######## block 1 ########
### config.mk
export PLATFORM = sky130hd
export DESIGN_NAME = vga_timing_gen
export DESIGN_NICKNAME = d
export VERILOG_FILES = /design/src/rtl/vga_pkg.sv /design/src/rtl/sync_window.sv /design/src/rtl/vga_timing_gen.sv
export SDC_FILE = /design/constraint.sdc
export NUM_CORES = 1
export LEC_CHECK = 0
export ABC_AREA = 1
export CORE_AREA = 2 2 72 74
export CTS_BUF_LIST = sky130_fd_sc_hd__clkbuf_8
export DETAILED_ROUTE_END_ITERATION = 12
export DIE_AREA = 0 0 74 76
export GPL_TIMING_DRIVEN = 1
export PLACE_DENSITY_LB_ADDON = 0.2
export RECOVER_POWER = 50
export SYNTH_ARGS = -nofsm -noshare
export SYNTH_HDL_FRONTEND = slang
export SYNTH_SLANG_ARGS = --single-unit
### constraint.sdc
create_clock -name clk -period 4.06 [get_ports clk]
set_input_delay 1.015 -clock clk [delete_from_list [all_inputs] [get_ports clk]]
set_output_delay 1.015 -clock clk [all_outputs]
set_load 0.05 [all_outputs]
### src/rtl/vga_pkg.sv
// vga_pkg: 800x600@72Hz raster timing constants shared by the timing generator
// and every raster consumer (score board, snake renderer, pixel mixer).
// No ports; constants only.
package vga_pkg;

  localparam int VGA_CNT_W     = 12;

  localparam int VGA_CLK_DIV   = 2;     // 100 MHz board clock / 2 = 50 MHz pixels

  localparam int VGA_H_VISIBLE = 800;
  localparam int VGA_H_FP      = 56;
  localparam int VGA_H_SYNC    = 120;
  localparam int VGA_H_BP      = 64;

  localparam int VGA_V_VISIBLE = 600;
  localparam int VGA_V_FP      = 37;
  localparam int VGA_V_SYNC    = 6;
  localparam int VGA_V_BP      = 23;

  localparam bit VGA_HS_POL    = 1'b1;
  localparam bit VGA_VS_POL    = 1'b1;

  localparam int VGA_H_TOTAL = VGA_H_VISIBLE + VGA_H_FP + VGA_H_SYNC + VGA_H_BP;  // 1040
  localparam int VGA_V_TOTAL = VGA_V_VISIBLE + VGA_V_FP + VGA_V_SYNC + VGA_V_BP;  // 666

endpackage

### src/rtl/sync_window.sv
// sync_window: counter-range comparator used to decode sync pulses.
// Drives POL while cnt lies in [LO, HI] (inclusive, unsigned), ~POL otherwise.
// Ports:
//   cnt   in  W  raster counter being decoded
//   level out 1  sync level for this counter value (combinational)
module sync_window
  import vga_pkg::*;
#(
  parameter int W   = VGA_CNT_W,
  parameter int LO  = 1,
  parameter int HI  = 1,
  parameter bit POL = 1'b1
) (
  input  logic [W-1:0] cnt,
  output logic         level
);

  localparam logic [W-1:0] LO_V = W'(LO);
  localparam logic [W-1:0] HI_V = W'(HI);

  logic in_win;

  assign in_win = (cnt >= LO_V) && (cnt <= HI_V);
  assign level  = in_win ? POL : ~POL;

endmodule

### src/rtl/vga_timing_gen.sv
// vga_timing_gen: free-running raster timing generator (800x600@72Hz by default).
// A clock divider produces a one-clk pixel strobe; horizontal/vertical counters
// advance on that strobe and are exported directly as the current coordinate.
// video_on/hsync/vsync are decoded from the pre-advance counters and registered,
// so they trail x_p/y_p by one pixel to line up with registered colour downstream.
// Ports:
//   clk        in   1   board clock (100 MHz)
//   reset      in   1   synchronous, active-high
//   pix_en     out  1   one-clk strobe per pixel period
//   x_p        out  12  horizontal counter, 0..H_TOTAL-1
//   y_p        out  12  vertical counter, 0..V_TOTAL-1
//   video_on   out  1   visible-area flag, one pixel late
//   hsync      out  1   horizontal sync, one pixel late
//   vsync      out  1   vertical sync, one pixel late
//   line_tick  out  1   one-clk pulse after each line wrap
//   frame_tick out  1   one-clk pulse after each frame wrap
module vga_timing_gen
  import vga_pkg::*;
#(
  parameter int CLK_DIV   = VGA_CLK_DIV,
  parameter int H_VISIBLE = VGA_H_VISIBLE,
  parameter int H_FP      = VGA_H_FP,
  parameter int H_SYNC    = VGA_H_SYNC,
  parameter int H_BP      = VGA_H_BP,
  parameter int V_VISIBLE = VGA_V_VISIBLE,
  parameter int V_FP      = VGA_V_FP,
  parameter int V_SYNC    = VGA_V_SYNC,
  parameter int V_BP      = VGA_V_BP,
  parameter bit HS_POL    = VGA_HS_POL,
  parameter bit VS_POL    = VGA_VS_POL
) (
  input  logic                 clk,
  input  logic                 reset,
  output logic                 pix_en,
  output logic [VGA_CNT_W-1:0] x_p,
  output logic [VGA_CNT_W-1:0] y_p,
  output logic                 video_on,
  output logic                 hsync,
  output logic                 vsync,
  output logic                 line_tick,
  output logic                 frame_tick
);

  localparam int H_TOTAL = H_VISIBLE + H_FP + H_SYNC + H_BP;
  localparam int V_TOTAL = V_VISIBLE + V_FP + V_SYNC + V_BP;
  localparam int DIV_W   = (CLK_DIV > 1) ? $clog2(CLK_DIV) : 1;

  localparam logic [DIV_W-1:0]     DIV_LAST = DIV_W'(CLK_DIV - 1);
  localparam logic [VGA_CNT_W-1:0] H_LAST   = VGA_CNT_W'(H_TOTAL - 1);
  localparam logic [VGA_CNT_W-1:0] V_LAST   = VGA_CNT_W'(V_TOTAL - 1);
  localparam logic [VGA_CNT_W-1:0] H_VIS_V  = VGA_CNT_W'(H_VISIBLE);
  localparam logic [VGA_CNT_W-1:0] V_VIS_V  = VGA_CNT_W'(V_VISIBLE);

  logic [DIV_W-1:0]     div;
  logic [VGA_CNT_W-1:0] h_cnt;
  logic [VGA_CNT_W-1:0] v_cnt;
  logic                 h_wrap;
  logic                 v_wrap;
  logic                 vo_src;
  logic                 hs_src;
  logic                 vs_src;

  // Gated by reset so that with CLK_DIV = 1 no strobe leaks out while held in reset.
  assign pix_en = (div == DIV_LAST) && !reset;

  assign h_wrap = (h_cnt == H_LAST);
  assign v_wrap = (v_cnt == V_LAST);
  assign vo_src = (h_cnt < H_VIS_V) && (v_cnt < V_VIS_V);

  assign x_p = h_cnt;
  assign y_p = v_cnt;

  sync_window #(
    .W   (VGA_CNT_W),
    .LO  (H_VISIBLE + H_FP),
    .HI  (H_VISIBLE + H_FP + H_SYNC - 1),
    .POL (HS_POL)
  ) u_hsync_win (
    .cnt   (h_cnt),
    .level (hs_src)
  );

  sync_window #(
    .W   (VGA_CNT_W),
    .LO  (V_VISIBLE + V_FP),
    .HI  (V_VISIBLE + V_FP + V_SYNC - 1),
    .POL (VS_POL)
  ) u_vsync_win (
    .cnt   (v_cnt),
    .level (vs_src)
  );

  always_ff @(posedge clk) begin
    if (reset) begin
      div <= '0;
    end else if (div == DIV_LAST) begin
      div <= '0;
    end else begin
      div <= div + DIV_W'(1);
    end
  end

  always_ff @(posedge clk) begin
    if (reset) begin
      h_cnt      <= '0;
      v_cnt      <= '0;
      video_on   <= 1'b0;
      hsync      <= ~HS_POL;
      vsync      <= ~VS_POL;
      line_tick  <= 1'b0;
      frame_tick <= 1'b0;
    end else begin
      line_tick  <= pix_en && h_wrap;
      frame_tick <= pix_en && h_wrap && v_wrap;
      if (pix_en) begin
        // Decode from the counters before they advance: outputs trail by one pixel.
        video_on <= vo_src;
        hsync    <= hs_src;
        vsync    <= vs_src;
        if (h_wrap) begin
          h_cnt <= '0;
          v_cnt <= v_wrap ? '0 : v_cnt + VGA_CNT_W'(1);
        end else begin
          h_cnt <= h_cnt + VGA_CNT_W'(1);
        end
      end
    end
  end

endmodule
Block 1, routed metal, one colour a layer:
Only two layers are drawn.
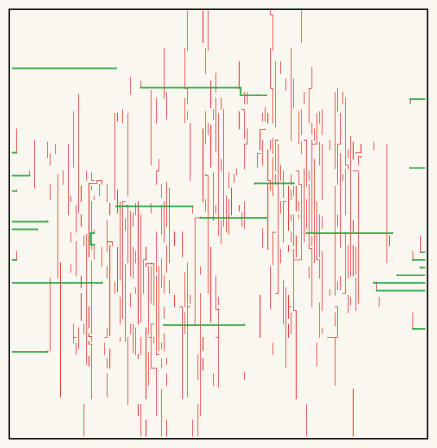
Key: M2 = red [wire length 1910 um]; M3 = green [wire length 178 um]
final wirelength: 4120 um
wire per inst: 11.8 um
Via Count: 1605

Block 1, close-up of the layout:
The bar under the picture is 10 um long. Region (22, 23) to (52, 53) um. Cells in grey, sequential cells in the stronger grey; small squares are vias.
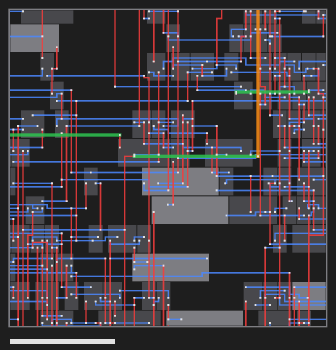
Key: M1 = blue; M3 = green; M2 = red; M4 = orange
Netlist names of flops here include `x_p` (2), `y_p` (2). Most frequent: nand2_1 (22), nand3_1 (9). 73 logic cells have their middle in the window. Sequential cells in the window: 5.

Block 1, clock wiring as the flow saved it:
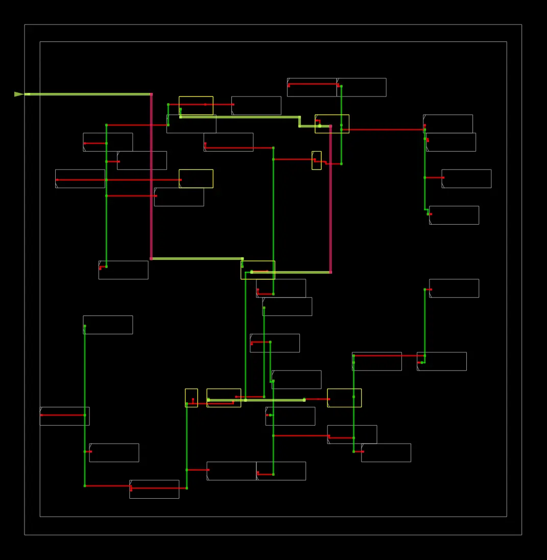
clock latency at the later pin of the worst-skew pair: 0.29 ns
clock buffers: 6
TritonCTS sink count: 30

==> cell usage in the layout, fill, tap and decap left out, drive strengths merged, types with 5 or more instances in the layout <==
| cell | netlist | final |
|---|---|---|
| a21oi | 10 | 10 |
| clkbuf | 0 | 7 |
| clkdlybuf4s50 | 0 | 29 |
| dfxtp | 30 | 30 |
| inv | 28 | 29 |
| nand2 | 69 | 69 |
| nand3 | 20 | 20 |
| nor2 | 39 | 39 |
| nor3 | 11 | 11 |
| o21ai | 9 | 9 |
| xor2 | 5 | 5 |
==> qor.yml <==
layout:
  fillers: 511
  area_growth_pct: 27.5
  drive_gt1_frac: 0.0573
  ff_count: 30
  inverters_excl_clock: 28
synth:
  aoi_share: 0.0943
  synthXorXnorAreaFrac: 0.0268
critical_path:
  crit_type: "in -> out"
  cp-end-kind: "output pin"
  cp-start-kind: "primary input"
  regToRegStartpoint: "x_p[0]$_SDFFE_PP0P_"
  cp_slowest_stage_delay_ns: 0.55
  cp_max_fo: 8
  required_ns: 3.04
place:
  portBuffers: 31
power:
  seqPwrFrac: 0.515
  p_seq_mw: 0.300
status:
  status: "complete, no violations"
die:
  core_um2: 4910
drt:
  wl_met3_um: 177
  post-route-drc-count: 0
  drtAntennaViolNets: 0
  dr_wl_met2_um: 1910
global_route:
  track_usage: 0.160
clock_network:
  ctsHtreeMaxLevel: 2
timing:
  drv_slew: 0
  hold_viol: 0
  timing.hold.ws_ns: 0.462

######## block 2 ########
### src/rtl/alu4_operand_loader.sv
// alu4_operand_loader: collects opcode/A/B nibbles from a valid/ready
// stream and issues them as one registered ALU command.
//
// Ports:
//   clk, rst        clock, synchronous active-high reset
//   flush           abort a partially collected command
//   in_valid/in_data/in_ready   nibble input stream
//   op_valid/op_ready           command output handshake
//   op_code, op_cin, op_a, op_b command fields
//   issue_count     completed output handshakes (wraps)
module alu4_operand_loader #(
   parameter int CNT_W = 8
) (
   input  logic             clk,
   input  logic             rst,
   input  logic             flush,
   input  logic             in_valid,
   input  logic [3:0]       in_data,
   output logic             in_ready,
   output logic             op_valid,
   input  logic             op_ready,
   output logic [2:0]       op_code,
   output logic             op_cin,
   output logic [3:0]       op_a,
   output logic [3:0]       op_b,
   output logic [CNT_W-1:0] issue_count
);

   typedef enum logic [1:0] {
      S_OPC = 2'd0,
      S_A   = 2'd1,
      S_B   = 2'd2
   } state_t;

   state_t     state;
   state_t     state_nx;
   logic [2:0] stg_code;
   logic       stg_cin;
   logic [3:0] stg_a;
   logic       in_fire;
   logic       b_fire;
   logic       op_fire;

   always_comb begin
      in_ready = 1'b0;
      state_nx = state;
      unique case (state)
         S_OPC:   in_ready = 1'b1;
         S_A:     in_ready = 1'b1;
         // Only take B when the holding register is empty or draining.
         S_B:     in_ready = !op_valid || op_ready;
         default: in_ready = 1'b0;
      endcase
      if (rst || flush)
         in_ready = 1'b0;

      in_fire = in_valid && in_ready;
      b_fire  = in_fire && (state == S_B);
      op_fire = op_valid && op_ready;

      if (flush) begin
         state_nx = S_OPC;
      end else if (in_fire) begin
         unique case (state)
            S_OPC:   state_nx = S_A;
            S_A:     state_nx = S_B;
            S_B:     state_nx = S_OPC;
            default: state_nx = S_OPC;
         endcase
      end else if (state == 2'd3) begin
         state_nx = S_OPC;
      end
   end

   always_ff @(posedge clk) begin
      if (rst) begin
         state       <= S_OPC;
         stg_code    <= '0;
         stg_cin     <= 1'b0;
         stg_a       <= '0;
         op_valid    <= 1'b0;
         op_code     <= '0;
         op_cin      <= 1'b0;
         op_a        <= '0;
         op_b        <= '0;
         issue_count <= '0;
      end else begin
         state <= state_nx;

         if (flush) begin
            stg_code <= '0;
            stg_cin  <= 1'b0;
            stg_a    <= '0;
         end else if (in_fire && state == S_OPC) begin
            stg_code <= in_data[2:0];
            stg_cin  <= in_data[3];
         end else if (in_fire && state == S_A) begin
            stg_a <= in_data;
         end

         // A new command may replace the leaving one in the same cycle.
         if (b_fire) begin
            op_valid <= 1'b1;
            op_code  <= stg_code;
            op_cin   <= stg_cin;
            op_a     <= stg_a;
            op_b     <= in_data;
         end else if (op_fire) begin
            op_valid <= 1'b0;
         end

         if (op_fire)
            issue_count <= issue_count + CNT_W'(1);
      end
   end

endmodule

### config.mk
export PLATFORM = sky130hd
export DESIGN_NAME = alu4_operand_loader
export DESIGN_NICKNAME = d
export VERILOG_FILES = /design/src/rtl/alu4_operand_loader.sv
export SDC_FILE = /design/constraint.sdc
export NUM_CORES = 1
export LEC_CHECK = 0
export ABC_CLOCK_PERIOD_IN_PS = 3600
export CORE_MARGIN = 2
export CORE_UTILIZATION = 52
export DETAILED_ROUTE_END_ITERATION = 7
export GPL_ROUTABILITY_DRIVEN = 0
export HOLD_SLACK_MARGIN = 0.08
export PLACE_DENSITY = 0.86
export SETUP_SLACK_MARGIN = 0.02
export SLEW_MARGIN = 15
export SYNTH_ARGS = -nofsm -noshare
export SYNTH_HDL_FRONTEND = slang
export SYNTH_SLANG_ARGS = --single-unit
### constraint.sdc
create_clock -name clk -period 3.6 [get_ports clk]
set_input_delay 0.72 -clock clk [delete_from_list [all_inputs] [get_ports clk]]
set_output_delay 0.72 -clock clk [all_outputs]
set_load 0.03 [all_outputs]
Block 2, port wiring:
The bar under the picture is 20 um long.
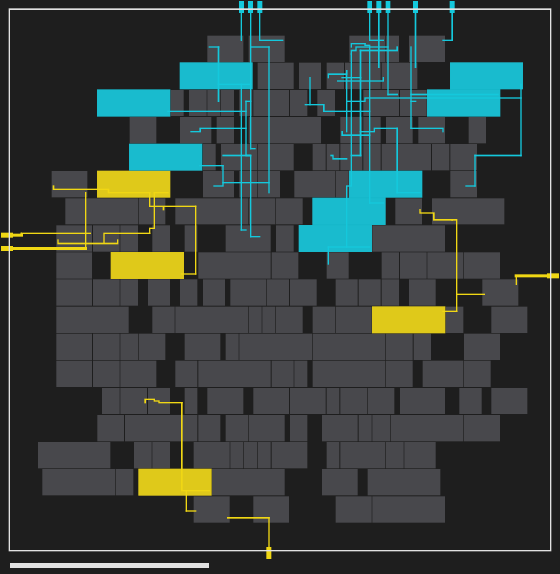
Key: `op_a` = yellow [bits 4, direction output, end cells 4, buffers 4, wire 111 um]; `issue_count` = cyan [bits 8, direction output, end cells 8, buffers 8, wire 296 um]
IO Pins: 31
I/O Buffers: 30

Block 2, close-up of the layout:
The bar under the picture is 10 um long. Region (12, 12) to (42, 42) um. Cells in grey, sequential cells in the stronger grey; small squares are vias.
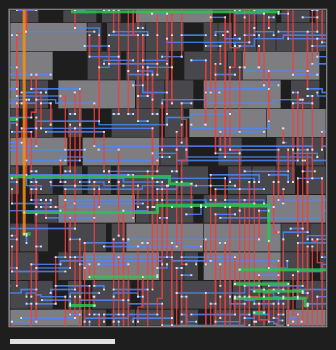
Key: M3 = green; M2 = red; M4 = orange; M1 = blue
Most frequent: dfxtp_1 (17), nand4_1 (13). 85 logic cells have their middle in the window. Sequential cells in the window: 17. Netlist names of flops here include `issue_count` (4), `stg_a` (4), `op_a` (3).

power by group through the flow:
stage | Combinational, mW | Sequential [mW] | Clock [mW]
floorplan | 0.0221 | 0.355 | 0
global placement | 0.0355 | 0.357 | 0
detailed placement | 0.0362 | 0.358 | 0
CTS | 0.0366 | 0.350 | 0.206
global route | 0.0396 | 0.350 | 0.223
finish | 0.0369 | 0.350 | 0.204
sequential cells by signal, summed over array words and instances, names as in the netlist:
register,flops
state,2
stg_code,3
op_cin,1
op_a,4
op_b,4
issue_count,8
op_code,3
op_valid,1
stg_cin,1
stg_a,4
==> qor.yml <==
status:
  status: "complete, no violations"
synth:
  synth_area_um2: 1310
  synth-edff-count: 0
  top_area_frac: 0.473
  synthCells: 143
  ys_seq_frac: 0.473
  ys_cells: 143
  top_cell: "dfxtp_1"
critical_path:
  cp-start-kind: "primary input"
  cp-end-kind: "output pin"
  crit_path_end: "in_ready"
  reg2reg_to: "op_b[1]$_SDFFE_PP0P_"
  crit_cells: 4
  regToRegSetupSlack_ns: 2.03
  crit_type: "in -> out"
  reg2reg_depth: 3
  cp-startpoint: "flush"
  cp_common_cell: "clkdlybuf4s50_1"
timing:
  timing.hold.ws_ns: 0.473
  drv_slew: 0
  hold_viol: 0
  timing.final.crit_share: 0.866
die:
  core_um2: 2430
worst_hold_path:
  hold_path_class: "reg -> reg"
drt:
  post-route-drc-count: 0
  firstDrtPassIters: 4
  drtAntennaViolNets: 0
global_route:
  use_met1: 0.266
  met3_usage: 0.0956
  grt_antenna_before_repair: 0
layout:
  regArea_um2: 621
  utilization: 0.690
  fillers: 197
  clockBufferCount: 6
job:
  openroad.warnings: 26
clock_network:
  numClockSinks: 31
  holdBufCountCts: 0
  cts_buffers: 5
  cts_buffer_depth: 2
power:
  finalPower_mw: 0.591
  intPower_mw: 0.453

######## block 3 ########
===== src/rtl/multicycle_control.sv =====
// Moore control FSM for the multicycle MIPS datapath: sequences each instruction through
// 3-5 states and drives every datapath select/enable from the current state.
module multicycle_control #(
  parameter logic [5:0] GPIO_OPCODE = 6'b011111
) (
  input  logic       clk,
  input  logic       reset,
  input  logic [5:0] op,
  input  logic [5:0] funct,
  input  logic       zero,
  output logic       PCen,
  output logic       IorD,
  output logic       Ori,
  output logic       MemWrite,
  output logic       IRWrite,
  output logic       RegWrite,
  output logic       ALUSrcA,
  output logic [1:0] ALUSrcB,
  output logic [1:0] PCSrc,
  output logic [1:0] RegDst,
  output logic [1:0] MemtoReg,
  output logic [2:0] ALUControl,
  output logic [3:0] state_o
);

  typedef enum logic [3:0] {
    FETCH  = 4'd0,
    DECODE = 4'd1,
    MEMADR = 4'd2,
    MEMRD  = 4'd3,
    MEMWB  = 4'd4,
    MEMWR  = 4'd5,
    REX    = 4'd6,
    RWB    = 4'd7,
    BEQ    = 4'd8,
    BNE    = 4'd9,
    IMMEX  = 4'd10,
    IMMWB  = 4'd11,
    JUMP   = 4'd12,
    JAL    = 4'd13,
    JR     = 4'd14,
    INEX   = 4'd15
  } state_e;

  typedef struct packed {
    logic       pc_en;
    logic       i_or_d;
    logic       ori;
    logic       mem_write;
    logic       ir_write;
    logic       reg_write;
    logic       alu_src_a;
    logic [1:0] alu_src_b;
    logic [1:0] pc_src;
    logic [1:0] reg_dst;
    logic [1:0] mem_to_reg;
    logic [2:0] alu_control;
    logic [3:0] state;
  } ctrl_t;

  localparam logic [5:0] OP_RTYPE = 6'b000000;
  localparam logic [5:0] OP_LW    = 6'b100011;
  localparam logic [5:0] OP_SW    = 6'b101011;
  localparam logic [5:0] OP_BEQ   = 6'b000100;
  localparam logic [5:0] OP_BNE   = 6'b000101;
  localparam logic [5:0] OP_ADDI  = 6'b001000;
  localparam logic [5:0] OP_ANDI  = 6'b001100;
  localparam logic [5:0] OP_ORI   = 6'b001101;
  localparam logic [5:0] OP_SLTI  = 6'b001010;
  localparam logic [5:0] OP_J     = 6'b000010;
  localparam logic [5:0] OP_JAL   = 6'b000011;

  localparam logic [5:0] F_ADD = 6'b100000;
  localparam logic [5:0] F_SUB = 6'b100010;
  localparam logic [5:0] F_AND = 6'b100100;
  localparam logic [5:0] F_OR  = 6'b100101;
  localparam logic [5:0] F_SLT = 6'b101010;
  localparam logic [5:0] F_JR  = 6'b001000;

  localparam logic [2:0] ALU_AND = 3'b000;
  localparam logic [2:0] ALU_OR  = 3'b001;
  localparam logic [2:0] ALU_ADD = 3'b010;
  localparam logic [2:0] ALU_SUB = 3'b110;
  localparam logic [2:0] ALU_SLT = 3'b111;

  localparam logic [1:0] SRCB_REG  = 2'b00;
  localparam logic [1:0] SRCB_FOUR = 2'b01;
  localparam logic [1:0] SRCB_IMM  = 2'b10;
  localparam logic [1:0] SRCB_BR   = 2'b11;

  localparam logic [1:0] PC_ALU_RESULT = 2'b00;
  localparam logic [1:0] PC_ALU_OUT    = 2'b01;
  localparam logic [1:0] PC_JUMP       = 2'b10;
  localparam logic [1:0] PC_REG_A      = 2'b11;

  state_e state_q;
  state_e state_d;
  ctrl_t  ctrl;

  // Dispatch after DECODE. Standard opcodes win over the custom IN opcode should they collide.
  function automatic state_e decode_next(input logic [5:0] o, input logic [5:0] f);
    state_e nxt;
    nxt = FETCH;
    case (o)
      OP_LW, OP_SW: nxt = MEMADR;
      OP_RTYPE: begin
        case (f)
          F_ADD, F_SUB, F_AND, F_OR, F_SLT: nxt = REX;
          F_JR:                             nxt = JR;
          default:                          nxt = FETCH;
        endcase
      end
      OP_BEQ:                             nxt = BEQ;
      OP_BNE:                             nxt = BNE;
      OP_ADDI, OP_ANDI, OP_ORI, OP_SLTI:  nxt = IMMEX;
      OP_J:                               nxt = JUMP;
      OP_JAL:                             nxt = JAL;
      default: nxt = (o == GPIO_OPCODE) ? INEX : FETCH;
    endcase
    return nxt;
  endfunction

  function automatic logic [2:0] rex_alu(input logic [5:0] f);
    logic [2:0] alu;
    case (f)
      F_SUB:   alu = ALU_SUB;
      F_AND:   alu = ALU_AND;
      F_OR:    alu = ALU_OR;
      F_SLT:   alu = ALU_SLT;
      default: alu = ALU_ADD;
    endcase
    return alu;
  endfunction

  function automatic logic [2:0] imm_alu(input logic [5:0] o);
    logic [2:0] alu;
    case (o)
      OP_ANDI: alu = ALU_AND;
      OP_ORI:  alu = ALU_OR;
      OP_SLTI: alu = ALU_SLT;
      default: alu = ALU_ADD;
    endcase
    return alu;
  endfunction

  // NOTE: state registers use non-blocking assignment so every flop samples pre-edge values.
  always_ff @(posedge clk) begin
    if (!reset) begin
      state_q <= FETCH;
    end else begin
      state_q <= state_d;
    end
  end

  // NOTE: every signal written here gets a default first, so no path can infer a latch.
  always_comb begin
    ctrl       = '0;
    ctrl.state = state_q;
    state_d    = state_q;

    case (state_q)
      FETCH: begin
        ctrl.i_or_d      = 1'b0;
        ctrl.ir_write    = 1'b1;
        ctrl.alu_src_a   = 1'b0;
        ctrl.alu_src_b   = SRCB_FOUR;
        ctrl.alu_control = ALU_ADD;
        ctrl.pc_src      = PC_ALU_RESULT;
        ctrl.pc_en       = 1'b1;
        state_d          = DECODE;
      end
      DECODE: begin
        ctrl.alu_src_a   = 1'b0;
        ctrl.alu_src_b   = SRCB_BR;
        ctrl.alu_control = ALU_ADD;
        state_d          = decode_next(op, funct);
      end
      MEMADR: begin
        ctrl.alu_src_a   = 1'b1;
        ctrl.alu_src_b   = SRCB_IMM;
        ctrl.alu_control = ALU_ADD;
        state_d          = (op == OP_LW) ? MEMRD : MEMWR;
      end
      MEMRD: begin
        ctrl.i_or_d = 1'b1;
        state_d     = MEMWB;
      end
      MEMWB: begin
        ctrl.reg_dst    = 2'b00;
        ctrl.mem_to_reg = 2'b01;
        ctrl.reg_write  = 1'b1;
        state_d         = FETCH;
      end
      MEMWR: begin
        ctrl.i_or_d    = 1'b1;
        ctrl.mem_write = 1'b1;
        state_d        = FETCH;
      end
      REX: begin
        ctrl.alu_src_a   = 1'b1;
        ctrl.alu_src_b   = SRCB_REG;
        ctrl.alu_control = rex_alu(funct);
        state_d          = RWB;
      end
      RWB: begin
        ctrl.reg_dst    = 2'b01;
        ctrl.mem_to_reg = 2'b00;
        ctrl.reg_write  = 1'b1;
        state_d         = FETCH;
      end
      BEQ, BNE: begin
        ctrl.alu_src_a   = 1'b1;
        ctrl.alu_src_b   = SRCB_REG;
        ctrl.alu_control = ALU_SUB;
        ctrl.pc_src      = PC_ALU_OUT;
        // The one Mealy-like term: branch outcome follows the live ALU zero flag.
        ctrl.pc_en       = (state_q == BEQ) ? zero : ~zero;
        state_d          = FETCH;
      end
      IMMEX: begin
        ctrl.alu_src_a   = 1'b1;
        ctrl.alu_src_b   = SRCB_IMM;
        ctrl.alu_control = imm_alu(op);
        state_d          = IMMWB;
      end
      IMMWB: begin
        ctrl.reg_dst    = 2'b00;
        ctrl.mem_to_reg = 2'b00;
        ctrl.reg_write  = 1'b1;
        state_d         = FETCH;
      end
      JUMP: begin
        ctrl.pc_src = PC_JUMP;
        ctrl.pc_en  = 1'b1;
        state_d     = FETCH;
      end
      JAL: begin
        // PC already holds PC+4 from FETCH, so it is the link value written to $31.
        ctrl.pc_src     = PC_JUMP;
        ctrl.pc_en      = 1'b1;
        ctrl.reg_dst    = 2'b10;
        ctrl.mem_to_reg = 2'b10;
        ctrl.reg_write  = 1'b1;
        state_d         = FETCH;
      end
      JR: begin
        ctrl.pc_src = PC_REG_A;
        ctrl.pc_en  = 1'b1;
        state_d     = FETCH;
      end
      INEX: begin
        ctrl.ori         = 1'b1;
        ctrl.alu_src_a   = 1'b1;
        ctrl.alu_src_b   = SRCB_IMM;
        ctrl.alu_control = ALU_OR;
        state_d          = IMMWB;
      end
      default: begin
        state_d = FETCH;
      end
    endcase

    // Asserted reset silences every strobe immediately, aborting any instruction in flight.
    if (!reset) begin
      ctrl = '0;
    end
  end

  assign PCen       = ctrl.pc_en;
  assign IorD       = ctrl.i_or_d;
  assign Ori        = ctrl.ori;
  assign MemWrite   = ctrl.mem_write;
  assign IRWrite    = ctrl.ir_write;
  assign RegWrite   = ctrl.reg_write;
  assign ALUSrcA    = ctrl.alu_src_a;
  assign ALUSrcB    = ctrl.alu_src_b;
  assign PCSrc      = ctrl.pc_src;
  assign RegDst     = ctrl.reg_dst;
  assign MemtoReg   = ctrl.mem_to_reg;
  assign ALUControl = ctrl.alu_control;
  assign state_o    = ctrl.state;

endmodule

===== config.mk =====
export PLATFORM = sky130hd
export DESIGN_NAME = multicycle_control
export DESIGN_NICKNAME = d
export VERILOG_FILES = /design/src/rtl/multicycle_control.sv
export SDC_FILE = /design/constraint.sdc
export NUM_CORES = 1
export LEC_CHECK = 0
export CORE_ASPECT_RATIO = 0.8
export CORE_UTILIZATION = 44
export CTS_BUF_LIST = sky130_fd_sc_hd__clkbuf_2
export DETAILED_ROUTE_END_ITERATION = 12
export PLACE_DENSITY = 0.92
export SLEW_MARGIN = 30
export SYNTH_ARGS = -nofsm -noshare
export SYNTH_HDL_FRONTEND = slang
export SYNTH_SLANG_ARGS = --single-unit

===== constraint.sdc =====
create_clock -name clk -period 3.74 [get_ports clk]
set_input_delay 0.561 -clock clk [delete_from_list [all_inputs] [get_ports clk]]
set_output_delay 0.561 -clock clk [all_outputs]
set_load 0.005 [all_outputs]

==> qor.yml <==
layout:
  finalNetCount: 186
  drive_gt1_frac: 0.0592
  stdcell_count: 193
  fillers: 171
  comb_share: 0.593
  top_register: "state_q"
  sh_seq_area: 0.0641
  lay_top_cells: "36 x clkdlybuf4s50_1, 17 x nor2_1, 13 x nand2_1, 12 x a21oi_1, 7 x nor2b_1"
synth:
  topCellsByArea: "dfxtp_1 8.7%, nor2_1 6.9%, a21oi_1 6.5%"
  aoi_share: 0.329
  ys_ff: 4
  synthXorXnorAreaFrac: 0.0285
  syn_avg_cell_area_um2: 6.40
  ys_sh_adder: 0.0109
  synthTopLogicFamily: "simple AND/OR/NAND/NOR gates"
  fp_nets: 159
  common_cells: "17 x nor2_1, 13 x nand2_1, 12 x a21oi_1, 8 x buf_2, 7 x nor2b_1"
  top_area_frac: 0.0870
power:
  p_switching_mw: 0.0783
  seqPwrFrac: 0.292
  powerDensity_nw_per_um2: 160
  switching_share: 0.391
  p_clk_frac: 0.196
timing:
  setup_ws_ns: 0.411
  setup_tns_ns: 0
  period_needed_ns: 3.33
critical_path:
  regToRegStartpoint: "state_q[1]$_SDFF_PN0_"
  regToRegSetupSlack_ns: 2.07
  required_ns: 3.18
  crit_path_end: "ALUControl[0]"
place:
  portBuffers: 36
  post-place-cells: 190
  gp_congestion: 0.915
  hpwlAfterDp_um: 1900
global_route:
  grt_pass1_wl_um: 4130
job:
  drv_cap: 0
clock_network:
  clk_pin_slew_ns: 0.04
  cts_resized: 0
status:
  status: "complete, no violations"
drt:
  drtAntennaViolNets: 0
die:
  n_tap_cell: 24
[worst max-delay path: stages]
cell             delay, ns
clkdlybuf4s50_1       0.69
inv_2                 0.09
or3_1                 0.36
a21oi_1               0.15
o21ai_1               0.08
a211oi_1              0.28
clkdlybuf4s50_1       0.55
[layer usage]
metal / global-route usage / wire length (um)
met3: 0.0143 / 169
met4: 0.0789 / 30
met2: 0.380 / 1150
met1: 0.338 / 1170
met5: 0 / 0
Block 3, met1 routing:
Supply wires on this layer in grey.
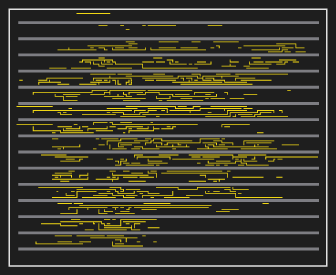
The layer carries 1170 um of wire. The wires run mostly horizontal. The layer holds 46% of the routed length. The longest straight run is 22.1 um.

Block 3, cell area per tile:
The bar under the picture is 20 um long. The die is cut into 11 by 9 equal tiles; white is low, dark blue is high, 0 to 100% covered.
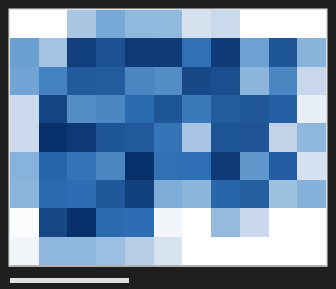
The fullest tile reaches 100%. The emptiest ninth of the die: south-east. The densest ninth of the die: centre. 36% of the tiles are over 75% full. 13% of the tiles are nearly empty. The mean over all tiles is 53%.
core area: 1930 um2
final core occ: 0.648
FP Util: 0.478


######## block 4 ########
Block 4, routed metal, one colour a layer:
Only two layers are drawn.
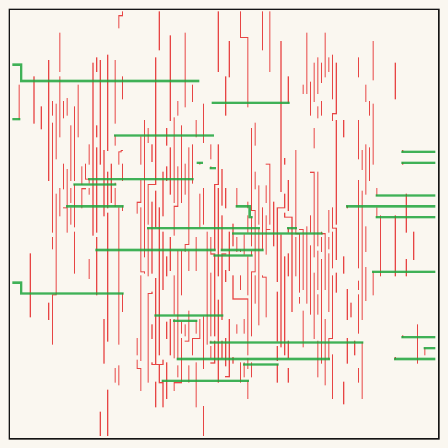
Block 4, port wiring:
The bar under the picture is 20 um long.
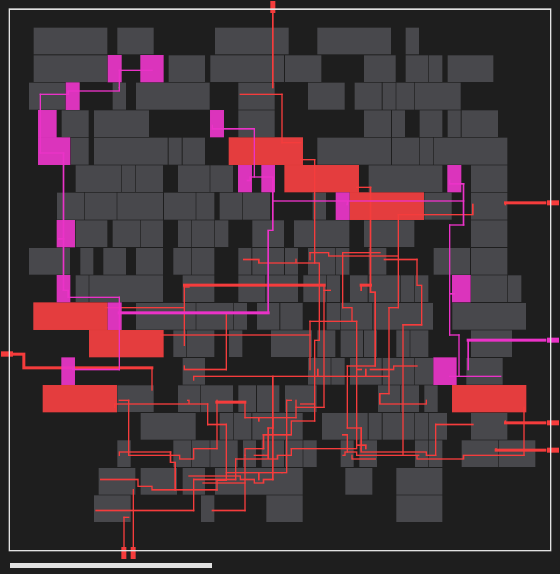
**config.mk**
```make
export PLATFORM = sky130hd
export DESIGN_NAME = updown_counter
export DESIGN_NICKNAME = d
export VERILOG_FILES = /design/src/rtl/updown_counter.sv
export SDC_FILE = /design/constraint.sdc
export NUM_CORES = 1
export LEC_CHECK = 0
export CORE_UTILIZATION = 52
export DETAILED_ROUTE_END_ITERATION = 10
export GPL_ROUTABILITY_DRIVEN = 0
export PLACE_DENSITY_LB_ADDON = 0.15
export SLEW_MARGIN = 20
export SYNTH_ARGS = -nofsm -noshare
export SYNTH_HDL_FRONTEND = slang
export SYNTH_SLANG_ARGS = --single-unit
```
**constraint.sdc**
```tcl
create_clock -name clk -period 8.9 [get_ports clk]
set_input_delay 1.78 -clock clk [delete_from_list [all_inputs] [get_ports clk]]
set_output_delay 1.78 -clock clk [all_outputs]
set_load 0.005 [all_outputs]
```
**src/rtl/updown_counter.sv**
```systemverilog
// Run/stop modulo-(MAX_COUNT+1) up/down counter with preset load, packed-BCD output and wrap buzzer.
// Optional SEVEN_SEG_EN adds a multiplexed two-digit active-low seven-segment driver.
module updown_counter #(
  parameter int unsigned MAX_COUNT  = 59,
  parameter int unsigned LOAD_VALUE = 30,
  parameter int unsigned TICK_DIV   = 1,
  parameter int unsigned BUZZ_LEN   = 4
) (
  input  logic       clk,
  input  logic       rst_n,
  input  logic       up_down,
  input  logic       start,
  input  logic       stop,
  input  logic       load,
  output logic [6:0] count,
  output logic [6:0] bcd,
  output logic       buzzer
`ifdef SEVEN_SEG_EN
  ,
  output logic [6:0] seg_out,
  output logic [1:0] anode
`endif
);

  localparam int unsigned CW = 7;
  localparam int unsigned PW = (TICK_DIV > 1) ? $clog2(TICK_DIV) : 1;
  localparam int unsigned BW = (BUZZ_LEN > 1) ? $clog2(BUZZ_LEN + 1) : 1;

  logic [CW-1:0] count_q, count_d;
  logic [6:0]    bcd_q, bcd_d;
  logic [PW-1:0] presc_q, presc_d;
  logic [BW-1:0] timer_q, timer_d;
  logic          run_q, run_d;
  logic          buzzer_q, buzzer_d;
  logic          run_eff;
  logic          wrap;
  logic [2:0]    tens;
  logic [3:0]    ones;

  // Next-state: load overrides everything but reset; a step happens when the prescaler expires.
  always_comb begin
    count_d = count_q;
    presc_d = presc_q;
    wrap    = 1'b0;
    run_eff = (run_q | start) & ~stop;
    run_d   = run_eff;
    timer_d = (timer_q != '0) ? timer_q - BW'(1) : timer_q;

    if (load) begin
      count_d = CW'(LOAD_VALUE);
      presc_d = '0;
      timer_d = '0;
      run_d   = run_q;
    end else if (run_eff) begin
      if (presc_q == PW'(TICK_DIV - 1)) begin
        presc_d = '0;
        if (up_down) begin
          if (count_q == CW'(MAX_COUNT)) begin
            count_d = '0;
            wrap    = 1'b1;
          end else begin
            count_d = count_q + CW'(1);
          end
        end else begin
          if (count_q == '0) begin
            count_d = CW'(MAX_COUNT);
            wrap    = 1'b1;
          end else begin
            count_d = count_q - CW'(1);
          end
        end
      end else begin
        presc_d = presc_q + PW'(1);
      end
    end

    if (wrap) begin
      timer_d = BW'(BUZZ_LEN);
    end
    buzzer_d = (timer_d != '0);
  end

  // Compare-subtract binary to BCD on the next count so bcd lands on the same edge.
  always_comb begin
    tens = '0;
    for (int i = 1; i < 8; i++) begin
      if (count_d >= CW'(10 * i)) begin
        tens = 3'(i);
      end
    end
    ones  = 4'(count_d - (CW'(tens) * CW'(10)));
    bcd_d = {tens, ones};
  end

  always_ff @(posedge clk) begin
    if (rst_n) begin
      count_q  <= '0;
      bcd_q    <= '0;
      presc_q  <= '0;
      timer_q  <= '0;
      run_q    <= 1'b0;
      buzzer_q <= 1'b0;
    end else begin
      count_q  <= count_d;
      bcd_q    <= bcd_d;
      presc_q  <= presc_d;
      timer_q  <= timer_d;
      run_q    <= run_d;
      buzzer_q <= buzzer_d;
    end
  end

  assign count  = count_q;
  assign bcd    = bcd_q;
  assign buzzer = buzzer_q;

`ifdef SEVEN_SEG_EN
  logic [15:0] refresh_q, refresh_d;
  logic [6:0]  seg_q, seg_d;
  logic [1:0]  anode_q, anode_d;
  logic [3:0]  digit;

  function automatic logic [6:0] seg_decode(input logic [3:0] d);
    case (d)
      4'd0:    seg_decode = 7'b1000000;
      4'd1:    seg_decode = 7'b1111001;
      4'd2:    seg_decode = 7'b0100100;
      4'd3:    seg_decode = 7'b0110000;
      4'd4:    seg_decode = 7'b0011001;
      4'd5:    seg_decode = 7'b0010010;
      4'd6:    seg_decode = 7'b0000010;
      4'd7:    seg_decode = 7'b1111000;
      4'd8:    seg_decode = 7'b0000000;
      4'd9:    seg_decode = 7'b0010000;
      default: seg_decode = 7'b1111111;
    endcase
  endfunction

  // Refresh MSB picks the digit: low half shows ones, high half shows tens.
  always_comb begin
    refresh_d = refresh_q + 16'd1;
    digit     = refresh_d[15] ? {1'b0, bcd_d[6:4]} : bcd_d[3:0];
    seg_d     = seg_decode(digit);
    anode_d   = refresh_d[15] ? 2'b01 : 2'b10;
  end

  always_ff @(posedge clk) begin
    if (rst_n) begin
      refresh_q <= '0;
      seg_q     <= 7'b1111111;
      anode_q   <= 2'b11;
    end else begin
      refresh_q <= refresh_d;
      seg_q     <= seg_d;
      anode_q   <= anode_d;
    end
  end

  assign seg_out = seg_q;
  assign anode   = anode_q;
`endif

endmodule

```
==> qor.yml <==
layout:
  logic_area_um2: 920
  lay_top_cells: "27 x nor2_1, 20 x clkdlybuf4s50_1, 18 x dfxtp_1, 12 x nand2_1"
  finalNetCount: 198
  clockBufferCount: 4
  final_area_um2: 1590
timing:
  grt_setup_unrepaired: "false"
  tightestPinTransition_ns: 0.751
  timing.final.crit_share: 0.581
  fmax_mhz: 193
  setup_ws_ns: 3.73
  timing.hold.ws_ns: 0.491
power:
  p_leak_nw: 0.613
drt:
  firstDrtPassIters: 5
global_route:
  track_usage: 0.246
  grt_antenna_before_repair: 0
  grt_pass1_vias: 1128
  grt_max_degree: 25
clock_network:
  ctsHtreeMaxLevel: 1
  cts_buffers: 3
synth:
  ys_ff: 18
  synthArstFlopShare: 0
  synth_cell_types: 57
  mux_share: 0.0255
  synth_area_um2: 1370
  top_cell: "nor2_1"
  ys_sh_adder: 0.0774
die:
  io_pins: 21
  rows: 18
critical_path:
  crit_path_end: "bcd[3]$_SDFF_PP0_"
  reg2reg_depth: 13
  cp_top_family: "AND-OR/OR-AND gates"
  cp_max_fo: 24
  worstPathCellList: "clkdlybuf4s50_1 -> o21ai_1 -> o41a_1 -> a21oi_2 -> o21ai_0 -> a211o_1 -> o211ai_2 -> inv_1 -> ha_1 -> fa_1 -> a21o_1 -> and3b_1 -> mux2_4"
  cp-end-kind: "register"
  crit_cells: 13
place:
  portBuffers: 20
  hpwlAfterDp_um: 2270
  post-place-cells: 210
status:
  status: "complete, no violations"
## Picture notes: 'routed metal, one colour a layer' of block 4
Key: M3 = green [wire length 255 um]; M2 = red [wire length 1430 um]

## Picture notes: 'port wiring' of block 4
Key: `rst_n` = magenta [bits 1, direction input, end cells 16, buffers 1, wire 153 um]; `count` = red [bits 7, direction output, end cells 7, buffers 7, wire 540 um]

==> routing by layer <==
| metal | part of all wire | global-route usage | vias up | routed length (um) |
|---|---|---|---|---|
| li1 | - | - | 644 | - |
| met1 | 0.44 | 0.323 | 590 | 1350 |
| met2 | 0.47 | 0.381 | 51 | 1430 |
| met3 | 0.083 | 0.0661 | 5 | 254 |
| met4 | 0.0059 | 0.0833 | 0 | 18 |
| met5 | 0 | 0 | - | 0 |
==> where the power goes <==
group	internal (mW)	switching (mW)
Clock	0.0249	0.0251
Combinational	0.0363	0.0348
Sequential	0.0877	0.00764

######## block 5 ########
Block 5, clock wiring as the flow saved it:
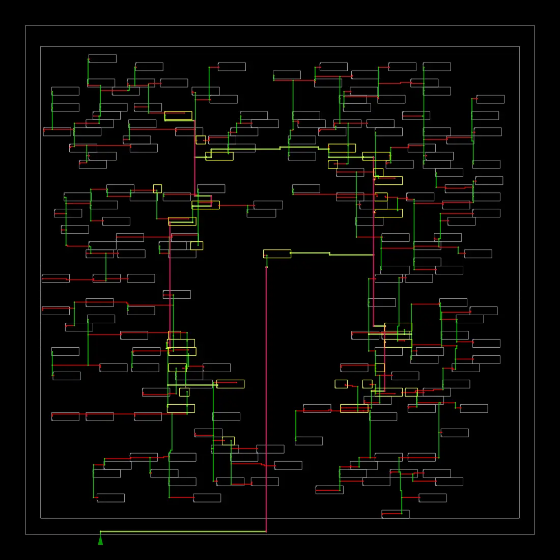
Block 5, met1 routing:
Supply wires on this layer in grey.
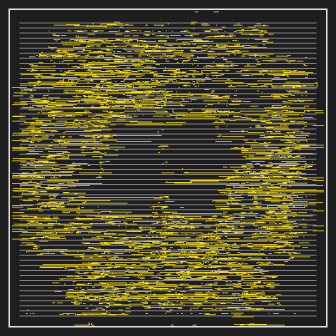
File: src/rtl/core_pkg.sv
// Shared definitions for the memory-access stage: funct3 memory-op encodings,
// FSM state type, trap causes, entry structs and alignment helpers.
package core_pkg;

    localparam logic [2:0] MemOpB  = 3'b000;
    localparam logic [2:0] MemOpH  = 3'b001;
    localparam logic [2:0] MemOpW  = 3'b010;
    localparam logic [2:0] MemOpBu = 3'b100;
    localparam logic [2:0] MemOpHu = 3'b101;

    localparam logic [31:0] CauseLoadMisaligned  = 32'd4;
    localparam logic [31:0] CauseStoreMisaligned = 32'd6;

    typedef enum logic [1:0] {
        StIdle = 2'd0,
        StReq  = 2'd1,
        StWait = 2'd2
    } ma_state_t;

    // Memory entry latched when a bus request is launched.
    typedef struct packed {
        logic [31:0] addr;
        logic [31:0] data;
        logic [2:0]  op;
        logic        is_store;
        logic [4:0]  rd;
        logic        reg_write;
        logic [11:0] csr;
        logic        csr_write;
    } em_entry_t;

    typedef struct packed {
        logic [4:0]  rd;
        logic        reg_write;
        logic [31:0] wdata;
        logic        mem_data_valid;
        logic [11:0] csr;
        logic        csr_write;
        logic [31:0] csr_data;
    } mw_entry_t;

    // Byte offset inside the word; low bits below the access size are dropped.
    function automatic logic [1:0] eff_offset(logic [2:0] op, logic [1:0] a);
        logic [1:0] off;
        case (op)
            MemOpB, MemOpBu: off = a;
            MemOpH, MemOpHu: off = {a[1], 1'b0};
            default:         off = 2'b00;
        endcase
        return off;
    endfunction

    function automatic logic is_misaligned(logic [2:0] op, logic [1:0] a);
        logic mis;
        case (op)
            MemOpB, MemOpBu: mis = 1'b0;
            MemOpH, MemOpHu: mis = a[0];
            default:         mis = |a;
        endcase
        return mis;
    endfunction

endpackage

File: src/rtl/core_ma_if.sv
// EX/MEM entry, data bus and MA/WB signal bundle of the memory-access stage.
// slave: the core_ma side; master: the surrounding pipeline / bus side.
interface core_ma_if;
    import core_pkg::*;

    logic        em_valid;
    logic        em_ready;
    logic [31:0] em_reg_data_mem_addr;
    logic [31:0] em_csr_data_mem_data;
    logic        em_mem_read;
    logic        em_mem_write;
    logic [2:0]  em_mem_op_type;
    logic [4:0]  em_rd;
    logic        em_reg_write;
    logic [11:0] em_csr;
    logic        em_csr_write;

    logic        bus_req_valid;
    logic        bus_req_ready;
    logic        bus_write;
    logic [31:0] bus_addr;
    logic [31:0] bus_wdata;
    logic [3:0]  bus_byte_en;
    logic        bus_rdata_valid;
    logic [31:0] bus_rdata;

    logic        mw_valid;
    logic [4:0]  mw_rd;
    logic        mw_reg_write;
    logic [31:0] mw_reg_write_data;
    logic        mw_mem_data_valid;
    logic [11:0] mw_csr;
    logic        mw_csr_write;
    logic [31:0] mw_csr_data;

    logic        ma_exception_valid;
    logic [31:0] ma_exception_cause;

    modport slave (
        input  em_valid, em_reg_data_mem_addr, em_csr_data_mem_data, em_mem_read,
        input  em_mem_write, em_mem_op_type, em_rd, em_reg_write, em_csr, em_csr_write,
        output em_ready,
        output bus_req_valid, bus_write, bus_addr, bus_wdata, bus_byte_en,
        input  bus_req_ready, bus_rdata_valid, bus_rdata,
        output mw_valid, mw_rd, mw_reg_write, mw_reg_write_data, mw_mem_data_valid,
        output mw_csr, mw_csr_write, mw_csr_data,
        output ma_exception_valid, ma_exception_cause
    );

    modport master (
        output em_valid, em_reg_data_mem_addr, em_csr_data_mem_data, em_mem_read,
        output em_mem_write, em_mem_op_type, em_rd, em_reg_write, em_csr, em_csr_write,
        input  em_ready,
        input  bus_req_valid, bus_write, bus_addr, bus_wdata, bus_byte_en,
        output bus_req_ready, bus_rdata_valid, bus_rdata,
        input  mw_valid, mw_rd, mw_reg_write, mw_reg_write_data, mw_mem_data_valid,
        input  mw_csr, mw_csr_write, mw_csr_data,
        input  ma_exception_valid, ma_exception_cause
    );

endinterface

File: src/rtl/core_ma_align.sv
// Combinational lane logic: store byte strobes and lane-replicated write data,
// load data shift-down and sign/zero extension.
module core_ma_align
    import core_pkg::*;
(
    input  logic [2:0]  i_op,
    input  logic [1:0]  i_addr_lo,
    input  logic [31:0] i_wdata,
    input  logic [31:0] i_rdata,
    output logic [3:0]  o_byte_en,
    output logic [31:0] o_wdata,
    output logic [31:0] o_rdata_ext
);

    logic [1:0]  w_off;
    logic [31:0] w_shifted;

    assign w_off     = eff_offset(i_op, i_addr_lo);
    assign w_shifted = i_rdata >> {w_off, 3'b000};

    // Per-size lane selection and extension.
    always_comb begin
        o_byte_en   = 4'b1111;
        o_wdata     = i_wdata;
        o_rdata_ext = w_shifted;
        case (i_op)
            MemOpB, MemOpBu: begin
                o_byte_en   = 4'b0001 << w_off;
                o_wdata     = {4{i_wdata[7:0]}};
                o_rdata_ext = {{24{w_shifted[7] & ~i_op[2]}}, w_shifted[7:0]};
            end
            MemOpH, MemOpHu: begin
                o_byte_en   = w_off[1] ? 4'b1100 : 4'b0011;
                o_wdata     = {2{i_wdata[15:0]}};
                o_rdata_ext = {{16{w_shifted[15] & ~i_op[2]}}, w_shifted[15:0]};
            end
            default: ;
        endcase
    end

endmodule

File: src/rtl/core_ma.sv
// Memory-access pipeline stage: retires ALU entries in one cycle, runs loads and
// stores over a valid/ready request bus with a separate load-data return.
// Optional macro CORE_MA_MISALIGN_CHECK_EN enables misaligned-access traps.
module core_ma
    import core_pkg::*;
(
    input logic     clk,
    input logic     rest,
    core_ma_if.slave io_ma
);

    ma_state_t r_state, w_state_next;
    em_entry_t r_ent, w_ent_in;
    mw_entry_t r_mw, w_mw_next;
    logic      r_mw_valid;
    logic      w_is_mem, w_misaligned, w_capture, w_retire, w_ready_raw, w_req;
    logic [3:0]  w_byte_en;
    logic [31:0] w_wdata, w_rdata_ext;

    assign w_is_mem = io_ma.em_mem_read | io_ma.em_mem_write;
    assign w_ent_in = '{
        addr:      io_ma.em_reg_data_mem_addr,
        data:      io_ma.em_csr_data_mem_data,
        op:        io_ma.em_mem_op_type,
        is_store:  io_ma.em_mem_write,
        rd:        io_ma.em_rd,
        reg_write: io_ma.em_reg_write,
        csr:       io_ma.em_csr,
        csr_write: io_ma.em_csr_write
    };

`ifdef CORE_MA_MISALIGN_CHECK_EN
    assign w_misaligned = is_misaligned(io_ma.em_mem_op_type, io_ma.em_reg_data_mem_addr[1:0]);
`else
    assign w_misaligned = 1'b0;
`endif

    core_ma_align u_align (
        .i_op        (r_ent.op),
        .i_addr_lo   (r_ent.addr[1:0]),
        .i_wdata     (r_ent.data),
        .i_rdata     (io_ma.bus_rdata),
        .o_byte_en   (w_byte_en),
        .o_wdata     (w_wdata),
        .o_rdata_ext (w_rdata_ext)
    );

    // Next state, handshake and retirement payload.
    always_comb begin
        w_state_next = r_state;
        w_ready_raw  = 1'b0;
        w_capture    = 1'b0;
        w_retire     = 1'b0;
        w_mw_next    = '{
            rd:             r_ent.rd,
            reg_write:      1'b0,
            wdata:          r_ent.addr,
            mem_data_valid: 1'b0,
            csr:            r_ent.csr,
            csr_write:      r_ent.csr_write,
            csr_data:       r_ent.data
        };
        case (r_state)
            StIdle: begin
                w_mw_next = '{
                    rd:             io_ma.em_rd,
                    reg_write:      io_ma.em_reg_write & ~w_is_mem,
                    wdata:          io_ma.em_reg_data_mem_addr,
                    mem_data_valid: 1'b0,
                    csr:            io_ma.em_csr,
                    csr_write:      io_ma.em_csr_write,
                    csr_data:       io_ma.em_csr_data_mem_data
                };
                if (io_ma.em_valid) begin
                    // Misaligned accesses retire here without touching the bus.
                    if (!w_is_mem || w_misaligned) begin
                        w_ready_raw = 1'b1;
                        w_retire    = 1'b1;
                    end else begin
                        w_capture    = 1'b1;
                        w_state_next = StReq;
                    end
                end
            end
            StReq: begin
                if (io_ma.bus_req_ready) begin
                    if (r_ent.is_store) begin
                        w_ready_raw  = 1'b1;
                        w_retire     = 1'b1;
                        w_state_next = StIdle;
                    end else begin
                        w_state_next = StWait;
                    end
                end
            end
            StWait: begin
                w_mw_next.reg_write      = r_ent.reg_write;
                w_mw_next.wdata          = w_rdata_ext;
                w_mw_next.mem_data_valid = 1'b1;
                if (io_ma.bus_rdata_valid) begin
                    w_ready_raw  = 1'b1;
                    w_retire     = 1'b1;
                    w_state_next = StIdle;
                end
            end
            default: w_state_next = StIdle;
        endcase
    end

    // FSM state register.
    always_ff @(posedge clk or negedge rest) begin
        if (!rest) r_state <= StIdle;
        else       r_state <= w_state_next;
    end

    // Latch the memory entry so the bus request stays stable while stalled.
    always_ff @(posedge clk or negedge rest) begin
        if (!rest)          r_ent <= '0;
        else if (w_capture) r_ent <= w_ent_in;
    end

    // MA/WB output register; mw_valid is a single-cycle pulse per retirement.
    always_ff @(posedge clk or negedge rest) begin
        if (!rest) begin
            r_mw_valid <= 1'b0;
            r_mw       <= '0;
        end else begin
            r_mw_valid <= w_retire;
            if (w_retire) r_mw <= w_mw_next;
        end
    end

`ifdef CORE_MA_MISALIGN_CHECK_EN
    logic        r_exc_valid;
    logic [31:0] r_exc_cause;

    // A memory entry retiring from IDLE can only be a misaligned trap.
    always_ff @(posedge clk or negedge rest) begin
        if (!rest) begin
            r_exc_valid <= 1'b0;
            r_exc_cause <= '0;
        end else begin
            r_exc_valid <= w_retire && (r_state == StIdle) && w_is_mem;
            if (w_retire && (r_state == StIdle) && w_is_mem) begin
                r_exc_cause <= io_ma.em_mem_write ? CauseStoreMisaligned : CauseLoadMisaligned;
            end
        end
    end

    assign io_ma.ma_exception_valid = r_exc_valid;
    assign io_ma.ma_exception_cause = r_exc_cause;
`else
    assign io_ma.ma_exception_valid = 1'b0;
    assign io_ma.ma_exception_cause = '0;
`endif

    // em_ready is combinational, so gate it to honour reset immediately.
    assign w_req                   = (r_state == StReq);
    assign io_ma.em_ready          = w_ready_raw & rest;
    assign io_ma.bus_req_valid     = w_req;
    assign io_ma.bus_write         = w_req & r_ent.is_store;
    assign io_ma.bus_addr          = w_req ? {r_ent.addr[31:2], 2'b00} : 32'd0;
    assign io_ma.bus_wdata         = w_req ? w_wdata : 32'd0;
    assign io_ma.bus_byte_en       = w_req ? w_byte_en : 4'd0;

    assign io_ma.mw_valid          = r_mw_valid;
    assign io_ma.mw_rd             = r_mw.rd;
    assign io_ma.mw_reg_write      = r_mw.reg_write;
    assign io_ma.mw_reg_write_data = r_mw.wdata;
    assign io_ma.mw_mem_data_valid = r_mw.mem_data_valid;
    assign io_ma.mw_csr            = r_mw.csr;
    assign io_ma.mw_csr_write      = r_mw.csr_write;
    assign io_ma.mw_csr_data       = r_mw.csr_data;

endmodule

File: src/flat_wrapper.sv
// flat-port wrapper written by rule: the top's interface ports become plain ports
module core_ma_flat import core_pkg::*;
  (clk, rest, io_ma_em_valid, io_ma_em_reg_data_mem_addr, io_ma_em_csr_data_mem_data, io_ma_em_mem_read, io_ma_em_mem_write, io_ma_em_mem_op_type, io_ma_em_rd, io_ma_em_reg_write, io_ma_em_csr, io_ma_em_csr_write, io_ma_em_ready, io_ma_bus_req_valid, io_ma_bus_write, io_ma_bus_addr, io_ma_bus_wdata, io_ma_bus_byte_en, io_ma_bus_req_ready, io_ma_bus_rdata_valid, io_ma_bus_rdata, io_ma_mw_valid, io_ma_mw_rd, io_ma_mw_reg_write, io_ma_mw_reg_write_data, io_ma_mw_mem_data_valid, io_ma_mw_csr, io_ma_mw_csr_write, io_ma_mw_csr_data, io_ma_ma_exception_valid, io_ma_ma_exception_cause);
  core_ma_if io_ma_i ();
  input logic clk;
  input logic rest;
  input wire logic [$bits(io_ma_i.em_valid)-1:0] io_ma_em_valid;
  input wire logic [$bits(io_ma_i.em_reg_data_mem_addr)-1:0] io_ma_em_reg_data_mem_addr;
  input wire logic [$bits(io_ma_i.em_csr_data_mem_data)-1:0] io_ma_em_csr_data_mem_data;
  input wire logic [$bits(io_ma_i.em_mem_read)-1:0] io_ma_em_mem_read;
  input wire logic [$bits(io_ma_i.em_mem_write)-1:0] io_ma_em_mem_write;
  input wire logic [$bits(io_ma_i.em_mem_op_type)-1:0] io_ma_em_mem_op_type;
  input wire logic [$bits(io_ma_i.em_rd)-1:0] io_ma_em_rd;
  input wire logic [$bits(io_ma_i.em_reg_write)-1:0] io_ma_em_reg_write;
  input wire logic [$bits(io_ma_i.em_csr)-1:0] io_ma_em_csr;
  input wire logic [$bits(io_ma_i.em_csr_write)-1:0] io_ma_em_csr_write;
  output wire logic [$bits(io_ma_i.em_ready)-1:0] io_ma_em_ready;
  output wire logic [$bits(io_ma_i.bus_req_valid)-1:0] io_ma_bus_req_valid;
  output wire logic [$bits(io_ma_i.bus_write)-1:0] io_ma_bus_write;
  output wire logic [$bits(io_ma_i.bus_addr)-1:0] io_ma_bus_addr;
  output wire logic [$bits(io_ma_i.bus_wdata)-1:0] io_ma_bus_wdata;
  output wire logic [$bits(io_ma_i.bus_byte_en)-1:0] io_ma_bus_byte_en;
  input wire logic [$bits(io_ma_i.bus_req_ready)-1:0] io_ma_bus_req_ready;
  input wire logic [$bits(io_ma_i.bus_rdata_valid)-1:0] io_ma_bus_rdata_valid;
  input wire logic [$bits(io_ma_i.bus_rdata)-1:0] io_ma_bus_rdata;
  output wire logic [$bits(io_ma_i.mw_valid)-1:0] io_ma_mw_valid;
  output wire logic [$bits(io_ma_i.mw_rd)-1:0] io_ma_mw_rd;
  output wire logic [$bits(io_ma_i.mw_reg_write)-1:0] io_ma_mw_reg_write;
  output wire logic [$bits(io_ma_i.mw_reg_write_data)-1:0] io_ma_mw_reg_write_data;
  output wire logic [$bits(io_ma_i.mw_mem_data_valid)-1:0] io_ma_mw_mem_data_valid;
  output wire logic [$bits(io_ma_i.mw_csr)-1:0] io_ma_mw_csr;
  output wire logic [$bits(io_ma_i.mw_csr_write)-1:0] io_ma_mw_csr_write;
  output wire logic [$bits(io_ma_i.mw_csr_data)-1:0] io_ma_mw_csr_data;
  output wire logic [$bits(io_ma_i.ma_exception_valid)-1:0] io_ma_ma_exception_valid;
  output wire logic [$bits(io_ma_i.ma_exception_cause)-1:0] io_ma_ma_exception_cause;
  assign io_ma_i.em_valid = io_ma_em_valid;
  assign io_ma_i.em_reg_data_mem_addr = io_ma_em_reg_data_mem_addr;
  assign io_ma_i.em_csr_data_mem_data = io_ma_em_csr_data_mem_data;
  assign io_ma_i.em_mem_read = io_ma_em_mem_read;
  assign io_ma_i.em_mem_write = io_ma_em_mem_write;
  assign io_ma_i.em_mem_op_type = io_ma_em_mem_op_type;
  assign io_ma_i.em_rd = io_ma_em_rd;
  assign io_ma_i.em_reg_write = io_ma_em_reg_write;
  assign io_ma_i.em_csr = io_ma_em_csr;
  assign io_ma_i.em_csr_write = io_ma_em_csr_write;
  assign io_ma_em_ready = io_ma_i.em_ready;
  assign io_ma_bus_req_valid = io_ma_i.bus_req_valid;
  assign io_ma_bus_write = io_ma_i.bus_write;
  assign io_ma_bus_addr = io_ma_i.bus_addr;
  assign io_ma_bus_wdata = io_ma_i.bus_wdata;
  assign io_ma_bus_byte_en = io_ma_i.bus_byte_en;
  assign io_ma_i.bus_req_ready = io_ma_bus_req_ready;
  assign io_ma_i.bus_rdata_valid = io_ma_bus_rdata_valid;
  assign io_ma_i.bus_rdata = io_ma_bus_rdata;
  assign io_ma_mw_valid = io_ma_i.mw_valid;
  assign io_ma_mw_rd = io_ma_i.mw_rd;
  assign io_ma_mw_reg_write = io_ma_i.mw_reg_write;
  assign io_ma_mw_reg_write_data = io_ma_i.mw_reg_write_data;
  assign io_ma_mw_mem_data_valid = io_ma_i.mw_mem_data_valid;
  assign io_ma_mw_csr = io_ma_i.mw_csr;
  assign io_ma_mw_csr_write = io_ma_i.mw_csr_write;
  assign io_ma_mw_csr_data = io_ma_i.mw_csr_data;
  assign io_ma_ma_exception_valid = io_ma_i.ma_exception_valid;
  assign io_ma_ma_exception_cause = io_ma_i.ma_exception_cause;
  core_ma u_core (.clk(clk), .rest(rest), .io_ma(io_ma_i));
endmodule
File: config.mk
export PLATFORM = sky130hd
export DESIGN_NAME = core_ma_flat
export DESIGN_NICKNAME = d
export VERILOG_FILES = /design/src/rtl/core_pkg.sv /design/src/rtl/core_ma_if.sv /design/src/rtl/core_ma_align.sv /design/src/rtl/core_ma.sv /design/src/flat_wrapper.sv
export SDC_FILE = /design/constraint.sdc
export NUM_CORES = 1
export LEC_CHECK = 0
export CAP_MARGIN = 20
export CELL_PAD_IN_SITES_DETAIL_PLACEMENT = 1
export CELL_PAD_IN_SITES_GLOBAL_PLACEMENT = 1
export CORE_MARGIN = 5
export CORE_UTILIZATION = 35
export CTS_CLUSTER_SIZE = 12
export DETAILED_ROUTE_END_ITERATION = 16
export MAX_ROUTING_LAYER = met4
export PLACE_DENSITY = 0.83
export SYNTH_ARGS = -nofsm -noshare
export SYNTH_HDL_FRONTEND = slang
export SYNTH_SLANG_ARGS = --single-unit
export TNS_END_PERCENT = 10
File: constraint.sdc
create_clock -name clk -period 2.5 [get_ports clk]
set_input_delay 0.5 -clock clk [delete_from_list [all_inputs] [get_ports clk]]
set_output_delay 0.5 -clock clk [all_outputs]
set_load 0.02 [all_outputs]
==> qor.yml <==
power:
  pwr-share-comb: 0.541
  p_switching_mw: 7.55
  p_clk_frac: 0.153
  p_leak_nw: 5.68
  ir_drop_v: 0.000788
  finalPower_mw: 17.4
timing:
  timing.hold.ws_ns: 0.191
  setup_tns_ns: -0.292
  timing.final.crit_share: 1.04
  period_needed_ns: 2.59
  finalSetupViolCount: 4
  setup_ws_ns: -0.0899
clock_network:
  holdBufCountCts: 0
  cts_tree: "yes"
  clk_pin_slew_ns: 0.07
  cts_resized: 72
drt:
  drtAntennaViolNets: 0
  wl_met1_um: 13100
  dr_wl_met2_um: 15400
  wirelength_um: 31200
  via_per_inst: 5.18
  wl_met3_um: 1860
critical_path:
  regToRegStartpoint: "u_core.r_ent[20]$_DFFE_PN0P_"
  crit_cells: 6
  cp_slowest_stage_delay_ns: 0.65
  cp-startpoint: "u_core.r_ent[20]$_DFFE_PN0P_"
synth:
  synthTopLogicFamily: "multiplexers"
  ys_seq_frac: 0.485
  synth_cell_types: 42
  ys_cells: 823
  ys_ff: 174
  yosys.area.top_type: "dfrtp_1"
  syn_avg_cell_area_um2: 10.9
global_route:
  grt_pass1_vias: 7974
  met3_usage: 0.0407
  use_met2: 0.349
  grt_antenna_before_repair: 2
status:
  status: "finished, violations left"
  violations: "negative setup slack"
place:
  dpl_cell_area_um2: 12100
  portBuffers: 278
die:
  chipArea_um2: 29000
  chipWidth_um: 170
  die_h_um: 170
  rows: 58
## Picture notes: 'clock wiring as the flow saved it' of block 5
TritonCTS sink count: 174
Seq cells: 174
clock latency at the later pin of the worst-skew pair: 0.43 ns

## Picture notes: 'met1 routing' of block 5
The longest straight run is 53.8 um. 1079 nets have wire on it.

flip-flops by register name, indices dropped and copies added (netlist names):
name and flops:
u_core.io_ma.mw_mem_data_valid 1, u_core.io_ma.mw_valid 1, u_core.io_ma.mw_csr_write 1, u_core.r_ent 87, u_core.r_state 2, u_core.io_ma.mw_rd 5
u_core.io_ma.mw_reg_write_data 32, u_core.io_ma.mw_reg_write 1, u_core.io_ma.mw_csr_data 32, u_core.io_ma.mw_csr 12

######## block 6 ########
<file path="src/rtl/regfile_scoreboard.sv">
// Eight-entry register file with same-cycle write bypass and a per-register
// pending-write scoreboard that flags RAW hazards to the decode stage.

module regfile_scoreboard_checker #(
  parameter int DATA_W = 16
) (
  input logic              clk,
  input logic              rst_n,
  input logic              err,
  input logic              writeEn,
  input logic [2:0]        writeReg,
  input logic [DATA_W-1:0] writeData,
  input logic [2:0]        read1reg,
  input logic [2:0]        read2reg,
  input logic [DATA_W-1:0] read1data,
  input logic [DATA_W-1:0] read2data
);

  err_sticky_a: assert property (@(posedge clk) disable iff (!rst_n) err |=> err);

  bypass1_a: assert property (@(posedge clk)
    (writeEn && (writeReg == read1reg)) |-> (read1data == writeData));

  bypass2_a: assert property (@(posedge clk)
    (writeEn && (writeReg == read2reg)) |-> (read2data == writeData));

endmodule

module regfile_scoreboard #(
  parameter int DATA_W   = 16,
  parameter int NUM_REGS = 8,
  parameter int CNT_W    = 2
) (
  input  logic              clk,
  input  logic              rst_n,
  input  logic [2:0]        read1reg,
  input  logic [2:0]        read2reg,
  output logic [DATA_W-1:0] read1data,
  output logic [DATA_W-1:0] read2data,
  output logic              read1busy,
  output logic              read2busy,
  input  logic              issueEn,
  input  logic [2:0]        issueReg,
  input  logic              writeEn,
  input  logic [2:0]        writeReg,
  input  logic [DATA_W-1:0] writeData,
  output logic              err
);

  localparam logic [CNT_W-1:0] CNT_MAX  = {CNT_W{1'b1}};
  localparam logic [CNT_W-1:0] CNT_ZERO = {CNT_W{1'b0}};
  localparam logic [CNT_W-1:0] CNT_ONE  = CNT_W'(1);

  logic [DATA_W-1:0] regs_r    [NUM_REGS];
  logic [CNT_W-1:0]  cnt_r     [NUM_REGS];
  logic [CNT_W-1:0]  cnt_nxt_s [NUM_REGS];
  logic              err_r;
  logic              err_nxt_s;

  // A same-cycle write to the addressed register wins over storage.
  function automatic logic [DATA_W-1:0] read_f(
    input logic              we,
    input logic [2:0]        wr,
    input logic [DATA_W-1:0] wd,
    input logic [2:0]        ra,
    input logic [DATA_W-1:0] stored
  );
    logic [DATA_W-1:0] res;
    if (we && (wr == ra)) begin
      res = wd;
    end else begin
      res = stored;
    end
    return res;
  endfunction

  // One pending count is retired by a write landing this cycle.
  function automatic logic busy_f(
    input logic             we,
    input logic [2:0]       wr,
    input logic [2:0]       ra,
    input logic [CNT_W-1:0] cnt
  );
    logic res;
    if (cnt > CNT_ONE) begin
      res = 1'b1;
    end else if (cnt == CNT_ONE) begin
      res = !(we && (wr == ra));
    end else begin
      res = 1'b0;
    end
    return res;
  endfunction

  // Combinational read ports with bypass and hazard indication.
  always_comb begin
    read1data = read_f(writeEn, writeReg, writeData, read1reg, regs_r[read1reg]);
    read2data = read_f(writeEn, writeReg, writeData, read2reg, regs_r[read2reg]);
    read1busy = busy_f(writeEn, writeReg, read1reg, cnt_r[read1reg]);
    read2busy = busy_f(writeEn, writeReg, read2reg, cnt_r[read2reg]);
  end

  // Next pending counts; overflow saturates, underflow holds at zero, both flag err.
  always_comb begin
    logic inc_v;
    logic dec_v;
    inc_v     = 1'b0;
    dec_v     = 1'b0;
    err_nxt_s = err_r;
    for (int r = 0; r < NUM_REGS; r++) begin
      inc_v        = issueEn && (issueReg == 3'(r));
      dec_v        = writeEn && (writeReg == 3'(r));
      cnt_nxt_s[r] = cnt_r[r];
      case ({inc_v, dec_v})
        2'b10: begin
          if (cnt_r[r] == CNT_MAX) begin
            err_nxt_s = 1'b1;
          end else begin
            cnt_nxt_s[r] = cnt_r[r] + CNT_ONE;
          end
        end
        2'b01: begin
          if (cnt_r[r] == CNT_ZERO) begin
            err_nxt_s = 1'b1;
          end else begin
            cnt_nxt_s[r] = cnt_r[r] - CNT_ONE;
          end
        end
        default: begin
          cnt_nxt_s[r] = cnt_r[r];
        end
      endcase
    end
  end

  // Register storage, scoreboard counters and sticky error flag.
  always_ff @(posedge clk or negedge rst_n) begin
    if (!rst_n) begin
      for (int r = 0; r < NUM_REGS; r++) begin
        regs_r[r] <= {DATA_W{1'b0}};
        cnt_r[r]  <= CNT_ZERO;
      end
      err_r <= 1'b0;
    end else begin
      if (writeEn) begin
        regs_r[writeReg] <= writeData;
      end else begin
        regs_r[writeReg] <= regs_r[writeReg];
      end
      for (int r = 0; r < NUM_REGS; r++) begin
        cnt_r[r] <= cnt_nxt_s[r];
      end
      err_r <= err_nxt_s;
    end
  end

  assign err = err_r;

  regfile_scoreboard_checker #(.DATA_W(DATA_W)) u_checker (
    .clk       (clk),
    .rst_n     (rst_n),
    .err       (err),
    .writeEn   (writeEn),
    .writeReg  (writeReg),
    .writeData (writeData),
    .read1reg  (read1reg),
    .read2reg  (read2reg),
    .read1data (read1data),
    .read2data (read2data)
  );

endmodule

</file>
<file path="config.mk">
export PLATFORM = sky130hd
export DESIGN_NAME = regfile_scoreboard
export DESIGN_NICKNAME = d
export VERILOG_FILES = /design/src/rtl/regfile_scoreboard.sv
export SDC_FILE = /design/constraint.sdc
export NUM_CORES = 1
export LEC_CHECK = 0
export CAP_MARGIN = 20
export CORE_ASPECT_RATIO = 0.6
export CORE_MARGIN = 8
export CORE_UTILIZATION = 40
export DETAILED_ROUTE_END_ITERATION = 7
export SYNTH_ARGS = -nofsm -noshare
export SYNTH_HDL_FRONTEND = slang
export SYNTH_SLANG_ARGS = --single-unit
</file>
<file path="constraint.sdc">
create_clock -name clk -period 3.2 [get_ports clk]
set_input_delay 0.8 -clock clk [delete_from_list [all_inputs] [get_ports clk]]
set_output_delay 0.8 -clock clk [all_outputs]
set_load 0.01 [all_outputs]
</file>
Block 6, met1 routing:
Supply wires on this layer in grey.
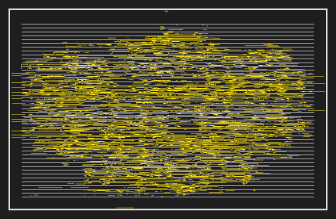
The layer holds 48% of the routed length. The wires run mostly horizontal. The longest straight run is 68.1 um. The layer carries 15900 um of wire.

Block 6, the metal 4 layer:
Supply wires on this layer in grey.
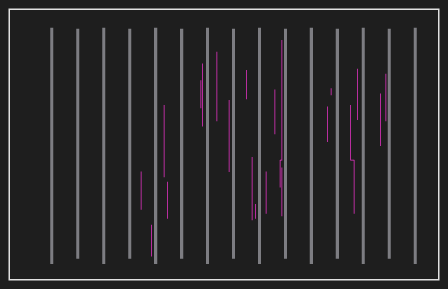
The longest straight run is 62.7 um. The layer holds 1.7% of the routed length. 15 nets have wire on it. The wires run mostly vertical.

Block 6, close-up of the layout:
The bar under the picture is 10 um long. Region (97, 55) to (127, 85) um. Cells in grey, sequential cells in the stronger grey; small squares are vias.
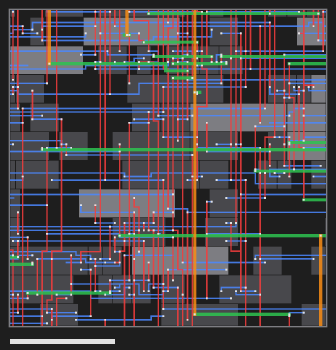
Key: M2 = red; M1 = blue; M3 = green; M4 = orange
Most frequent: buf_4 (9), nand2_1 (7). Sequential cells in the window: 5. Netlist names of flops here include `regs_r` (5). 48 logic cells have their middle in the window.

==> qor.yml <==
die:
  chipArea_um2: 31500
  rows: 45
timing:
  finalSetupViolCount: 0
  setup_ws_ns: 0.0538
global_route:
  grt-ovfl-total: 0
layout:
  final_common_cell: "dfrtp_1"
  largest_cell_class: "logic gates"
  fillers: 2346
  final-nonclk-buf-share: 0.139
  ff_count: 145
job:
  drv_cap: 0
status:
  status: "complete, no violations"
clock_network:
  cts_tree: "yes"
critical_path:
  cp.arrival_ns: 2.35
  cp-end-kind: "output pin"
  regToRegSetupSlack_ns: 1.46
worst_hold_path:
  hold_path_class: "in -> async"
cell families after synthesis:
group / count (synthesis) / synth area share
flops: 145 / 0.350
buf+inv: 125 / 0.0633
mux: 137 / 0.221
compound gates: 308 / 0.189
simple gates: 316 / 0.152
xor+xnor: 6 / 0.00507
fa+ha+maj: 16 / 0.0193
registers in the layout, summed over array words and instances, names as in the netlist:
register  cells
cnt_r        16
err           1
regs_r      128
power by group:
part           internal, mW  leakage (nW)  switching (mW)
logic                  1.05          3.22           0.985
registers              2.20          1.69           0.436
clock network          1.27         0.309           0.837

######## block 7 ########
File: config.mk
export PLATFORM = sky130hd
export DESIGN_NAME = cpu_sequencer_flat
export DESIGN_NICKNAME = d
export VERILOG_FILES = /design/src/rtl/cpu_pkg.sv /design/src/rtl/cpu_sequencer_if.sv /design/src/rtl/cpu_decode.sv /design/src/rtl/cpu_sequencer.sv /design/src/flat_wrapper.sv
export SDC_FILE = /design/constraint.sdc
export NUM_CORES = 1
export LEC_CHECK = 0
export CAP_MARGIN = 5
export CORE_MARGIN = 10
export CORE_UTILIZATION = 40
export CTS_CLUSTER_DIAMETER = 50
export CTS_CLUSTER_SIZE = 30
export DETAILED_ROUTE_END_ITERATION = 8
export PLACE_DENSITY = 0.73
export SETUP_SLACK_MARGIN = 0.05
export SYNTH_ARGS = -nofsm -noshare
export SYNTH_HDL_FRONTEND = slang
export SYNTH_SLANG_ARGS = --single-unit
File: constraint.sdc
create_clock -name clk -period 5.2 [get_ports clk]
set_clock_uncertainty 0.15 [all_clocks]
set_input_delay 0.52 -clock clk [delete_from_list [all_inputs] [get_ports clk]]
set_output_delay 0.52 -clock clk [all_outputs]
set_load 0.1 [all_outputs]
File: src/rtl/cpu_pkg.sv
// Shared opcode, state and error definitions for the two-phase CPU control unit.
package cpu_pkg;

  localparam logic [5:0] OP_NOP  = 6'b000100;
  localparam logic [5:0] OP_J    = 6'b010000;
  localparam logic [5:0] OP_JZ   = 6'b010001;
  localparam logic [5:0] OP_JNZ  = 6'b010010;
  localparam logic [5:0] OP_CALL = 6'b010011;
  localparam logic [5:0] OP_RET  = 6'b010100;
  localparam logic [5:0] OP_HALT = 6'b011111;
  localparam logic [3:0] LI_PREFIX  = 4'b0000;
  localparam logic       ALU_PREFIX = 1'b1;

  localparam logic [1:0] ERR_NONE = 2'b00;
  localparam logic [1:0] ERR_OVF  = 2'b01;
  localparam logic [1:0] ERR_UNF  = 2'b10;
  localparam logic [1:0] ERR_ILL  = 2'b11;

  typedef enum logic [1:0] {ST_IDLE, ST_FETCH, ST_EXEC, ST_HALTED} state_t;

  typedef struct packed {
    logic       pc_en;
    logic       s_inc;
    logic       s_inm;
    logic       we3;
    logic       wez;
    logic [2:0] op_alu;
    logic       push;
    logic       pop;
    logic       s_stack;
  } strobes_t;

  // Quiescent datapath controls: nothing written, PC mux parked on PC+1.
  function automatic strobes_t idle_strobes();
    strobes_t s;
    s         = '0;
    s.s_inc   = 1'b1;
    return s;
  endfunction

endpackage

File: src/rtl/cpu_sequencer_if.sv
// Control bundle between the sequencer and the datapath.
interface cpu_sequencer_if;
  logic       start;
  logic [5:0] opcode;
  logic       z;
  logic       pc_en;
  logic       s_inc;
  logic       s_inm;
  logic       we3;
  logic       wez;
  logic [2:0] op_alu;
  logic       push_signal;
  logic       pop_signal;
  logic       s_stack;
  logic       busy;
  logic       halted;
  logic [1:0] err;

  modport master (
    input  start, opcode, z,
    output pc_en, s_inc, s_inm, we3, wez, op_alu,
           push_signal, pop_signal, s_stack, busy, halted, err
  );

  modport slave (
    output start, opcode, z,
    input  pc_en, s_inc, s_inm, we3, wez, op_alu,
           push_signal, pop_signal, s_stack, busy, halted, err
  );
endinterface

File: src/rtl/cpu_decode.sv
// Combinational EXEC-phase decoder: opcode/z plus stack occupancy -> datapath strobes.
module cpu_decode
  import cpu_pkg::*;
(
  input  logic [5:0] opcode,
  input  logic       z,
  input  logic       sp_full,
  input  logic       sp_empty,
  output strobes_t   str,
  output logic       illegal,
  output logic       halt_req,
  output logic [1:0] err_code
);

  always_comb begin
    str       = idle_strobes();
    str.pc_en = 1'b1;
    illegal   = 1'b0;
    halt_req  = 1'b0;
    err_code  = ERR_NONE;
    casez (opcode)
      6'b1?????: begin
        str.op_alu = opcode[4:2];
        str.we3    = 1'b1;
        str.wez    = 1'b1;
      end
      6'b0000??: begin
        str.we3   = 1'b1;
        str.s_inm = 1'b1;
      end
      OP_NOP: ;
      OP_J:   str.s_inc = 1'b0;
      OP_JZ:  str.s_inc = ~z;
      OP_JNZ: str.s_inc = z;
      // Stack boundary faults suppress the push/pop so the stack contents survive.
      OP_CALL: begin
        if (sp_full) begin
          str.pc_en = 1'b0;
          err_code  = ERR_OVF;
        end else begin
          str.push  = 1'b1;
          str.s_inc = 1'b0;
        end
      end
      OP_RET: begin
        if (sp_empty) begin
          str.pc_en = 1'b0;
          err_code  = ERR_UNF;
        end else begin
          str.pop     = 1'b1;
          str.s_stack = 1'b1;
        end
      end
      OP_HALT: halt_req = 1'b1;
      default: begin
        str      = idle_strobes();
        illegal  = 1'b1;
        err_code = ERR_ILL;
      end
    endcase
  end

endmodule

File: src/rtl/cpu_sequencer.sv
// FETCH/EXEC sequencer with start/halt control, return-stack occupancy tracking
// and sticky error reporting.
module cpu_sequencer
  import cpu_pkg::*;
#(
  parameter int STACK_DEPTH = 8,
  parameter bit AUTOSTART   = 1'b0
) (
  input  logic            clk,
  input  logic            reset,
  cpu_sequencer_if.master bus
);

  localparam int SP_W = $clog2(STACK_DEPTH + 1);
  localparam state_t RST_STATE = AUTOSTART ? ST_FETCH : ST_IDLE;

  state_t          state_q, state_d;
  logic [SP_W-1:0] sp_cnt_q, sp_cnt_d;
  logic [1:0]      err_q, err_d;

  strobes_t   dec_str, str;
  logic       dec_illegal, dec_halt;
  logic [1:0] dec_err;

  cpu_decode u_decode (
    .opcode   (bus.opcode),
    .z        (bus.z),
    .sp_full  (sp_cnt_q == SP_W'(STACK_DEPTH)),
    .sp_empty (sp_cnt_q == '0),
    .str      (dec_str),
    .illegal  (dec_illegal),
    .halt_req (dec_halt),
    .err_code (dec_err)
  );

  always_ff @(posedge clk or posedge reset) begin
    if (reset) begin
      state_q  <= RST_STATE;
      sp_cnt_q <= '0;
      err_q    <= ERR_NONE;
    end else begin
      state_q  <= state_d;
      sp_cnt_q <= sp_cnt_d;
      err_q    <= err_d;
    end
  end

  always_comb begin
    state_d  = state_q;
    sp_cnt_d = sp_cnt_q;
    err_d    = err_q;
    case (state_q)
      ST_IDLE:  if (bus.start) state_d = ST_FETCH;
      ST_FETCH: state_d = ST_EXEC;
      ST_EXEC: begin
        if (dec_str.push)     sp_cnt_d = sp_cnt_q + 1'b1;
        else if (dec_str.pop) sp_cnt_d = sp_cnt_q - 1'b1;
        if (dec_illegal || dec_err != ERR_NONE) begin
          err_d   = dec_err;
          state_d = ST_HALTED;
        end else if (dec_halt) begin
          state_d = ST_HALTED;
        end else begin
          state_d = ST_FETCH;
        end
      end
      // Once an error is latched only reset leaves HALTED.
      ST_HALTED: if (bus.start && err_q == ERR_NONE) state_d = ST_FETCH;
      default:   state_d = ST_IDLE;
    endcase
  end

  always_comb begin
    str = idle_strobes();
    if (state_q == ST_EXEC) str = dec_str;
  end

  assign bus.pc_en       = str.pc_en;
  assign bus.s_inc       = str.s_inc;
  assign bus.s_inm       = str.s_inm;
  assign bus.we3         = str.we3;
  assign bus.wez         = str.wez;
  assign bus.op_alu      = str.op_alu;
  assign bus.push_signal = str.push;
  assign bus.pop_signal  = str.pop;
  assign bus.s_stack     = str.s_stack;
  assign bus.busy        = (state_q == ST_FETCH) || (state_q == ST_EXEC);
  assign bus.halted      = (state_q == ST_HALTED);
  assign bus.err         = err_q;

endmodule

File: src/flat_wrapper.sv
// flat-port wrapper written by rule: the top's interface ports become plain ports
module cpu_sequencer_flat import cpu_pkg::*;
#(
  parameter int STACK_DEPTH = 8,
  parameter bit AUTOSTART   = 1'b0
)
  (clk, reset, bus_start, bus_opcode, bus_z, bus_pc_en, bus_s_inc, bus_s_inm, bus_we3, bus_wez, bus_op_alu, bus_push_signal, bus_pop_signal, bus_s_stack, bus_busy, bus_halted, bus_err);
  cpu_sequencer_if bus_i ();
  input  logic clk;
  input  logic reset;
  input wire logic [$bits(bus_i.start)-1:0] bus_start;
  input wire logic [$bits(bus_i.opcode)-1:0] bus_opcode;
  input wire logic [$bits(bus_i.z)-1:0] bus_z;
  output wire logic [$bits(bus_i.pc_en)-1:0] bus_pc_en;
  output wire logic [$bits(bus_i.s_inc)-1:0] bus_s_inc;
  output wire logic [$bits(bus_i.s_inm)-1:0] bus_s_inm;
  output wire logic [$bits(bus_i.we3)-1:0] bus_we3;
  output wire logic [$bits(bus_i.wez)-1:0] bus_wez;
  output wire logic [$bits(bus_i.op_alu)-1:0] bus_op_alu;
  output wire logic [$bits(bus_i.push_signal)-1:0] bus_push_signal;
  output wire logic [$bits(bus_i.pop_signal)-1:0] bus_pop_signal;
  output wire logic [$bits(bus_i.s_stack)-1:0] bus_s_stack;
  output wire logic [$bits(bus_i.busy)-1:0] bus_busy;
  output wire logic [$bits(bus_i.halted)-1:0] bus_halted;
  output wire logic [$bits(bus_i.err)-1:0] bus_err;
  assign bus_i.start = bus_start;
  assign bus_i.opcode = bus_opcode;
  assign bus_i.z = bus_z;
  assign bus_pc_en = bus_i.pc_en;
  assign bus_s_inc = bus_i.s_inc;
  assign bus_s_inm = bus_i.s_inm;
  assign bus_we3 = bus_i.we3;
  assign bus_wez = bus_i.wez;
  assign bus_op_alu = bus_i.op_alu;
  assign bus_push_signal = bus_i.push_signal;
  assign bus_pop_signal = bus_i.pop_signal;
  assign bus_s_stack = bus_i.s_stack;
  assign bus_busy = bus_i.busy;
  assign bus_halted = bus_i.halted;
  assign bus_err = bus_i.err;
  cpu_sequencer #(.STACK_DEPTH(STACK_DEPTH), .AUTOSTART(AUTOSTART)) u_core (.clk(clk), .reset(reset), .bus(bus_i));
endmodule
Block 7, port wiring:
The bar under the picture is 20 um long.
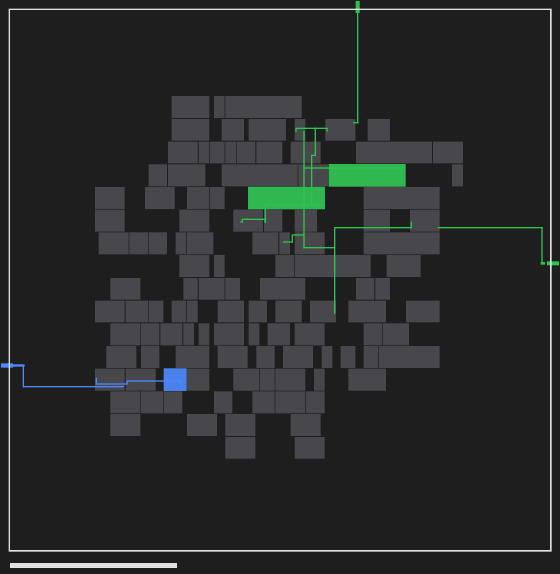
Key: `bus_err` = green [bits 2, direction output, end cells 2, buffers 2, wire 110 um]; `bus_s_inc` = blue [bits 1, direction output, end cells 1, buffers 1, wire 27.1 um]

Block 7, met1 routing:
Supply wires on this layer in grey.
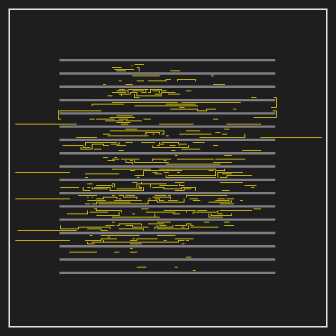
The layer holds 45% of the routed length. The wires run mostly horizontal.

==> qor.yml <==
synth:
  syn_avg_cell_area_um2: 8.97
  ys_seq_frac: 0.251
critical_path:
  worstPathCellList: "clkdlybuf4s50_1 -> or3b_4 -> nor3_2 -> and3_2 -> clkdlybuf4s50_1"
  cp_top_family: "buffers and inverters"
  cp_slowest_stage_delay_ns: 1.13
  reg2reg_to: "u_core.sp_cnt_q[3]$_DFFE_PP0P_"
status:
  status: "complete, no violations"
layout:
  utilization: 0.559
  comb_share: 0.520
job:
  openroad.warnings: 29
clock_network:
  clk_latency_ns: 0.25
  cts_resized: 0
die:
  die_h_um: 64.7
power:
  comb-power_mw: 0.306
  pwr-share-comb: 0.678
  p_seq_mw: 0.0997
timing:
  tightestPinTransition_ns: 0.992
place:
  gp_congestion: 0.795
drt:
  via_per_inst: 5.39
logic make-up (layout without fill, tap and decap cells):
family	after synthesis	count (layout)	synth area share
and+or+nand+nor	39	39	0.298
AOI/OAI and AO/OA	19	19	0.196
buffers and inverters	9	32	0.0486
DFF	8	8	0.251
adders and majority gates	7	7	0.119
muxes	5	5	0.0658
xor gates and xnor gates	2	2	0.0219
layer usage:
metal | vias up | routed length, um
met1 | 349 | 881
met4 | 0 | 22
li1 | 379 | -
met3 | 2 | 138
met2 | 19 | 931
met5 | - | 0

######## block 8 ########
Block 8, port wiring:
The bar under the picture is 20 um long.
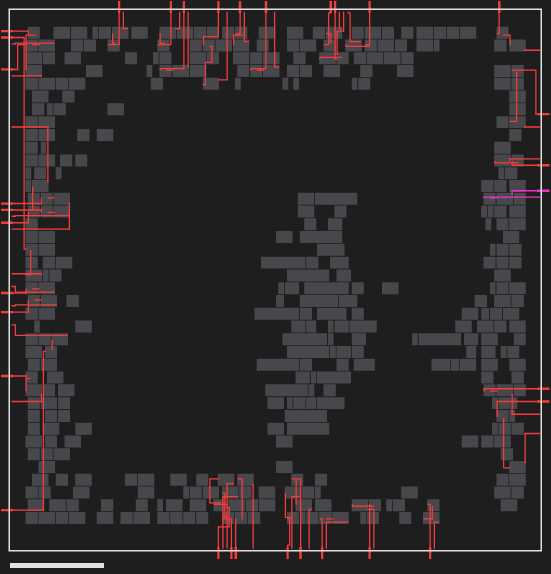
Block 8, met1 routing:
Supply wires on this layer in grey.
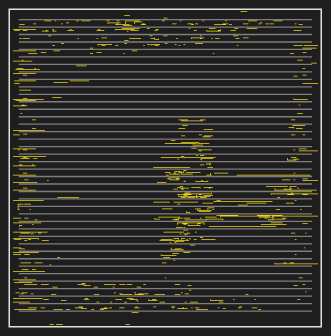
--- config.mk ---
export PLATFORM = sky130hd
export DESIGN_NAME = pzcorebus_outstanding_limiter_flat
export DESIGN_NICKNAME = d
export VERILOG_FILES = /design/src/rtl/pzcorebus_pkg.sv /design/src/rtl/pzcorebus_if.sv /design/src/rtl/pzcorebus_outstanding_counter.sv /design/src/rtl/pzcorebus_outstanding_limiter.sv /design/src/flat_wrapper.sv
export SDC_FILE = /design/constraint.sdc
export NUM_CORES = 1
export LEC_CHECK = 0
export CORE_AREA = 3 3 110 112
export CTS_CLUSTER_SIZE = 28
export DETAILED_ROUTE_END_ITERATION = 16
export DIE_AREA = 0 0 113 115
export GPL_TIMING_DRIVEN = 0
export PLACE_DENSITY = 0.62
export SYNTH_ARGS = -nofsm -noshare
export SYNTH_HDL_FRONTEND = slang
export SYNTH_SLANG_ARGS = --single-unit
--- constraint.sdc ---
create_clock -name i_clk -period 2.15 [get_ports i_clk]
set_input_delay 0.43 -clock i_clk [delete_from_list [all_inputs] [get_ports i_clk]]
set_output_delay 0.43 -clock i_clk [all_outputs]
set_load 0.01 [all_outputs]
--- src/rtl/pzcorebus_pkg.sv ---
// Shared pzcorebus types: configuration, command/response encodings, limiter state
// and the command/response classification helpers.
package pzcorebus_pkg;
    localparam int PZCOREBUS_ID_WIDTH      = 4;
    localparam int PZCOREBUS_ADDRESS_WIDTH = 32;
    localparam int PZCOREBUS_LENGTH_WIDTH  = 4;
    localparam int PZCOREBUS_DATA_WIDTH    = 32;

    typedef enum logic {
        PZCOREBUS_MEMORY_PROFILE = 1'b0,
        PZCOREBUS_CSR_PROFILE    = 1'b1
    } pzcorebus_profile;

    typedef struct packed {
        pzcorebus_profile profile;
    } pzcorebus_config;

    // Bit 2 set marks every command class that expects a response.
    typedef enum logic [2:0] {
        PZCOREBUS_NULL_COMMAND       = 3'b000,
        PZCOREBUS_MESSAGE            = 3'b001,
        PZCOREBUS_WRITE              = 3'b010,
        PZCOREBUS_READ               = 3'b100,
        PZCOREBUS_MESSAGE_NON_POSTED = 3'b101,
        PZCOREBUS_WRITE_NON_POSTED   = 3'b110,
        PZCOREBUS_ATOMIC             = 3'b111
    } pzcorebus_command_type;

    typedef enum logic {
        PZCOREBUS_RESPONSE           = 1'b0,
        PZCOREBUS_RESPONSE_WITH_DATA = 1'b1
    } pzcorebus_response_type;

    typedef enum logic [1:0] {
        RUN     = 2'd0,
        DRAIN   = 2'd1,
        DRAINED = 2'd2
    } pzcorebus_limiter_state;

    function automatic logic is_non_posted_command(pzcorebus_command_type mcmd);
        return mcmd[2];
    endfunction

    // sresp_last[0] closes a burst unit, sresp_last[1] closes the whole response.
    function automatic logic is_final_response(logic [1:0] sresp_last);
        return sresp_last[1];
    endfunction
endpackage

--- src/rtl/pzcorebus_if.sv ---
// pzcorebus request/response interface with master and slave views.
interface pzcorebus_if;
    import pzcorebus_pkg::*;

    // Every channel is valid/accept: a beat transfers on a clock edge where both
    // are high; once valid is raised the payload is held stable until accepted.
    logic                                 mcmd_valid;
    logic                                 scmd_accept;
    pzcorebus_command_type                mcmd;
    logic [PZCOREBUS_ID_WIDTH-1:0]        mid;
    logic [PZCOREBUS_ADDRESS_WIDTH-1:0]   maddr;
    logic [PZCOREBUS_LENGTH_WIDTH-1:0]    mlength;
    logic                                 mdata_valid;
    logic                                 sdata_accept;
    logic [PZCOREBUS_DATA_WIDTH-1:0]      mdata;
    logic                                 mdata_last;
    logic                                 sresp_valid;
    logic                                 mresp_accept;
    pzcorebus_response_type               sresp;
    logic [PZCOREBUS_ID_WIDTH-1:0]        sid;
    logic                                 serror;
    logic [PZCOREBUS_DATA_WIDTH-1:0]      sdata;
    logic [1:0]                           sresp_last;

    modport master (
        output mcmd_valid, mcmd, mid, maddr, mlength,
        output mdata_valid, mdata, mdata_last, mresp_accept,
        input  scmd_accept, sdata_accept,
        input  sresp_valid, sresp, sid, serror, sdata, sresp_last
    );

    modport slave (
        input  mcmd_valid, mcmd, mid, maddr, mlength,
        input  mdata_valid, mdata, mdata_last, mresp_accept,
        output scmd_accept, sdata_accept,
        output sresp_valid, sresp, sid, serror, sdata, sresp_last
    );
endinterface

--- src/rtl/pzcorebus_outstanding_counter.sv ---
// Up/down outstanding-command counter with full/empty flags and a sticky
// underflow error flag.
module pzcorebus_outstanding_counter #(
    parameter int  MAX_OUTSTANDING = 8,
    localparam int COUNT_WIDTH     = $clog2(MAX_OUTSTANDING + 1)
) (
    input  logic                   clk,
    input  logic                   rst_n,
    input  logic                   inc,
    input  logic                   dec,
    output logic [COUNT_WIDTH-1:0] count,
    output logic                   full,
    output logic                   empty,
    output logic                   error
);
    localparam logic [COUNT_WIDTH-1:0] MAX_COUNT = COUNT_WIDTH'(MAX_OUTSTANDING);
    localparam logic [COUNT_WIDTH-1:0] ONE       = COUNT_WIDTH'(1);

    logic [COUNT_WIDTH-1:0] count_next;
    logic                   error_next;

    // A simultaneous inc and dec cancel; a lone dec at zero is a stray response.
    always_comb begin
        count_next = count;
        error_next = error;
        if (inc && !dec) begin
            if (count != MAX_COUNT) begin
                count_next = count + ONE;
            end
        end else if (dec && !inc) begin
            if (count == '0) begin
                error_next = 1'b1;
            end else begin
                count_next = count - ONE;
            end
        end
    end

    always_ff @(posedge clk or negedge rst_n) begin
        if (!rst_n) begin
            count <= '0;
            error <= 1'b0;
        end else begin
            count <= count_next;
            error <= error_next;
        end
    end

    assign full  = (count == MAX_COUNT);
    assign empty = (count == '0);
endmodule

--- src/rtl/pzcorebus_outstanding_limiter.sv ---
// Caps in-flight non-posted pzcorebus commands and offers a drain handshake.
// PZCOREBUS_OUTSTANDING_LIMITER_STALL_COUNTER_EN adds the limit-stall cycle counter.
module pzcorebus_outstanding_limiter
    import pzcorebus_pkg::*;
#(
    parameter pzcorebus_config BUS_CONFIG      = '0,
    parameter int              MAX_OUTSTANDING = 8,
    localparam int             COUNT_WIDTH     = $clog2(MAX_OUTSTANDING + 1)
) (
    input  logic                   i_clk,
    input  logic                   i_rst_n,
    input  logic                   i_drain_req,
    output logic                   o_drain_ack,
    output logic [COUNT_WIDTH-1:0] o_outstanding,
    output logic                   o_error,
    output logic [31:0]            o_stall_count,
    pzcorebus_if.slave             slave_if,
    pzcorebus_if.master            master_if
);
    pzcorebus_limiter_state state;
    pzcorebus_limiter_state state_next;
    logic                   full;
    logic                   empty;
    logic                   block;
    logic                   final_beat;
    logic                   inc;
    logic                   dec;

    // Gate uses only registered state, so a slot freed this cycle opens next cycle.
    assign block = full || (state != RUN);

    assign master_if.mcmd_valid  = slave_if.mcmd_valid && !block;
    assign slave_if.scmd_accept  = master_if.scmd_accept && !block;
    assign master_if.mcmd        = slave_if.mcmd;
    assign master_if.mid         = slave_if.mid;
    assign master_if.maddr       = slave_if.maddr;
    assign master_if.mlength     = slave_if.mlength;

    assign master_if.mdata_valid = slave_if.mdata_valid;
    assign master_if.mdata       = slave_if.mdata;
    assign master_if.mdata_last  = slave_if.mdata_last;
    assign slave_if.sdata_accept = master_if.sdata_accept;

    assign slave_if.sresp_valid  = master_if.sresp_valid;
    assign slave_if.sresp        = master_if.sresp;
    assign slave_if.sid          = master_if.sid;
    assign slave_if.serror       = master_if.serror;
    assign slave_if.sdata        = master_if.sdata;
    assign slave_if.sresp_last   = master_if.sresp_last;
    assign master_if.mresp_accept = slave_if.mresp_accept;

    // CSR-profile responses are always single beat.
    assign final_beat = (BUS_CONFIG.profile == PZCOREBUS_CSR_PROFILE) ||
                        is_final_response(master_if.sresp_last);
    assign inc = master_if.mcmd_valid && master_if.scmd_accept &&
                 is_non_posted_command(master_if.mcmd);
    assign dec = master_if.sresp_valid && slave_if.mresp_accept && final_beat;

    pzcorebus_outstanding_counter #(
        .MAX_OUTSTANDING (MAX_OUTSTANDING)
    ) u_counter (
        .clk   (i_clk),
        .rst_n (i_rst_n),
        .inc   (inc),
        .dec   (dec),
        .count (o_outstanding),
        .full  (full),
        .empty (empty),
        .error (o_error)
    );

    always_ff @(posedge i_clk or negedge i_rst_n) begin
        if (!i_rst_n) begin
            state <= RUN;
        end else begin
            state <= state_next;
        end
    end

    always_comb begin
        state_next = state;
        case (state)
            RUN: begin
                if (i_drain_req) state_next = DRAIN;
            end
            DRAIN: begin
                if (!i_drain_req) state_next = RUN;
                else if (empty) state_next = DRAINED;
            end
            DRAINED: begin
                if (!i_drain_req) state_next = RUN;
            end
            default: state_next = RUN;
        endcase
    end

    assign o_drain_ack = (state == DRAINED);

`ifdef PZCOREBUS_OUTSTANDING_LIMITER_STALL_COUNTER_EN
    logic [31:0] stall_count;

    // Only limit stalls are counted, saturating at all-ones.
    always_ff @(posedge i_clk or negedge i_rst_n) begin
        if (!i_rst_n) begin
            stall_count <= '0;
        end else if (slave_if.mcmd_valid && full && (stall_count != '1)) begin
            stall_count <= stall_count + 32'd1;
        end
    end

    assign o_stall_count = stall_count;
`else
    assign o_stall_count = '0;
`endif
endmodule

--- src/flat_wrapper.sv ---
// flat-port wrapper written by rule: the top's interface ports become plain ports
module pzcorebus_outstanding_limiter_flat import pzcorebus_pkg::*;
#(
    parameter pzcorebus_config BUS_CONFIG      = '0,
    parameter int              MAX_OUTSTANDING = 8,
    localparam int             COUNT_WIDTH     = $clog2(MAX_OUTSTANDING + 1)
)
  (i_clk, i_rst_n, i_drain_req, o_drain_ack, o_outstanding, o_error, o_stall_count, slave_if_mcmd_valid, slave_if_mcmd, slave_if_mid, slave_if_maddr, slave_if_mlength, slave_if_mdata_valid, slave_if_mdata, slave_if_mdata_last, slave_if_mresp_accept, slave_if_scmd_accept, slave_if_sdata_accept, slave_if_sresp_valid, slave_if_sresp, slave_if_sid, slave_if_serror, slave_if_sdata, slave_if_sresp_last, master_if_mcmd_valid, master_if_mcmd, master_if_mid, master_if_maddr, master_if_mlength, master_if_mdata_valid, master_if_mdata, master_if_mdata_last, master_if_mresp_accept, master_if_scmd_accept, master_if_sdata_accept, master_if_sresp_valid, master_if_sresp, master_if_sid, master_if_serror, master_if_sdata, master_if_sresp_last);
  pzcorebus_if slave_if_i ();
  pzcorebus_if master_if_i ();
  input  logic i_clk;
  input  logic i_rst_n;
  input  logic i_drain_req;
  output logic o_drain_ack;
  output logic [COUNT_WIDTH-1:0] o_outstanding;
  output logic o_error;
  output logic [31:0] o_stall_count;
  input wire logic [$bits(slave_if_i.mcmd_valid)-1:0] slave_if_mcmd_valid;
  input wire logic [$bits(slave_if_i.mcmd)-1:0] slave_if_mcmd;
  input wire logic [$bits(slave_if_i.mid)-1:0] slave_if_mid;
  input wire logic [$bits(slave_if_i.maddr)-1:0] slave_if_maddr;
  input wire logic [$bits(slave_if_i.mlength)-1:0] slave_if_mlength;
  input wire logic [$bits(slave_if_i.mdata_valid)-1:0] slave_if_mdata_valid;
  input wire logic [$bits(slave_if_i.mdata)-1:0] slave_if_mdata;
  input wire logic [$bits(slave_if_i.mdata_last)-1:0] slave_if_mdata_last;
  input wire logic [$bits(slave_if_i.mresp_accept)-1:0] slave_if_mresp_accept;
  output wire logic [$bits(slave_if_i.scmd_accept)-1:0] slave_if_scmd_accept;
  output wire logic [$bits(slave_if_i.sdata_accept)-1:0] slave_if_sdata_accept;
  output wire logic [$bits(slave_if_i.sresp_valid)-1:0] slave_if_sresp_valid;
  output wire logic [$bits(slave_if_i.sresp)-1:0] slave_if_sresp;
  output wire logic [$bits(slave_if_i.sid)-1:0] slave_if_sid;
  output wire logic [$bits(slave_if_i.serror)-1:0] slave_if_serror;
  output wire logic [$bits(slave_if_i.sdata)-1:0] slave_if_sdata;
  output wire logic [$bits(slave_if_i.sresp_last)-1:0] slave_if_sresp_last;
  output wire logic [$bits(master_if_i.mcmd_valid)-1:0] master_if_mcmd_valid;
  output wire logic [$bits(master_if_i.mcmd)-1:0] master_if_mcmd;
  output wire logic [$bits(master_if_i.mid)-1:0] master_if_mid;
  output wire logic [$bits(master_if_i.maddr)-1:0] master_if_maddr;
  output wire logic [$bits(master_if_i.mlength)-1:0] master_if_mlength;
  output wire logic [$bits(master_if_i.mdata_valid)-1:0] master_if_mdata_valid;
  output wire logic [$bits(master_if_i.mdata)-1:0] master_if_mdata;
  output wire logic [$bits(master_if_i.mdata_last)-1:0] master_if_mdata_last;
  output wire logic [$bits(master_if_i.mresp_accept)-1:0] master_if_mresp_accept;
  input wire logic [$bits(master_if_i.scmd_accept)-1:0] master_if_scmd_accept;
  input wire logic [$bits(master_if_i.sdata_accept)-1:0] master_if_sdata_accept;
  input wire logic [$bits(master_if_i.sresp_valid)-1:0] master_if_sresp_valid;
  input wire logic [$bits(master_if_i.sresp)-1:0] master_if_sresp;
  input wire logic [$bits(master_if_i.sid)-1:0] master_if_sid;
  input wire logic [$bits(master_if_i.serror)-1:0] master_if_serror;
  input wire logic [$bits(master_if_i.sdata)-1:0] master_if_sdata;
  input wire logic [$bits(master_if_i.sresp_last)-1:0] master_if_sresp_last;
  assign slave_if_i.mcmd_valid = slave_if_mcmd_valid;
  assign slave_if_i.mcmd = slave_if_mcmd;
  assign slave_if_i.mid = slave_if_mid;
  assign slave_if_i.maddr = slave_if_maddr;
  assign slave_if_i.mlength = slave_if_mlength;
  assign slave_if_i.mdata_valid = slave_if_mdata_valid;
  assign slave_if_i.mdata = slave_if_mdata;
  assign slave_if_i.mdata_last = slave_if_mdata_last;
  assign slave_if_i.mresp_accept = slave_if_mresp_accept;
  assign slave_if_scmd_accept = slave_if_i.scmd_accept;
  assign slave_if_sdata_accept = slave_if_i.sdata_accept;
  assign slave_if_sresp_valid = slave_if_i.sresp_valid;
  assign slave_if_sresp = slave_if_i.sresp;
  assign slave_if_sid = slave_if_i.sid;
  assign slave_if_serror = slave_if_i.serror;
  assign slave_if_sdata = slave_if_i.sdata;
  assign slave_if_sresp_last = slave_if_i.sresp_last;
  assign master_if_mcmd_valid = master_if_i.mcmd_valid;
  assign master_if_mcmd = master_if_i.mcmd;
  assign master_if_mid = master_if_i.mid;
  assign master_if_maddr = master_if_i.maddr;
  assign master_if_mlength = master_if_i.mlength;
  assign master_if_mdata_valid = master_if_i.mdata_valid;
  assign master_if_mdata = master_if_i.mdata;
  assign master_if_mdata_last = master_if_i.mdata_last;
  assign master_if_mresp_accept = master_if_i.mresp_accept;
  assign master_if_i.scmd_accept = master_if_scmd_accept;
  assign master_if_i.sdata_accept = master_if_sdata_accept;
  assign master_if_i.sresp_valid = master_if_sresp_valid;
  assign master_if_i.sresp = master_if_sresp;
  assign master_if_i.sid = master_if_sid;
  assign master_if_i.serror = master_if_serror;
  assign master_if_i.sdata = master_if_sdata;
  assign master_if_i.sresp_last = master_if_sresp_last;
  pzcorebus_outstanding_limiter #(.BUS_CONFIG(BUS_CONFIG), .MAX_OUTSTANDING(MAX_OUTSTANDING)) u_core (.i_clk(i_clk), .i_rst_n(i_rst_n), .i_drain_req(i_drain_req), .o_drain_ack(o_drain_ack), .o_outstanding(o_outstanding), .o_error(o_error), .o_stall_count(o_stall_count), .slave_if(slave_if_i), .master_if(master_if_i));
endmodule
==> qor.yml <==
worst_hold_path:
  hold_path_class: "in -> async"
critical_path:
  worstPathCellList: "nor3_4 -> a211oi_4 -> and2_4 -> and3_4 -> ha_4 -> inv_6 -> ha_4 -> a21oi_4 -> and3_4 -> o21ai_2 -> xnor2_1"
  crit_path_end: "u_core.u_counter.count[3]$_DFFE_PN0P_"
synth:
  ys_sh_simple: 0.0601
  common_cells: "152 x buf_4, 7 x dfrtp_1, 4 x ha_1, 4 x nand2_1"
  syn_avg_cell_area_um2: 8.08
clock_network:
  cts_tree: "yes"
layout:
  sh_seq_area: 0.0511
timing:
  setup_ws_ns: -0.0633
  finalSetupViolCount: 3
  timing.hold.ws_ns: 0.463
status:
  violations: "negative setup slack"
  status: "finished, violations left"
place:
  hpwlAfterDp_um: 4820
drt:
  highest_layer: "met3"
  wl_per_cell_um: 10.1
## Picture notes: 'port wiring' of block 8
Key: `slave_if_mdata` = red [bits 32, direction input, end cells 0, buffers 64, wire 826 um]; `master_if_mdata_valid` = magenta [bits 1, direction output, end cells 0, buffers 2, wire 19.9 um]
I/O Buffers: 136
IO Pins: 285

## Picture notes: 'met1 routing' of block 8
The wires run mostly horizontal. The longest straight run is 26.7 um. 387 nets have wire on it. The layer carries 1410 um of wire. The layer holds 27% of the routed length.

## repair_timing
item | CTS | global route
pin swaps | 9 | 11
endpoints found under the setup margin | 2 | 4
buffers inserted | 8 | 4
resized | 10 | 3
## logic make-up (layout without fill, tap and decap cells)
family / after synthesis / count (layout)
xor+xnor: 4 / 4
flops: 7 / 7
fa+ha+maj: 5 / 5
buf+inv: 154 / 306
simple gates: 17 / 17
other cells: 1 / 32
compound gates: 8 / 8
## where the power goes
group	internal [mW]	leakage [nW]	switching (mW)
logic	0.742	1.58	0.461
clock network	0.247	0.0382	0.0708
registers	0.192	0.0806	0.0629

######## block 9 ########
Block 9, met1 routing:
Supply wires on this layer in grey.
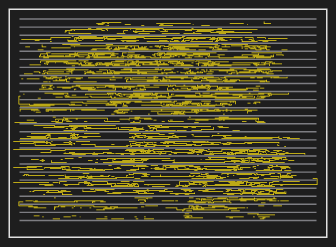
Block 9, close-up of the layout:
The bar under the picture is 10 um long. Region (38, 23) to (68, 53) um. Cells in grey, sequential cells in the stronger grey; small squares are vias.
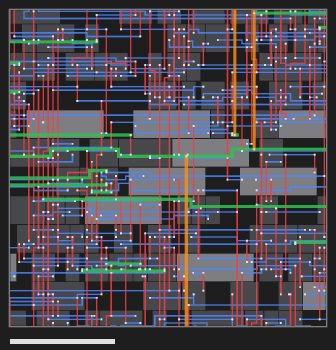
### config.mk
export PLATFORM = sky130hd
export DESIGN_NAME = keypad_scanner_flat
export DESIGN_NICKNAME = d
export VERILOG_FILES = /design/src/rtl/keypad_if.sv /design/src/rtl/keypad_scanner.sv /design/src/flat_wrapper.sv
export SDC_FILE = /design/constraint.sdc
export NUM_CORES = 1
export LEC_CHECK = 0
export CORE_ASPECT_RATIO = 0.7
export CORE_MARGIN = 3
export CORE_UTILIZATION = 50
export DETAILED_ROUTE_END_ITERATION = 8
export GPL_TIMING_DRIVEN = 0
export PLACE_DENSITY_LB_ADDON = 0.15
export SLEW_MARGIN = 30
export SYNTH_ARGS = -nofsm -noshare
export SYNTH_HDL_FRONTEND = slang
export SYNTH_SLANG_ARGS = --single-unit
### constraint.sdc
create_clock -name clk -period 8.4 [get_ports clk]
set_clock_uncertainty 0.05 [all_clocks]
set_input_delay 2.1 -clock clk [delete_from_list [all_inputs] [get_ports clk]]
set_output_delay 2.1 -clock clk [all_outputs]
set_load 0.01 [all_outputs]
### src/rtl/keypad_if.sv
// Keypad scanner signal bundle: raw row lines in, column drive and decoded key out.
// The master side is the scanner; the slave side is the keypad/consumer.
interface keypad_if;
   logic [3:0] row_in;
   logic [3:0] col_drive;
   logic [3:0] col;
   logic [3:0] row;
   logic       en;

   modport master (
      input  row_in,
      output col_drive,
      output col,
      output row,
      output en
   );

   modport slave (
      output row_in,
      input  col_drive,
      input  col,
      input  row,
      input  en
   );
endinterface

### src/rtl/keypad_scanner.sv
// 4x4 matrix keypad scanner: rotates an active-low column drive, debounces presses and
// releases, and strobes en once per accepted key with its one-hot column and row.
module keypad_scanner #(
   parameter int SCAN_DIV        = 24000,
   parameter int DEBOUNCE_CYCLES = 960000
) (
   input  logic     clk,
   input  logic     reset,
   keypad_if.master kp
);

   localparam int DIV_W = $clog2(SCAN_DIV);
   localparam int CNT_W = $clog2(DEBOUNCE_CYCLES + 1);
   localparam logic [DIV_W-1:0] DIV_LAST = DIV_W'(SCAN_DIV - 1);
   localparam logic [CNT_W-1:0] CNT_MAX  = CNT_W'(DEBOUNCE_CYCLES);

   typedef enum logic [1:0] {
      SCAN     = 2'd0,
      DEBOUNCE = 2'd1,
      HELD     = 2'd2,
      RELEASE  = 2'd3
   } state_t;

   state_t           state_q, state_d;
   logic [3:0]       sync1_q, sync1_d;
   logic [3:0]       sync2_q, sync2_d;
   logic [3:0]       col_drive_q, col_drive_d;
   logic [3:0]       col_q, col_d;
   logic [3:0]       row_q, row_d;
   logic             en_q, en_d;
   logic [3:0]       cand_row_q, cand_row_d;
   logic [DIV_W-1:0] div_q, div_d;
   logic [CNT_W-1:0] cnt_q, cnt_d;

   logic [3:0]       rows_act;
   logic [CNT_W-1:0] cnt_next;

   function automatic logic is_one_hot(input logic [3:0] v);
      return (v != 4'b0000) && ((v & (v - 4'b0001)) == 4'b0000);
   endfunction

   function automatic logic [CNT_W-1:0] sat_inc(input logic [CNT_W-1:0] c);
      return (c == CNT_MAX) ? c : c + CNT_W'(1);
   endfunction

   // Active-low one-hot drive advances toward the higher column index.
   function automatic logic [3:0] next_col(input logic [3:0] cd);
      return {cd[2:0], cd[3]};
   endfunction

   assign rows_act = ~sync2_q;
   assign cnt_next = sat_inc(cnt_q);

   always_comb begin
      state_d     = state_q;
      sync1_d     = kp.row_in;
      sync2_d     = sync1_q;
      col_drive_d = col_drive_q;
      col_d       = col_q;
      row_d       = row_q;
      en_d        = 1'b0;
      cand_row_d  = cand_row_q;
      div_d       = div_q;
      cnt_d       = cnt_q;

      case (state_q)
         SCAN: begin
            if (div_q == DIV_LAST) begin
               div_d = '0;
               if (is_one_hot(rows_act)) begin
                  cand_row_d = rows_act;
                  cnt_d      = '0;
                  state_d    = DEBOUNCE;
               end else begin
                  col_drive_d = next_col(col_drive_q);
               end
            end else begin
               div_d = div_q + DIV_W'(1);
            end
         end
         DEBOUNCE: begin
            if (rows_act == cand_row_q) begin
               cnt_d = cnt_next;
               if (cnt_next == CNT_MAX) begin
                  col_d   = ~col_drive_q;
                  row_d   = cand_row_q;
                  en_d    = 1'b1;
                  state_d = HELD;
               end
            end else begin
               col_drive_d = next_col(col_drive_q);
               div_d       = '0;
               state_d     = SCAN;
            end
         end
         HELD: begin
            // Any row activity, including extra keys, keeps the current key held.
            if (rows_act == 4'b0000) begin
               cnt_d   = '0;
               state_d = RELEASE;
            end
         end
         RELEASE: begin
            if (rows_act == 4'b0000) begin
               cnt_d = cnt_next;
               if (cnt_next == CNT_MAX) begin
                  col_drive_d = next_col(col_drive_q);
                  div_d       = '0;
                  state_d     = SCAN;
               end
            end else begin
               state_d = HELD;
            end
         end
         default: begin
            state_d = SCAN;
         end
      endcase
   end

   always_ff @(posedge clk) begin
      if (reset) begin
         state_q     <= SCAN;
         sync1_q     <= 4'b1111;
         sync2_q     <= 4'b1111;
         col_drive_q <= 4'b1110;
         col_q       <= 4'b0000;
         row_q       <= 4'b0000;
         en_q        <= 1'b0;
         cand_row_q  <= 4'b0000;
         div_q       <= '0;
         cnt_q       <= '0;
      end else begin
         state_q     <= state_d;
         sync1_q     <= sync1_d;
         sync2_q     <= sync2_d;
         col_drive_q <= col_drive_d;
         col_q       <= col_d;
         row_q       <= row_d;
         en_q        <= en_d;
         cand_row_q  <= cand_row_d;
         div_q       <= div_d;
         cnt_q       <= cnt_d;
      end
   end

   assign kp.col_drive = col_drive_q;
   assign kp.col       = col_q;
   assign kp.row       = row_q;
   assign kp.en        = en_q;

endmodule

### src/flat_wrapper.sv
// flat-port wrapper written by rule: the top's interface ports become plain ports
module keypad_scanner_flat 
#(
   parameter int SCAN_DIV        = 24000,
   parameter int DEBOUNCE_CYCLES = 960000
)
  (clk, reset, kp_row_in, kp_col_drive, kp_col, kp_row, kp_en);
  keypad_if kp_i ();
  input  logic clk;
  input  logic reset;
  input wire logic [$bits(kp_i.row_in)-1:0] kp_row_in;
  output wire logic [$bits(kp_i.col_drive)-1:0] kp_col_drive;
  output wire logic [$bits(kp_i.col)-1:0] kp_col;
  output wire logic [$bits(kp_i.row)-1:0] kp_row;
  output wire logic [$bits(kp_i.en)-1:0] kp_en;
  assign kp_i.row_in = kp_row_in;
  assign kp_col_drive = kp_i.col_drive;
  assign kp_col = kp_i.col;
  assign kp_row = kp_i.row;
  assign kp_en = kp_i.en;
  keypad_scanner #(.SCAN_DIV(SCAN_DIV), .DEBOUNCE_CYCLES(DEBOUNCE_CYCLES)) u_core (.clk(clk), .reset(reset), .kp(kp_i));
endmodule
==> qor.yml <==
timing:
  grt_setup_unrepaired: "false"
  period_needed_ns: 3.48
  setup_ws_ns: 4.92
layout:
  drive_gt1_frac: 0.111
  clkCellAreaFrac: 0.0516
  n_antenna_cell: 0
global_route:
  track_usage: 0.228
  use_met1: 0.340
critical_path:
  required_ns: 8.56
  crit_path_end: "u_core.kp.en$_SDFF_PP0_"
  cp-end-kind: "register"
synth:
  ys_cells: 434
  synthXorXnorAreaFrac: 0.0148
clock_network:
  holdBufCountCts: 0
  cts_root_buf: "clkbuf_8"
die:
  fp_util: 0.521
place:
  pre_cts_ws_ns: 4.58
worst_hold_path:
  hold_path_class: "reg -> reg"
status:
  status: "complete, no violations"
## Picture notes: 'met1 routing' of block 9
444 nets have wire on it. The longest straight run is 31.7 um. The wires run mostly horizontal. The layer carries 4650 um of wire.

## Picture notes: 'close-up of the layout' of block 9
Key: M3 = green; M2 = red; M4 = orange; M1 = blue
81 logic cells have their middle in the window. Most frequent: dfxtp_1 (8), inv_1 (7), nor2_1 (7). Netlist names of flops here include `u_core.cnt_q` (4), `u_core.div_q` (2), `u_core.state_q` (2). Sequential cells in the window: 8.

[worst max-delay path, cell delays in order]
cell and delay, ns:
clkbuf_1 0.29, buf_2 0.28, dlygate4sd3_1 0.84, nor2_1 0.12
[registers in the layout, indices dropped and copies added, names as in the netlist]
register / count
u_core.sync1_q: 4
u_core.kp.en: 1
u_core.kp.col: 4
u_core.state_q: 2
u_core.cand_row_q: 4
u_core.kp.col_drive: 4
u_core.sync2_q: 4
u_core.kp.row: 4
u_core.cnt_q: 20
u_core.div_q: 15

######## block 10 ########
Block 10, met1 routing:
Supply wires on this layer in grey.
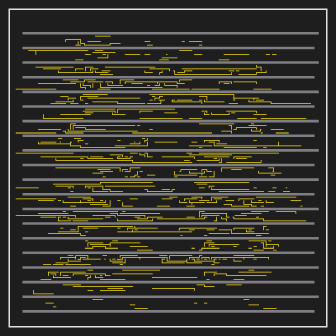
Block 10, port wiring:
The bar under the picture is 20 um long.
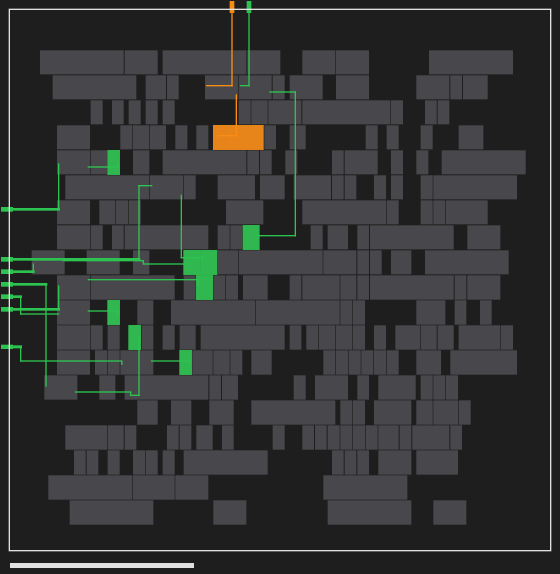
$ cat src/rtl/seq_div_pkg.sv
// Shared constants and FSM encoding for the 8-by-4 sequential restoring divider.
package seq_div_pkg;

    localparam int unsigned DW = 8;
    localparam int unsigned VW = 4;

    localparam logic [DW-1:0] DBZ_QUOT = 8'hFF;
    localparam logic [VW-1:0] DBZ_REM  = 4'h0;

    typedef enum logic [1:0] {
        IDLE = 2'd0,
        CALC = 2'd1,
        DONE = 2'd2
    } state_e;

endpackage

$ cat src/rtl/seq_div8by4_if.sv
// Operand and result handshakes of the divider; slave is the divider, master the client.
interface seq_div8by4_if;
    import seq_div_pkg::*;

    logic          in_valid;
    logic          in_ready;
    logic [DW-1:0] dividend;
    logic [VW-1:0] divisor;
    logic          out_valid;
    logic          out_ready;
    logic [DW-1:0] quotient;
    logic [VW-1:0] remainder;
    logic          div_by_zero;

    modport master (
        output in_valid, dividend, divisor, out_ready,
        input  in_ready, out_valid, quotient, remainder, div_by_zero
    );

    modport slave (
        input  in_valid, dividend, divisor, out_ready,
        output in_ready, out_valid, quotient, remainder, div_by_zero
    );

endinterface

$ cat src/rtl/seq_div8by4_div_step.sv
// One restoring-division step: shift the next dividend bit into R, subtract D if it fits.
module div_step
    import seq_div_pkg::*;
(
    input  logic [VW:0]   rem_i,
    input  logic          q_msb_i,
    input  logic [VW-1:0] div_i,
    output logic [VW:0]   rem_o,
    output logic          q_bit_o
);

    logic [VW:0] trial;
    logic [VW:0] div_ext;

    always_comb begin
        trial   = {rem_i[VW-1:0], q_msb_i};
        div_ext = {1'b0, div_i};
        // rem_i[VW] is always 0 while R < D holds; an overflowed trial would always fit.
        q_bit_o = rem_i[VW] | (trial >= div_ext);
        rem_o   = q_bit_o ? (trial - div_ext) : trial;
    end

endmodule

$ cat src/rtl/seq_div8by4.sv
// Sequential 8-by-4 restoring divider: one quotient bit per clock, MSB first.
module seq_div8by4
    import seq_div_pkg::*;
(
    input  logic          clk,
    input  logic          rst,
    seq_div8by4_if.slave  bus
);

    state_e        state_q;
    logic [DW-1:0] q_q;
    logic [VW:0]   r_q;
    logic [VW-1:0] d_q;
    logic [2:0]    cnt_q;
    logic          dbz_q;
    logic          in_ready_q;
    logic          out_valid_q;

    logic [VW:0]   step_rem;
    logic          step_bit;

    div_step u_div_step (
        .rem_i   (r_q),
        .q_msb_i (q_q[DW-1]),
        .div_i   (d_q),
        .rem_o   (step_rem),
        .q_bit_o (step_bit)
    );

    always_ff @(posedge clk or posedge rst) begin
        if (rst) begin
            state_q     <= IDLE;
            q_q         <= '0;
            r_q         <= '0;
            d_q         <= '0;
            cnt_q       <= '0;
            dbz_q       <= 1'b0;
            in_ready_q  <= 1'b1;
            out_valid_q <= 1'b0;
        end else begin
            case (state_q)
                IDLE: begin
                    if (bus.in_valid) begin
                        d_q        <= bus.divisor;
                        r_q        <= '0;
                        cnt_q      <= '0;
                        in_ready_q <= 1'b0;
                        if (bus.divisor == '0) begin
                            // Q and R double as the result registers, so preload the DBZ result.
                            q_q         <= DBZ_QUOT;
                            r_q         <= {1'b0, DBZ_REM};
                            dbz_q       <= 1'b1;
                            out_valid_q <= 1'b1;
                            state_q     <= DONE;
                        end else begin
                            q_q     <= bus.dividend;
                            state_q <= CALC;
                        end
                    end
                end
                CALC: begin
                    r_q   <= step_rem;
                    q_q   <= {q_q[DW-2:0], step_bit};
                    cnt_q <= cnt_q + 3'd1;
                    if (cnt_q == 3'd7) begin
                        out_valid_q <= 1'b1;
                        state_q     <= DONE;
                    end
                end
                DONE: begin
                    if (bus.out_ready) begin
                        out_valid_q <= 1'b0;
                        in_ready_q  <= 1'b1;
                        dbz_q       <= 1'b0;
                        state_q     <= IDLE;
                    end
                end
                default: begin
                    state_q     <= IDLE;
                    in_ready_q  <= 1'b1;
                    out_valid_q <= 1'b0;
                end
            endcase
        end
    end

    assign bus.in_ready    = in_ready_q;
    assign bus.out_valid   = out_valid_q;
    assign bus.quotient    = q_q;
    assign bus.remainder   = r_q[VW-1:0];
    assign bus.div_by_zero = dbz_q;

endmodule

$ cat src/flat_wrapper.sv
// flat-port wrapper written by rule: the top's interface ports become plain ports
module seq_div8by4_flat import seq_div_pkg::*;
  (clk, rst, bus_in_valid, bus_dividend, bus_divisor, bus_out_ready, bus_in_ready, bus_out_valid, bus_quotient, bus_remainder, bus_div_by_zero);
  seq_div8by4_if bus_i ();
  input  logic clk;
  input  logic rst;
  input wire logic [$bits(bus_i.in_valid)-1:0] bus_in_valid;
  input wire logic [$bits(bus_i.dividend)-1:0] bus_dividend;
  input wire logic [$bits(bus_i.divisor)-1:0] bus_divisor;
  input wire logic [$bits(bus_i.out_ready)-1:0] bus_out_ready;
  output wire logic [$bits(bus_i.in_ready)-1:0] bus_in_ready;
  output wire logic [$bits(bus_i.out_valid)-1:0] bus_out_valid;
  output wire logic [$bits(bus_i.quotient)-1:0] bus_quotient;
  output wire logic [$bits(bus_i.remainder)-1:0] bus_remainder;
  output wire logic [$bits(bus_i.div_by_zero)-1:0] bus_div_by_zero;
  assign bus_i.in_valid = bus_in_valid;
  assign bus_i.dividend = bus_dividend;
  assign bus_i.divisor = bus_divisor;
  assign bus_i.out_ready = bus_out_ready;
  assign bus_in_ready = bus_i.in_ready;
  assign bus_out_valid = bus_i.out_valid;
  assign bus_quotient = bus_i.quotient;
  assign bus_remainder = bus_i.remainder;
  assign bus_div_by_zero = bus_i.div_by_zero;
  seq_div8by4 u_core (.clk(clk), .rst(rst), .bus(bus_i));
endmodule
$ cat config.mk
export PLATFORM = sky130hd
export DESIGN_NAME = seq_div8by4_flat
export DESIGN_NICKNAME = d
export VERILOG_FILES = /design/src/rtl/seq_div_pkg.sv /design/src/rtl/seq_div8by4_if.sv /design/src/rtl/seq_div8by4_div_step.sv /design/src/rtl/seq_div8by4.sv /design/src/flat_wrapper.sv
export SDC_FILE = /design/constraint.sdc
export NUM_CORES = 1
export LEC_CHECK = 0
export ABC_AREA = 1
export CAP_MARGIN = 25
export CORE_MARGIN = 2
export CORE_UTILIZATION = 50
export CTS_CLUSTER_SIZE = 12
export DETAILED_ROUTE_END_ITERATION = 6
export HOLD_SLACK_MARGIN = 0.03
export PLACE_DENSITY = 0.74
export SLEW_MARGIN = 10
export SYNTH_ARGS = -nofsm -noshare
export SYNTH_HDL_FRONTEND = slang
export SYNTH_HIERARCHICAL = 1
export SYNTH_SLANG_ARGS = --single-unit
$ cat constraint.sdc
create_clock -name clk -period 1.9 [get_ports clk]
set_input_delay 0.19 -clock clk [delete_from_list [all_inputs] [get_ports clk]]
set_output_delay 0.19 -clock clk [all_outputs]
set_load 0.01 [all_outputs]
==> qor.yml <==
critical_path:
  cp_max_fo: 6
  cp_slowest_stage_delay_ns: 0.44
  cp-startpoint: "u_core/r_q[2]$_DFFE_PP0P_"
  worstPathCellList: "ha_1 -> nand2_2 -> nor2_4 -> nor2_4 -> nand2_4 -> or2_2 -> nand3_1 -> nand2_1"
  cp_common_cell: "nor2_4"
  required_ns: 2.12
power:
  ir_drop_v: 0.000833
  comb-power_mw: 2.19
  p_clk_mw: 0.241
  p_clk_frac: 0.070
  p_seq_mw: 1.02
  pwr-share-comb: 0.635
job:
  openroad.warnings: 26
clock_network:
  cts_buffer_depth: 2
  clk_latency_ns: 0.32
  numClockSinks: 25
timing:
  timing.hold.ws_ns: 0.189
  max-slew-margin-rel: 0.779
  tightestPinTransition_ns: 0.332
  period_needed_ns: 1.81
  fin_skew_ns: 0.0134
drt:
  post-route-drc-count: 1
  wirelength_um: 3170
synth:
  ys_chip_area_um2: 1500
  synth_cell_types: 26
  synthArstFlopShare: 1.00
die:
  io_pins: 31
layout:
  stdcell_count: 254
  drive_gt1_frac: 0.126
  final_common_cell: "nand2_1"
  area_growth_pct: 22.8
place:
  hpwlAfterDp_um: 2410
global_route:
  top_usage_layer: "met2"
  use_met1: 0.263
status:
  status: "finished, violations left"
  violations: "design-rule violations"
About 'met1 routing' of block 10:
The longest straight run is 16.1 um. The layer holds 46% of the routed length. 222 nets have wire on it.

About 'port wiring' of block 10:
Key: `bus_dividend` = green [bits 8, direction input, end cells 8, buffers 8, wire 170 um]; `bus_in_valid` = orange [bits 1, direction input, end cells 2, buffers 1, wire 17.1 um]

==> flip-flops by register name, indices dropped and copies added, names as in the netlist <==
name / flops
u_core/cnt_q: 3
u_core/d_q: 4
u_core/state_q: 2
u_core/bus.quotient: 8
u_core/bus.out_valid: 1
u_core/bus.in_ready: 1
u_core/bus.div_by_zero: 1
u_core/r_q: 5
==> layout make-up <==
class	instances	area, um2	share of cell area
Tap cell	31	38.8	0.0211
Inverter	24	92.6	0.0503
Timing Repair Buffer	32	315	0.171
Clock inverter	1	5.00	0.00272
Multi-Input combinational cell	138	738	0.401
Clock buffer	3	22.5	0.0122
Sequential cell	25	627	0.341


==> screenshots <==
Clock wiring as the flow saved it.
Plate I
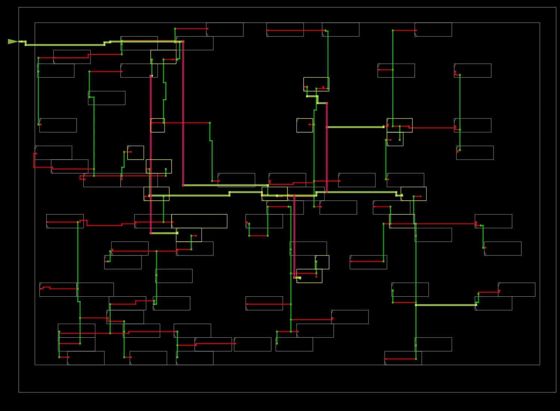
Plate II
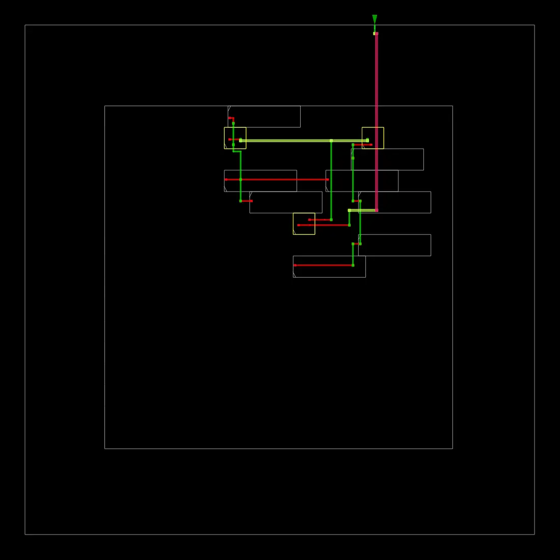
Plate III
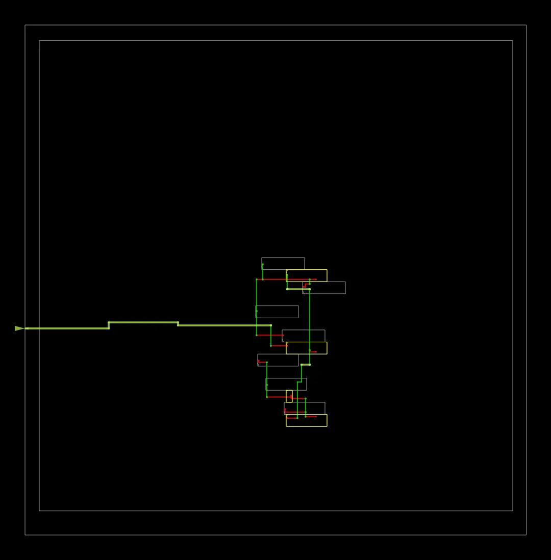
Plate IV
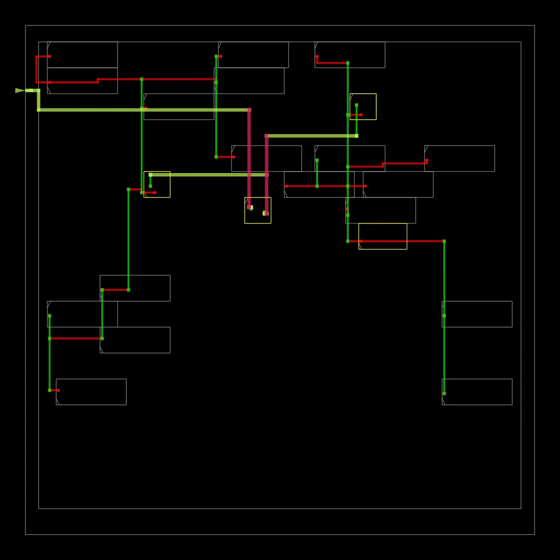
Plate V
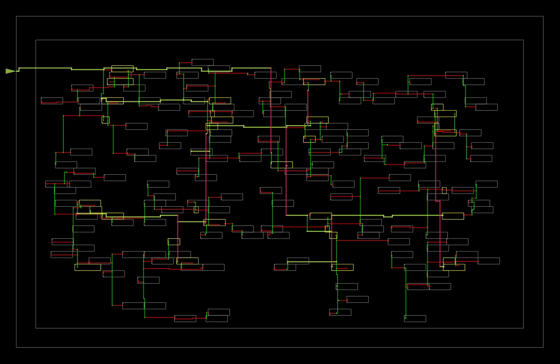
Plate VI
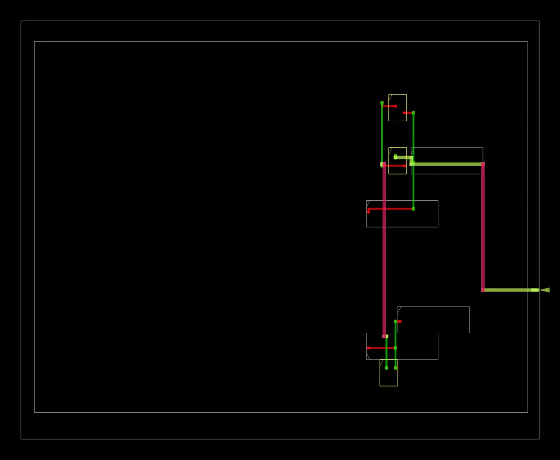
- block 8 = Plate III
- block 9 = Plate I
- block 3 = Plate VI
- block 4 = Plate IV
- block 7 = Plate II
- block 6 = Plate V
Of these, most clock buffers: Plate V
Of these, most sequential cells: Plate V


==> gallery <==
Met1 routing.
Supply wires on this layer in grey.
image #1
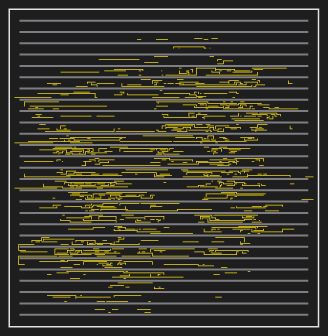
image #2
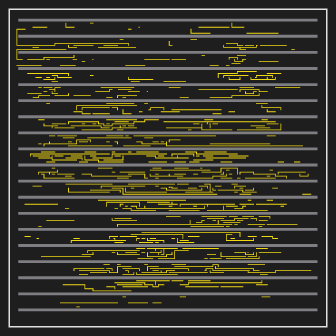
image #3
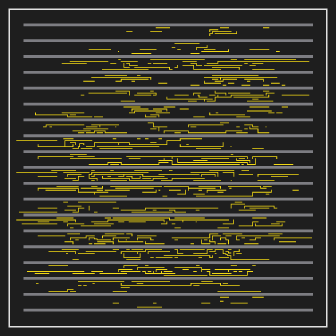
image #1: block 1
image #3: block 2
image #2: block 4

Key to image #1:
The longest straight run is 18.4 um. The layer holds 48% of the routed length. 254 nets have wire on it. The layer carries 1980 um of wire. The wires run mostly horizontal.

Power is estimated from default activity; no workload was simulated.
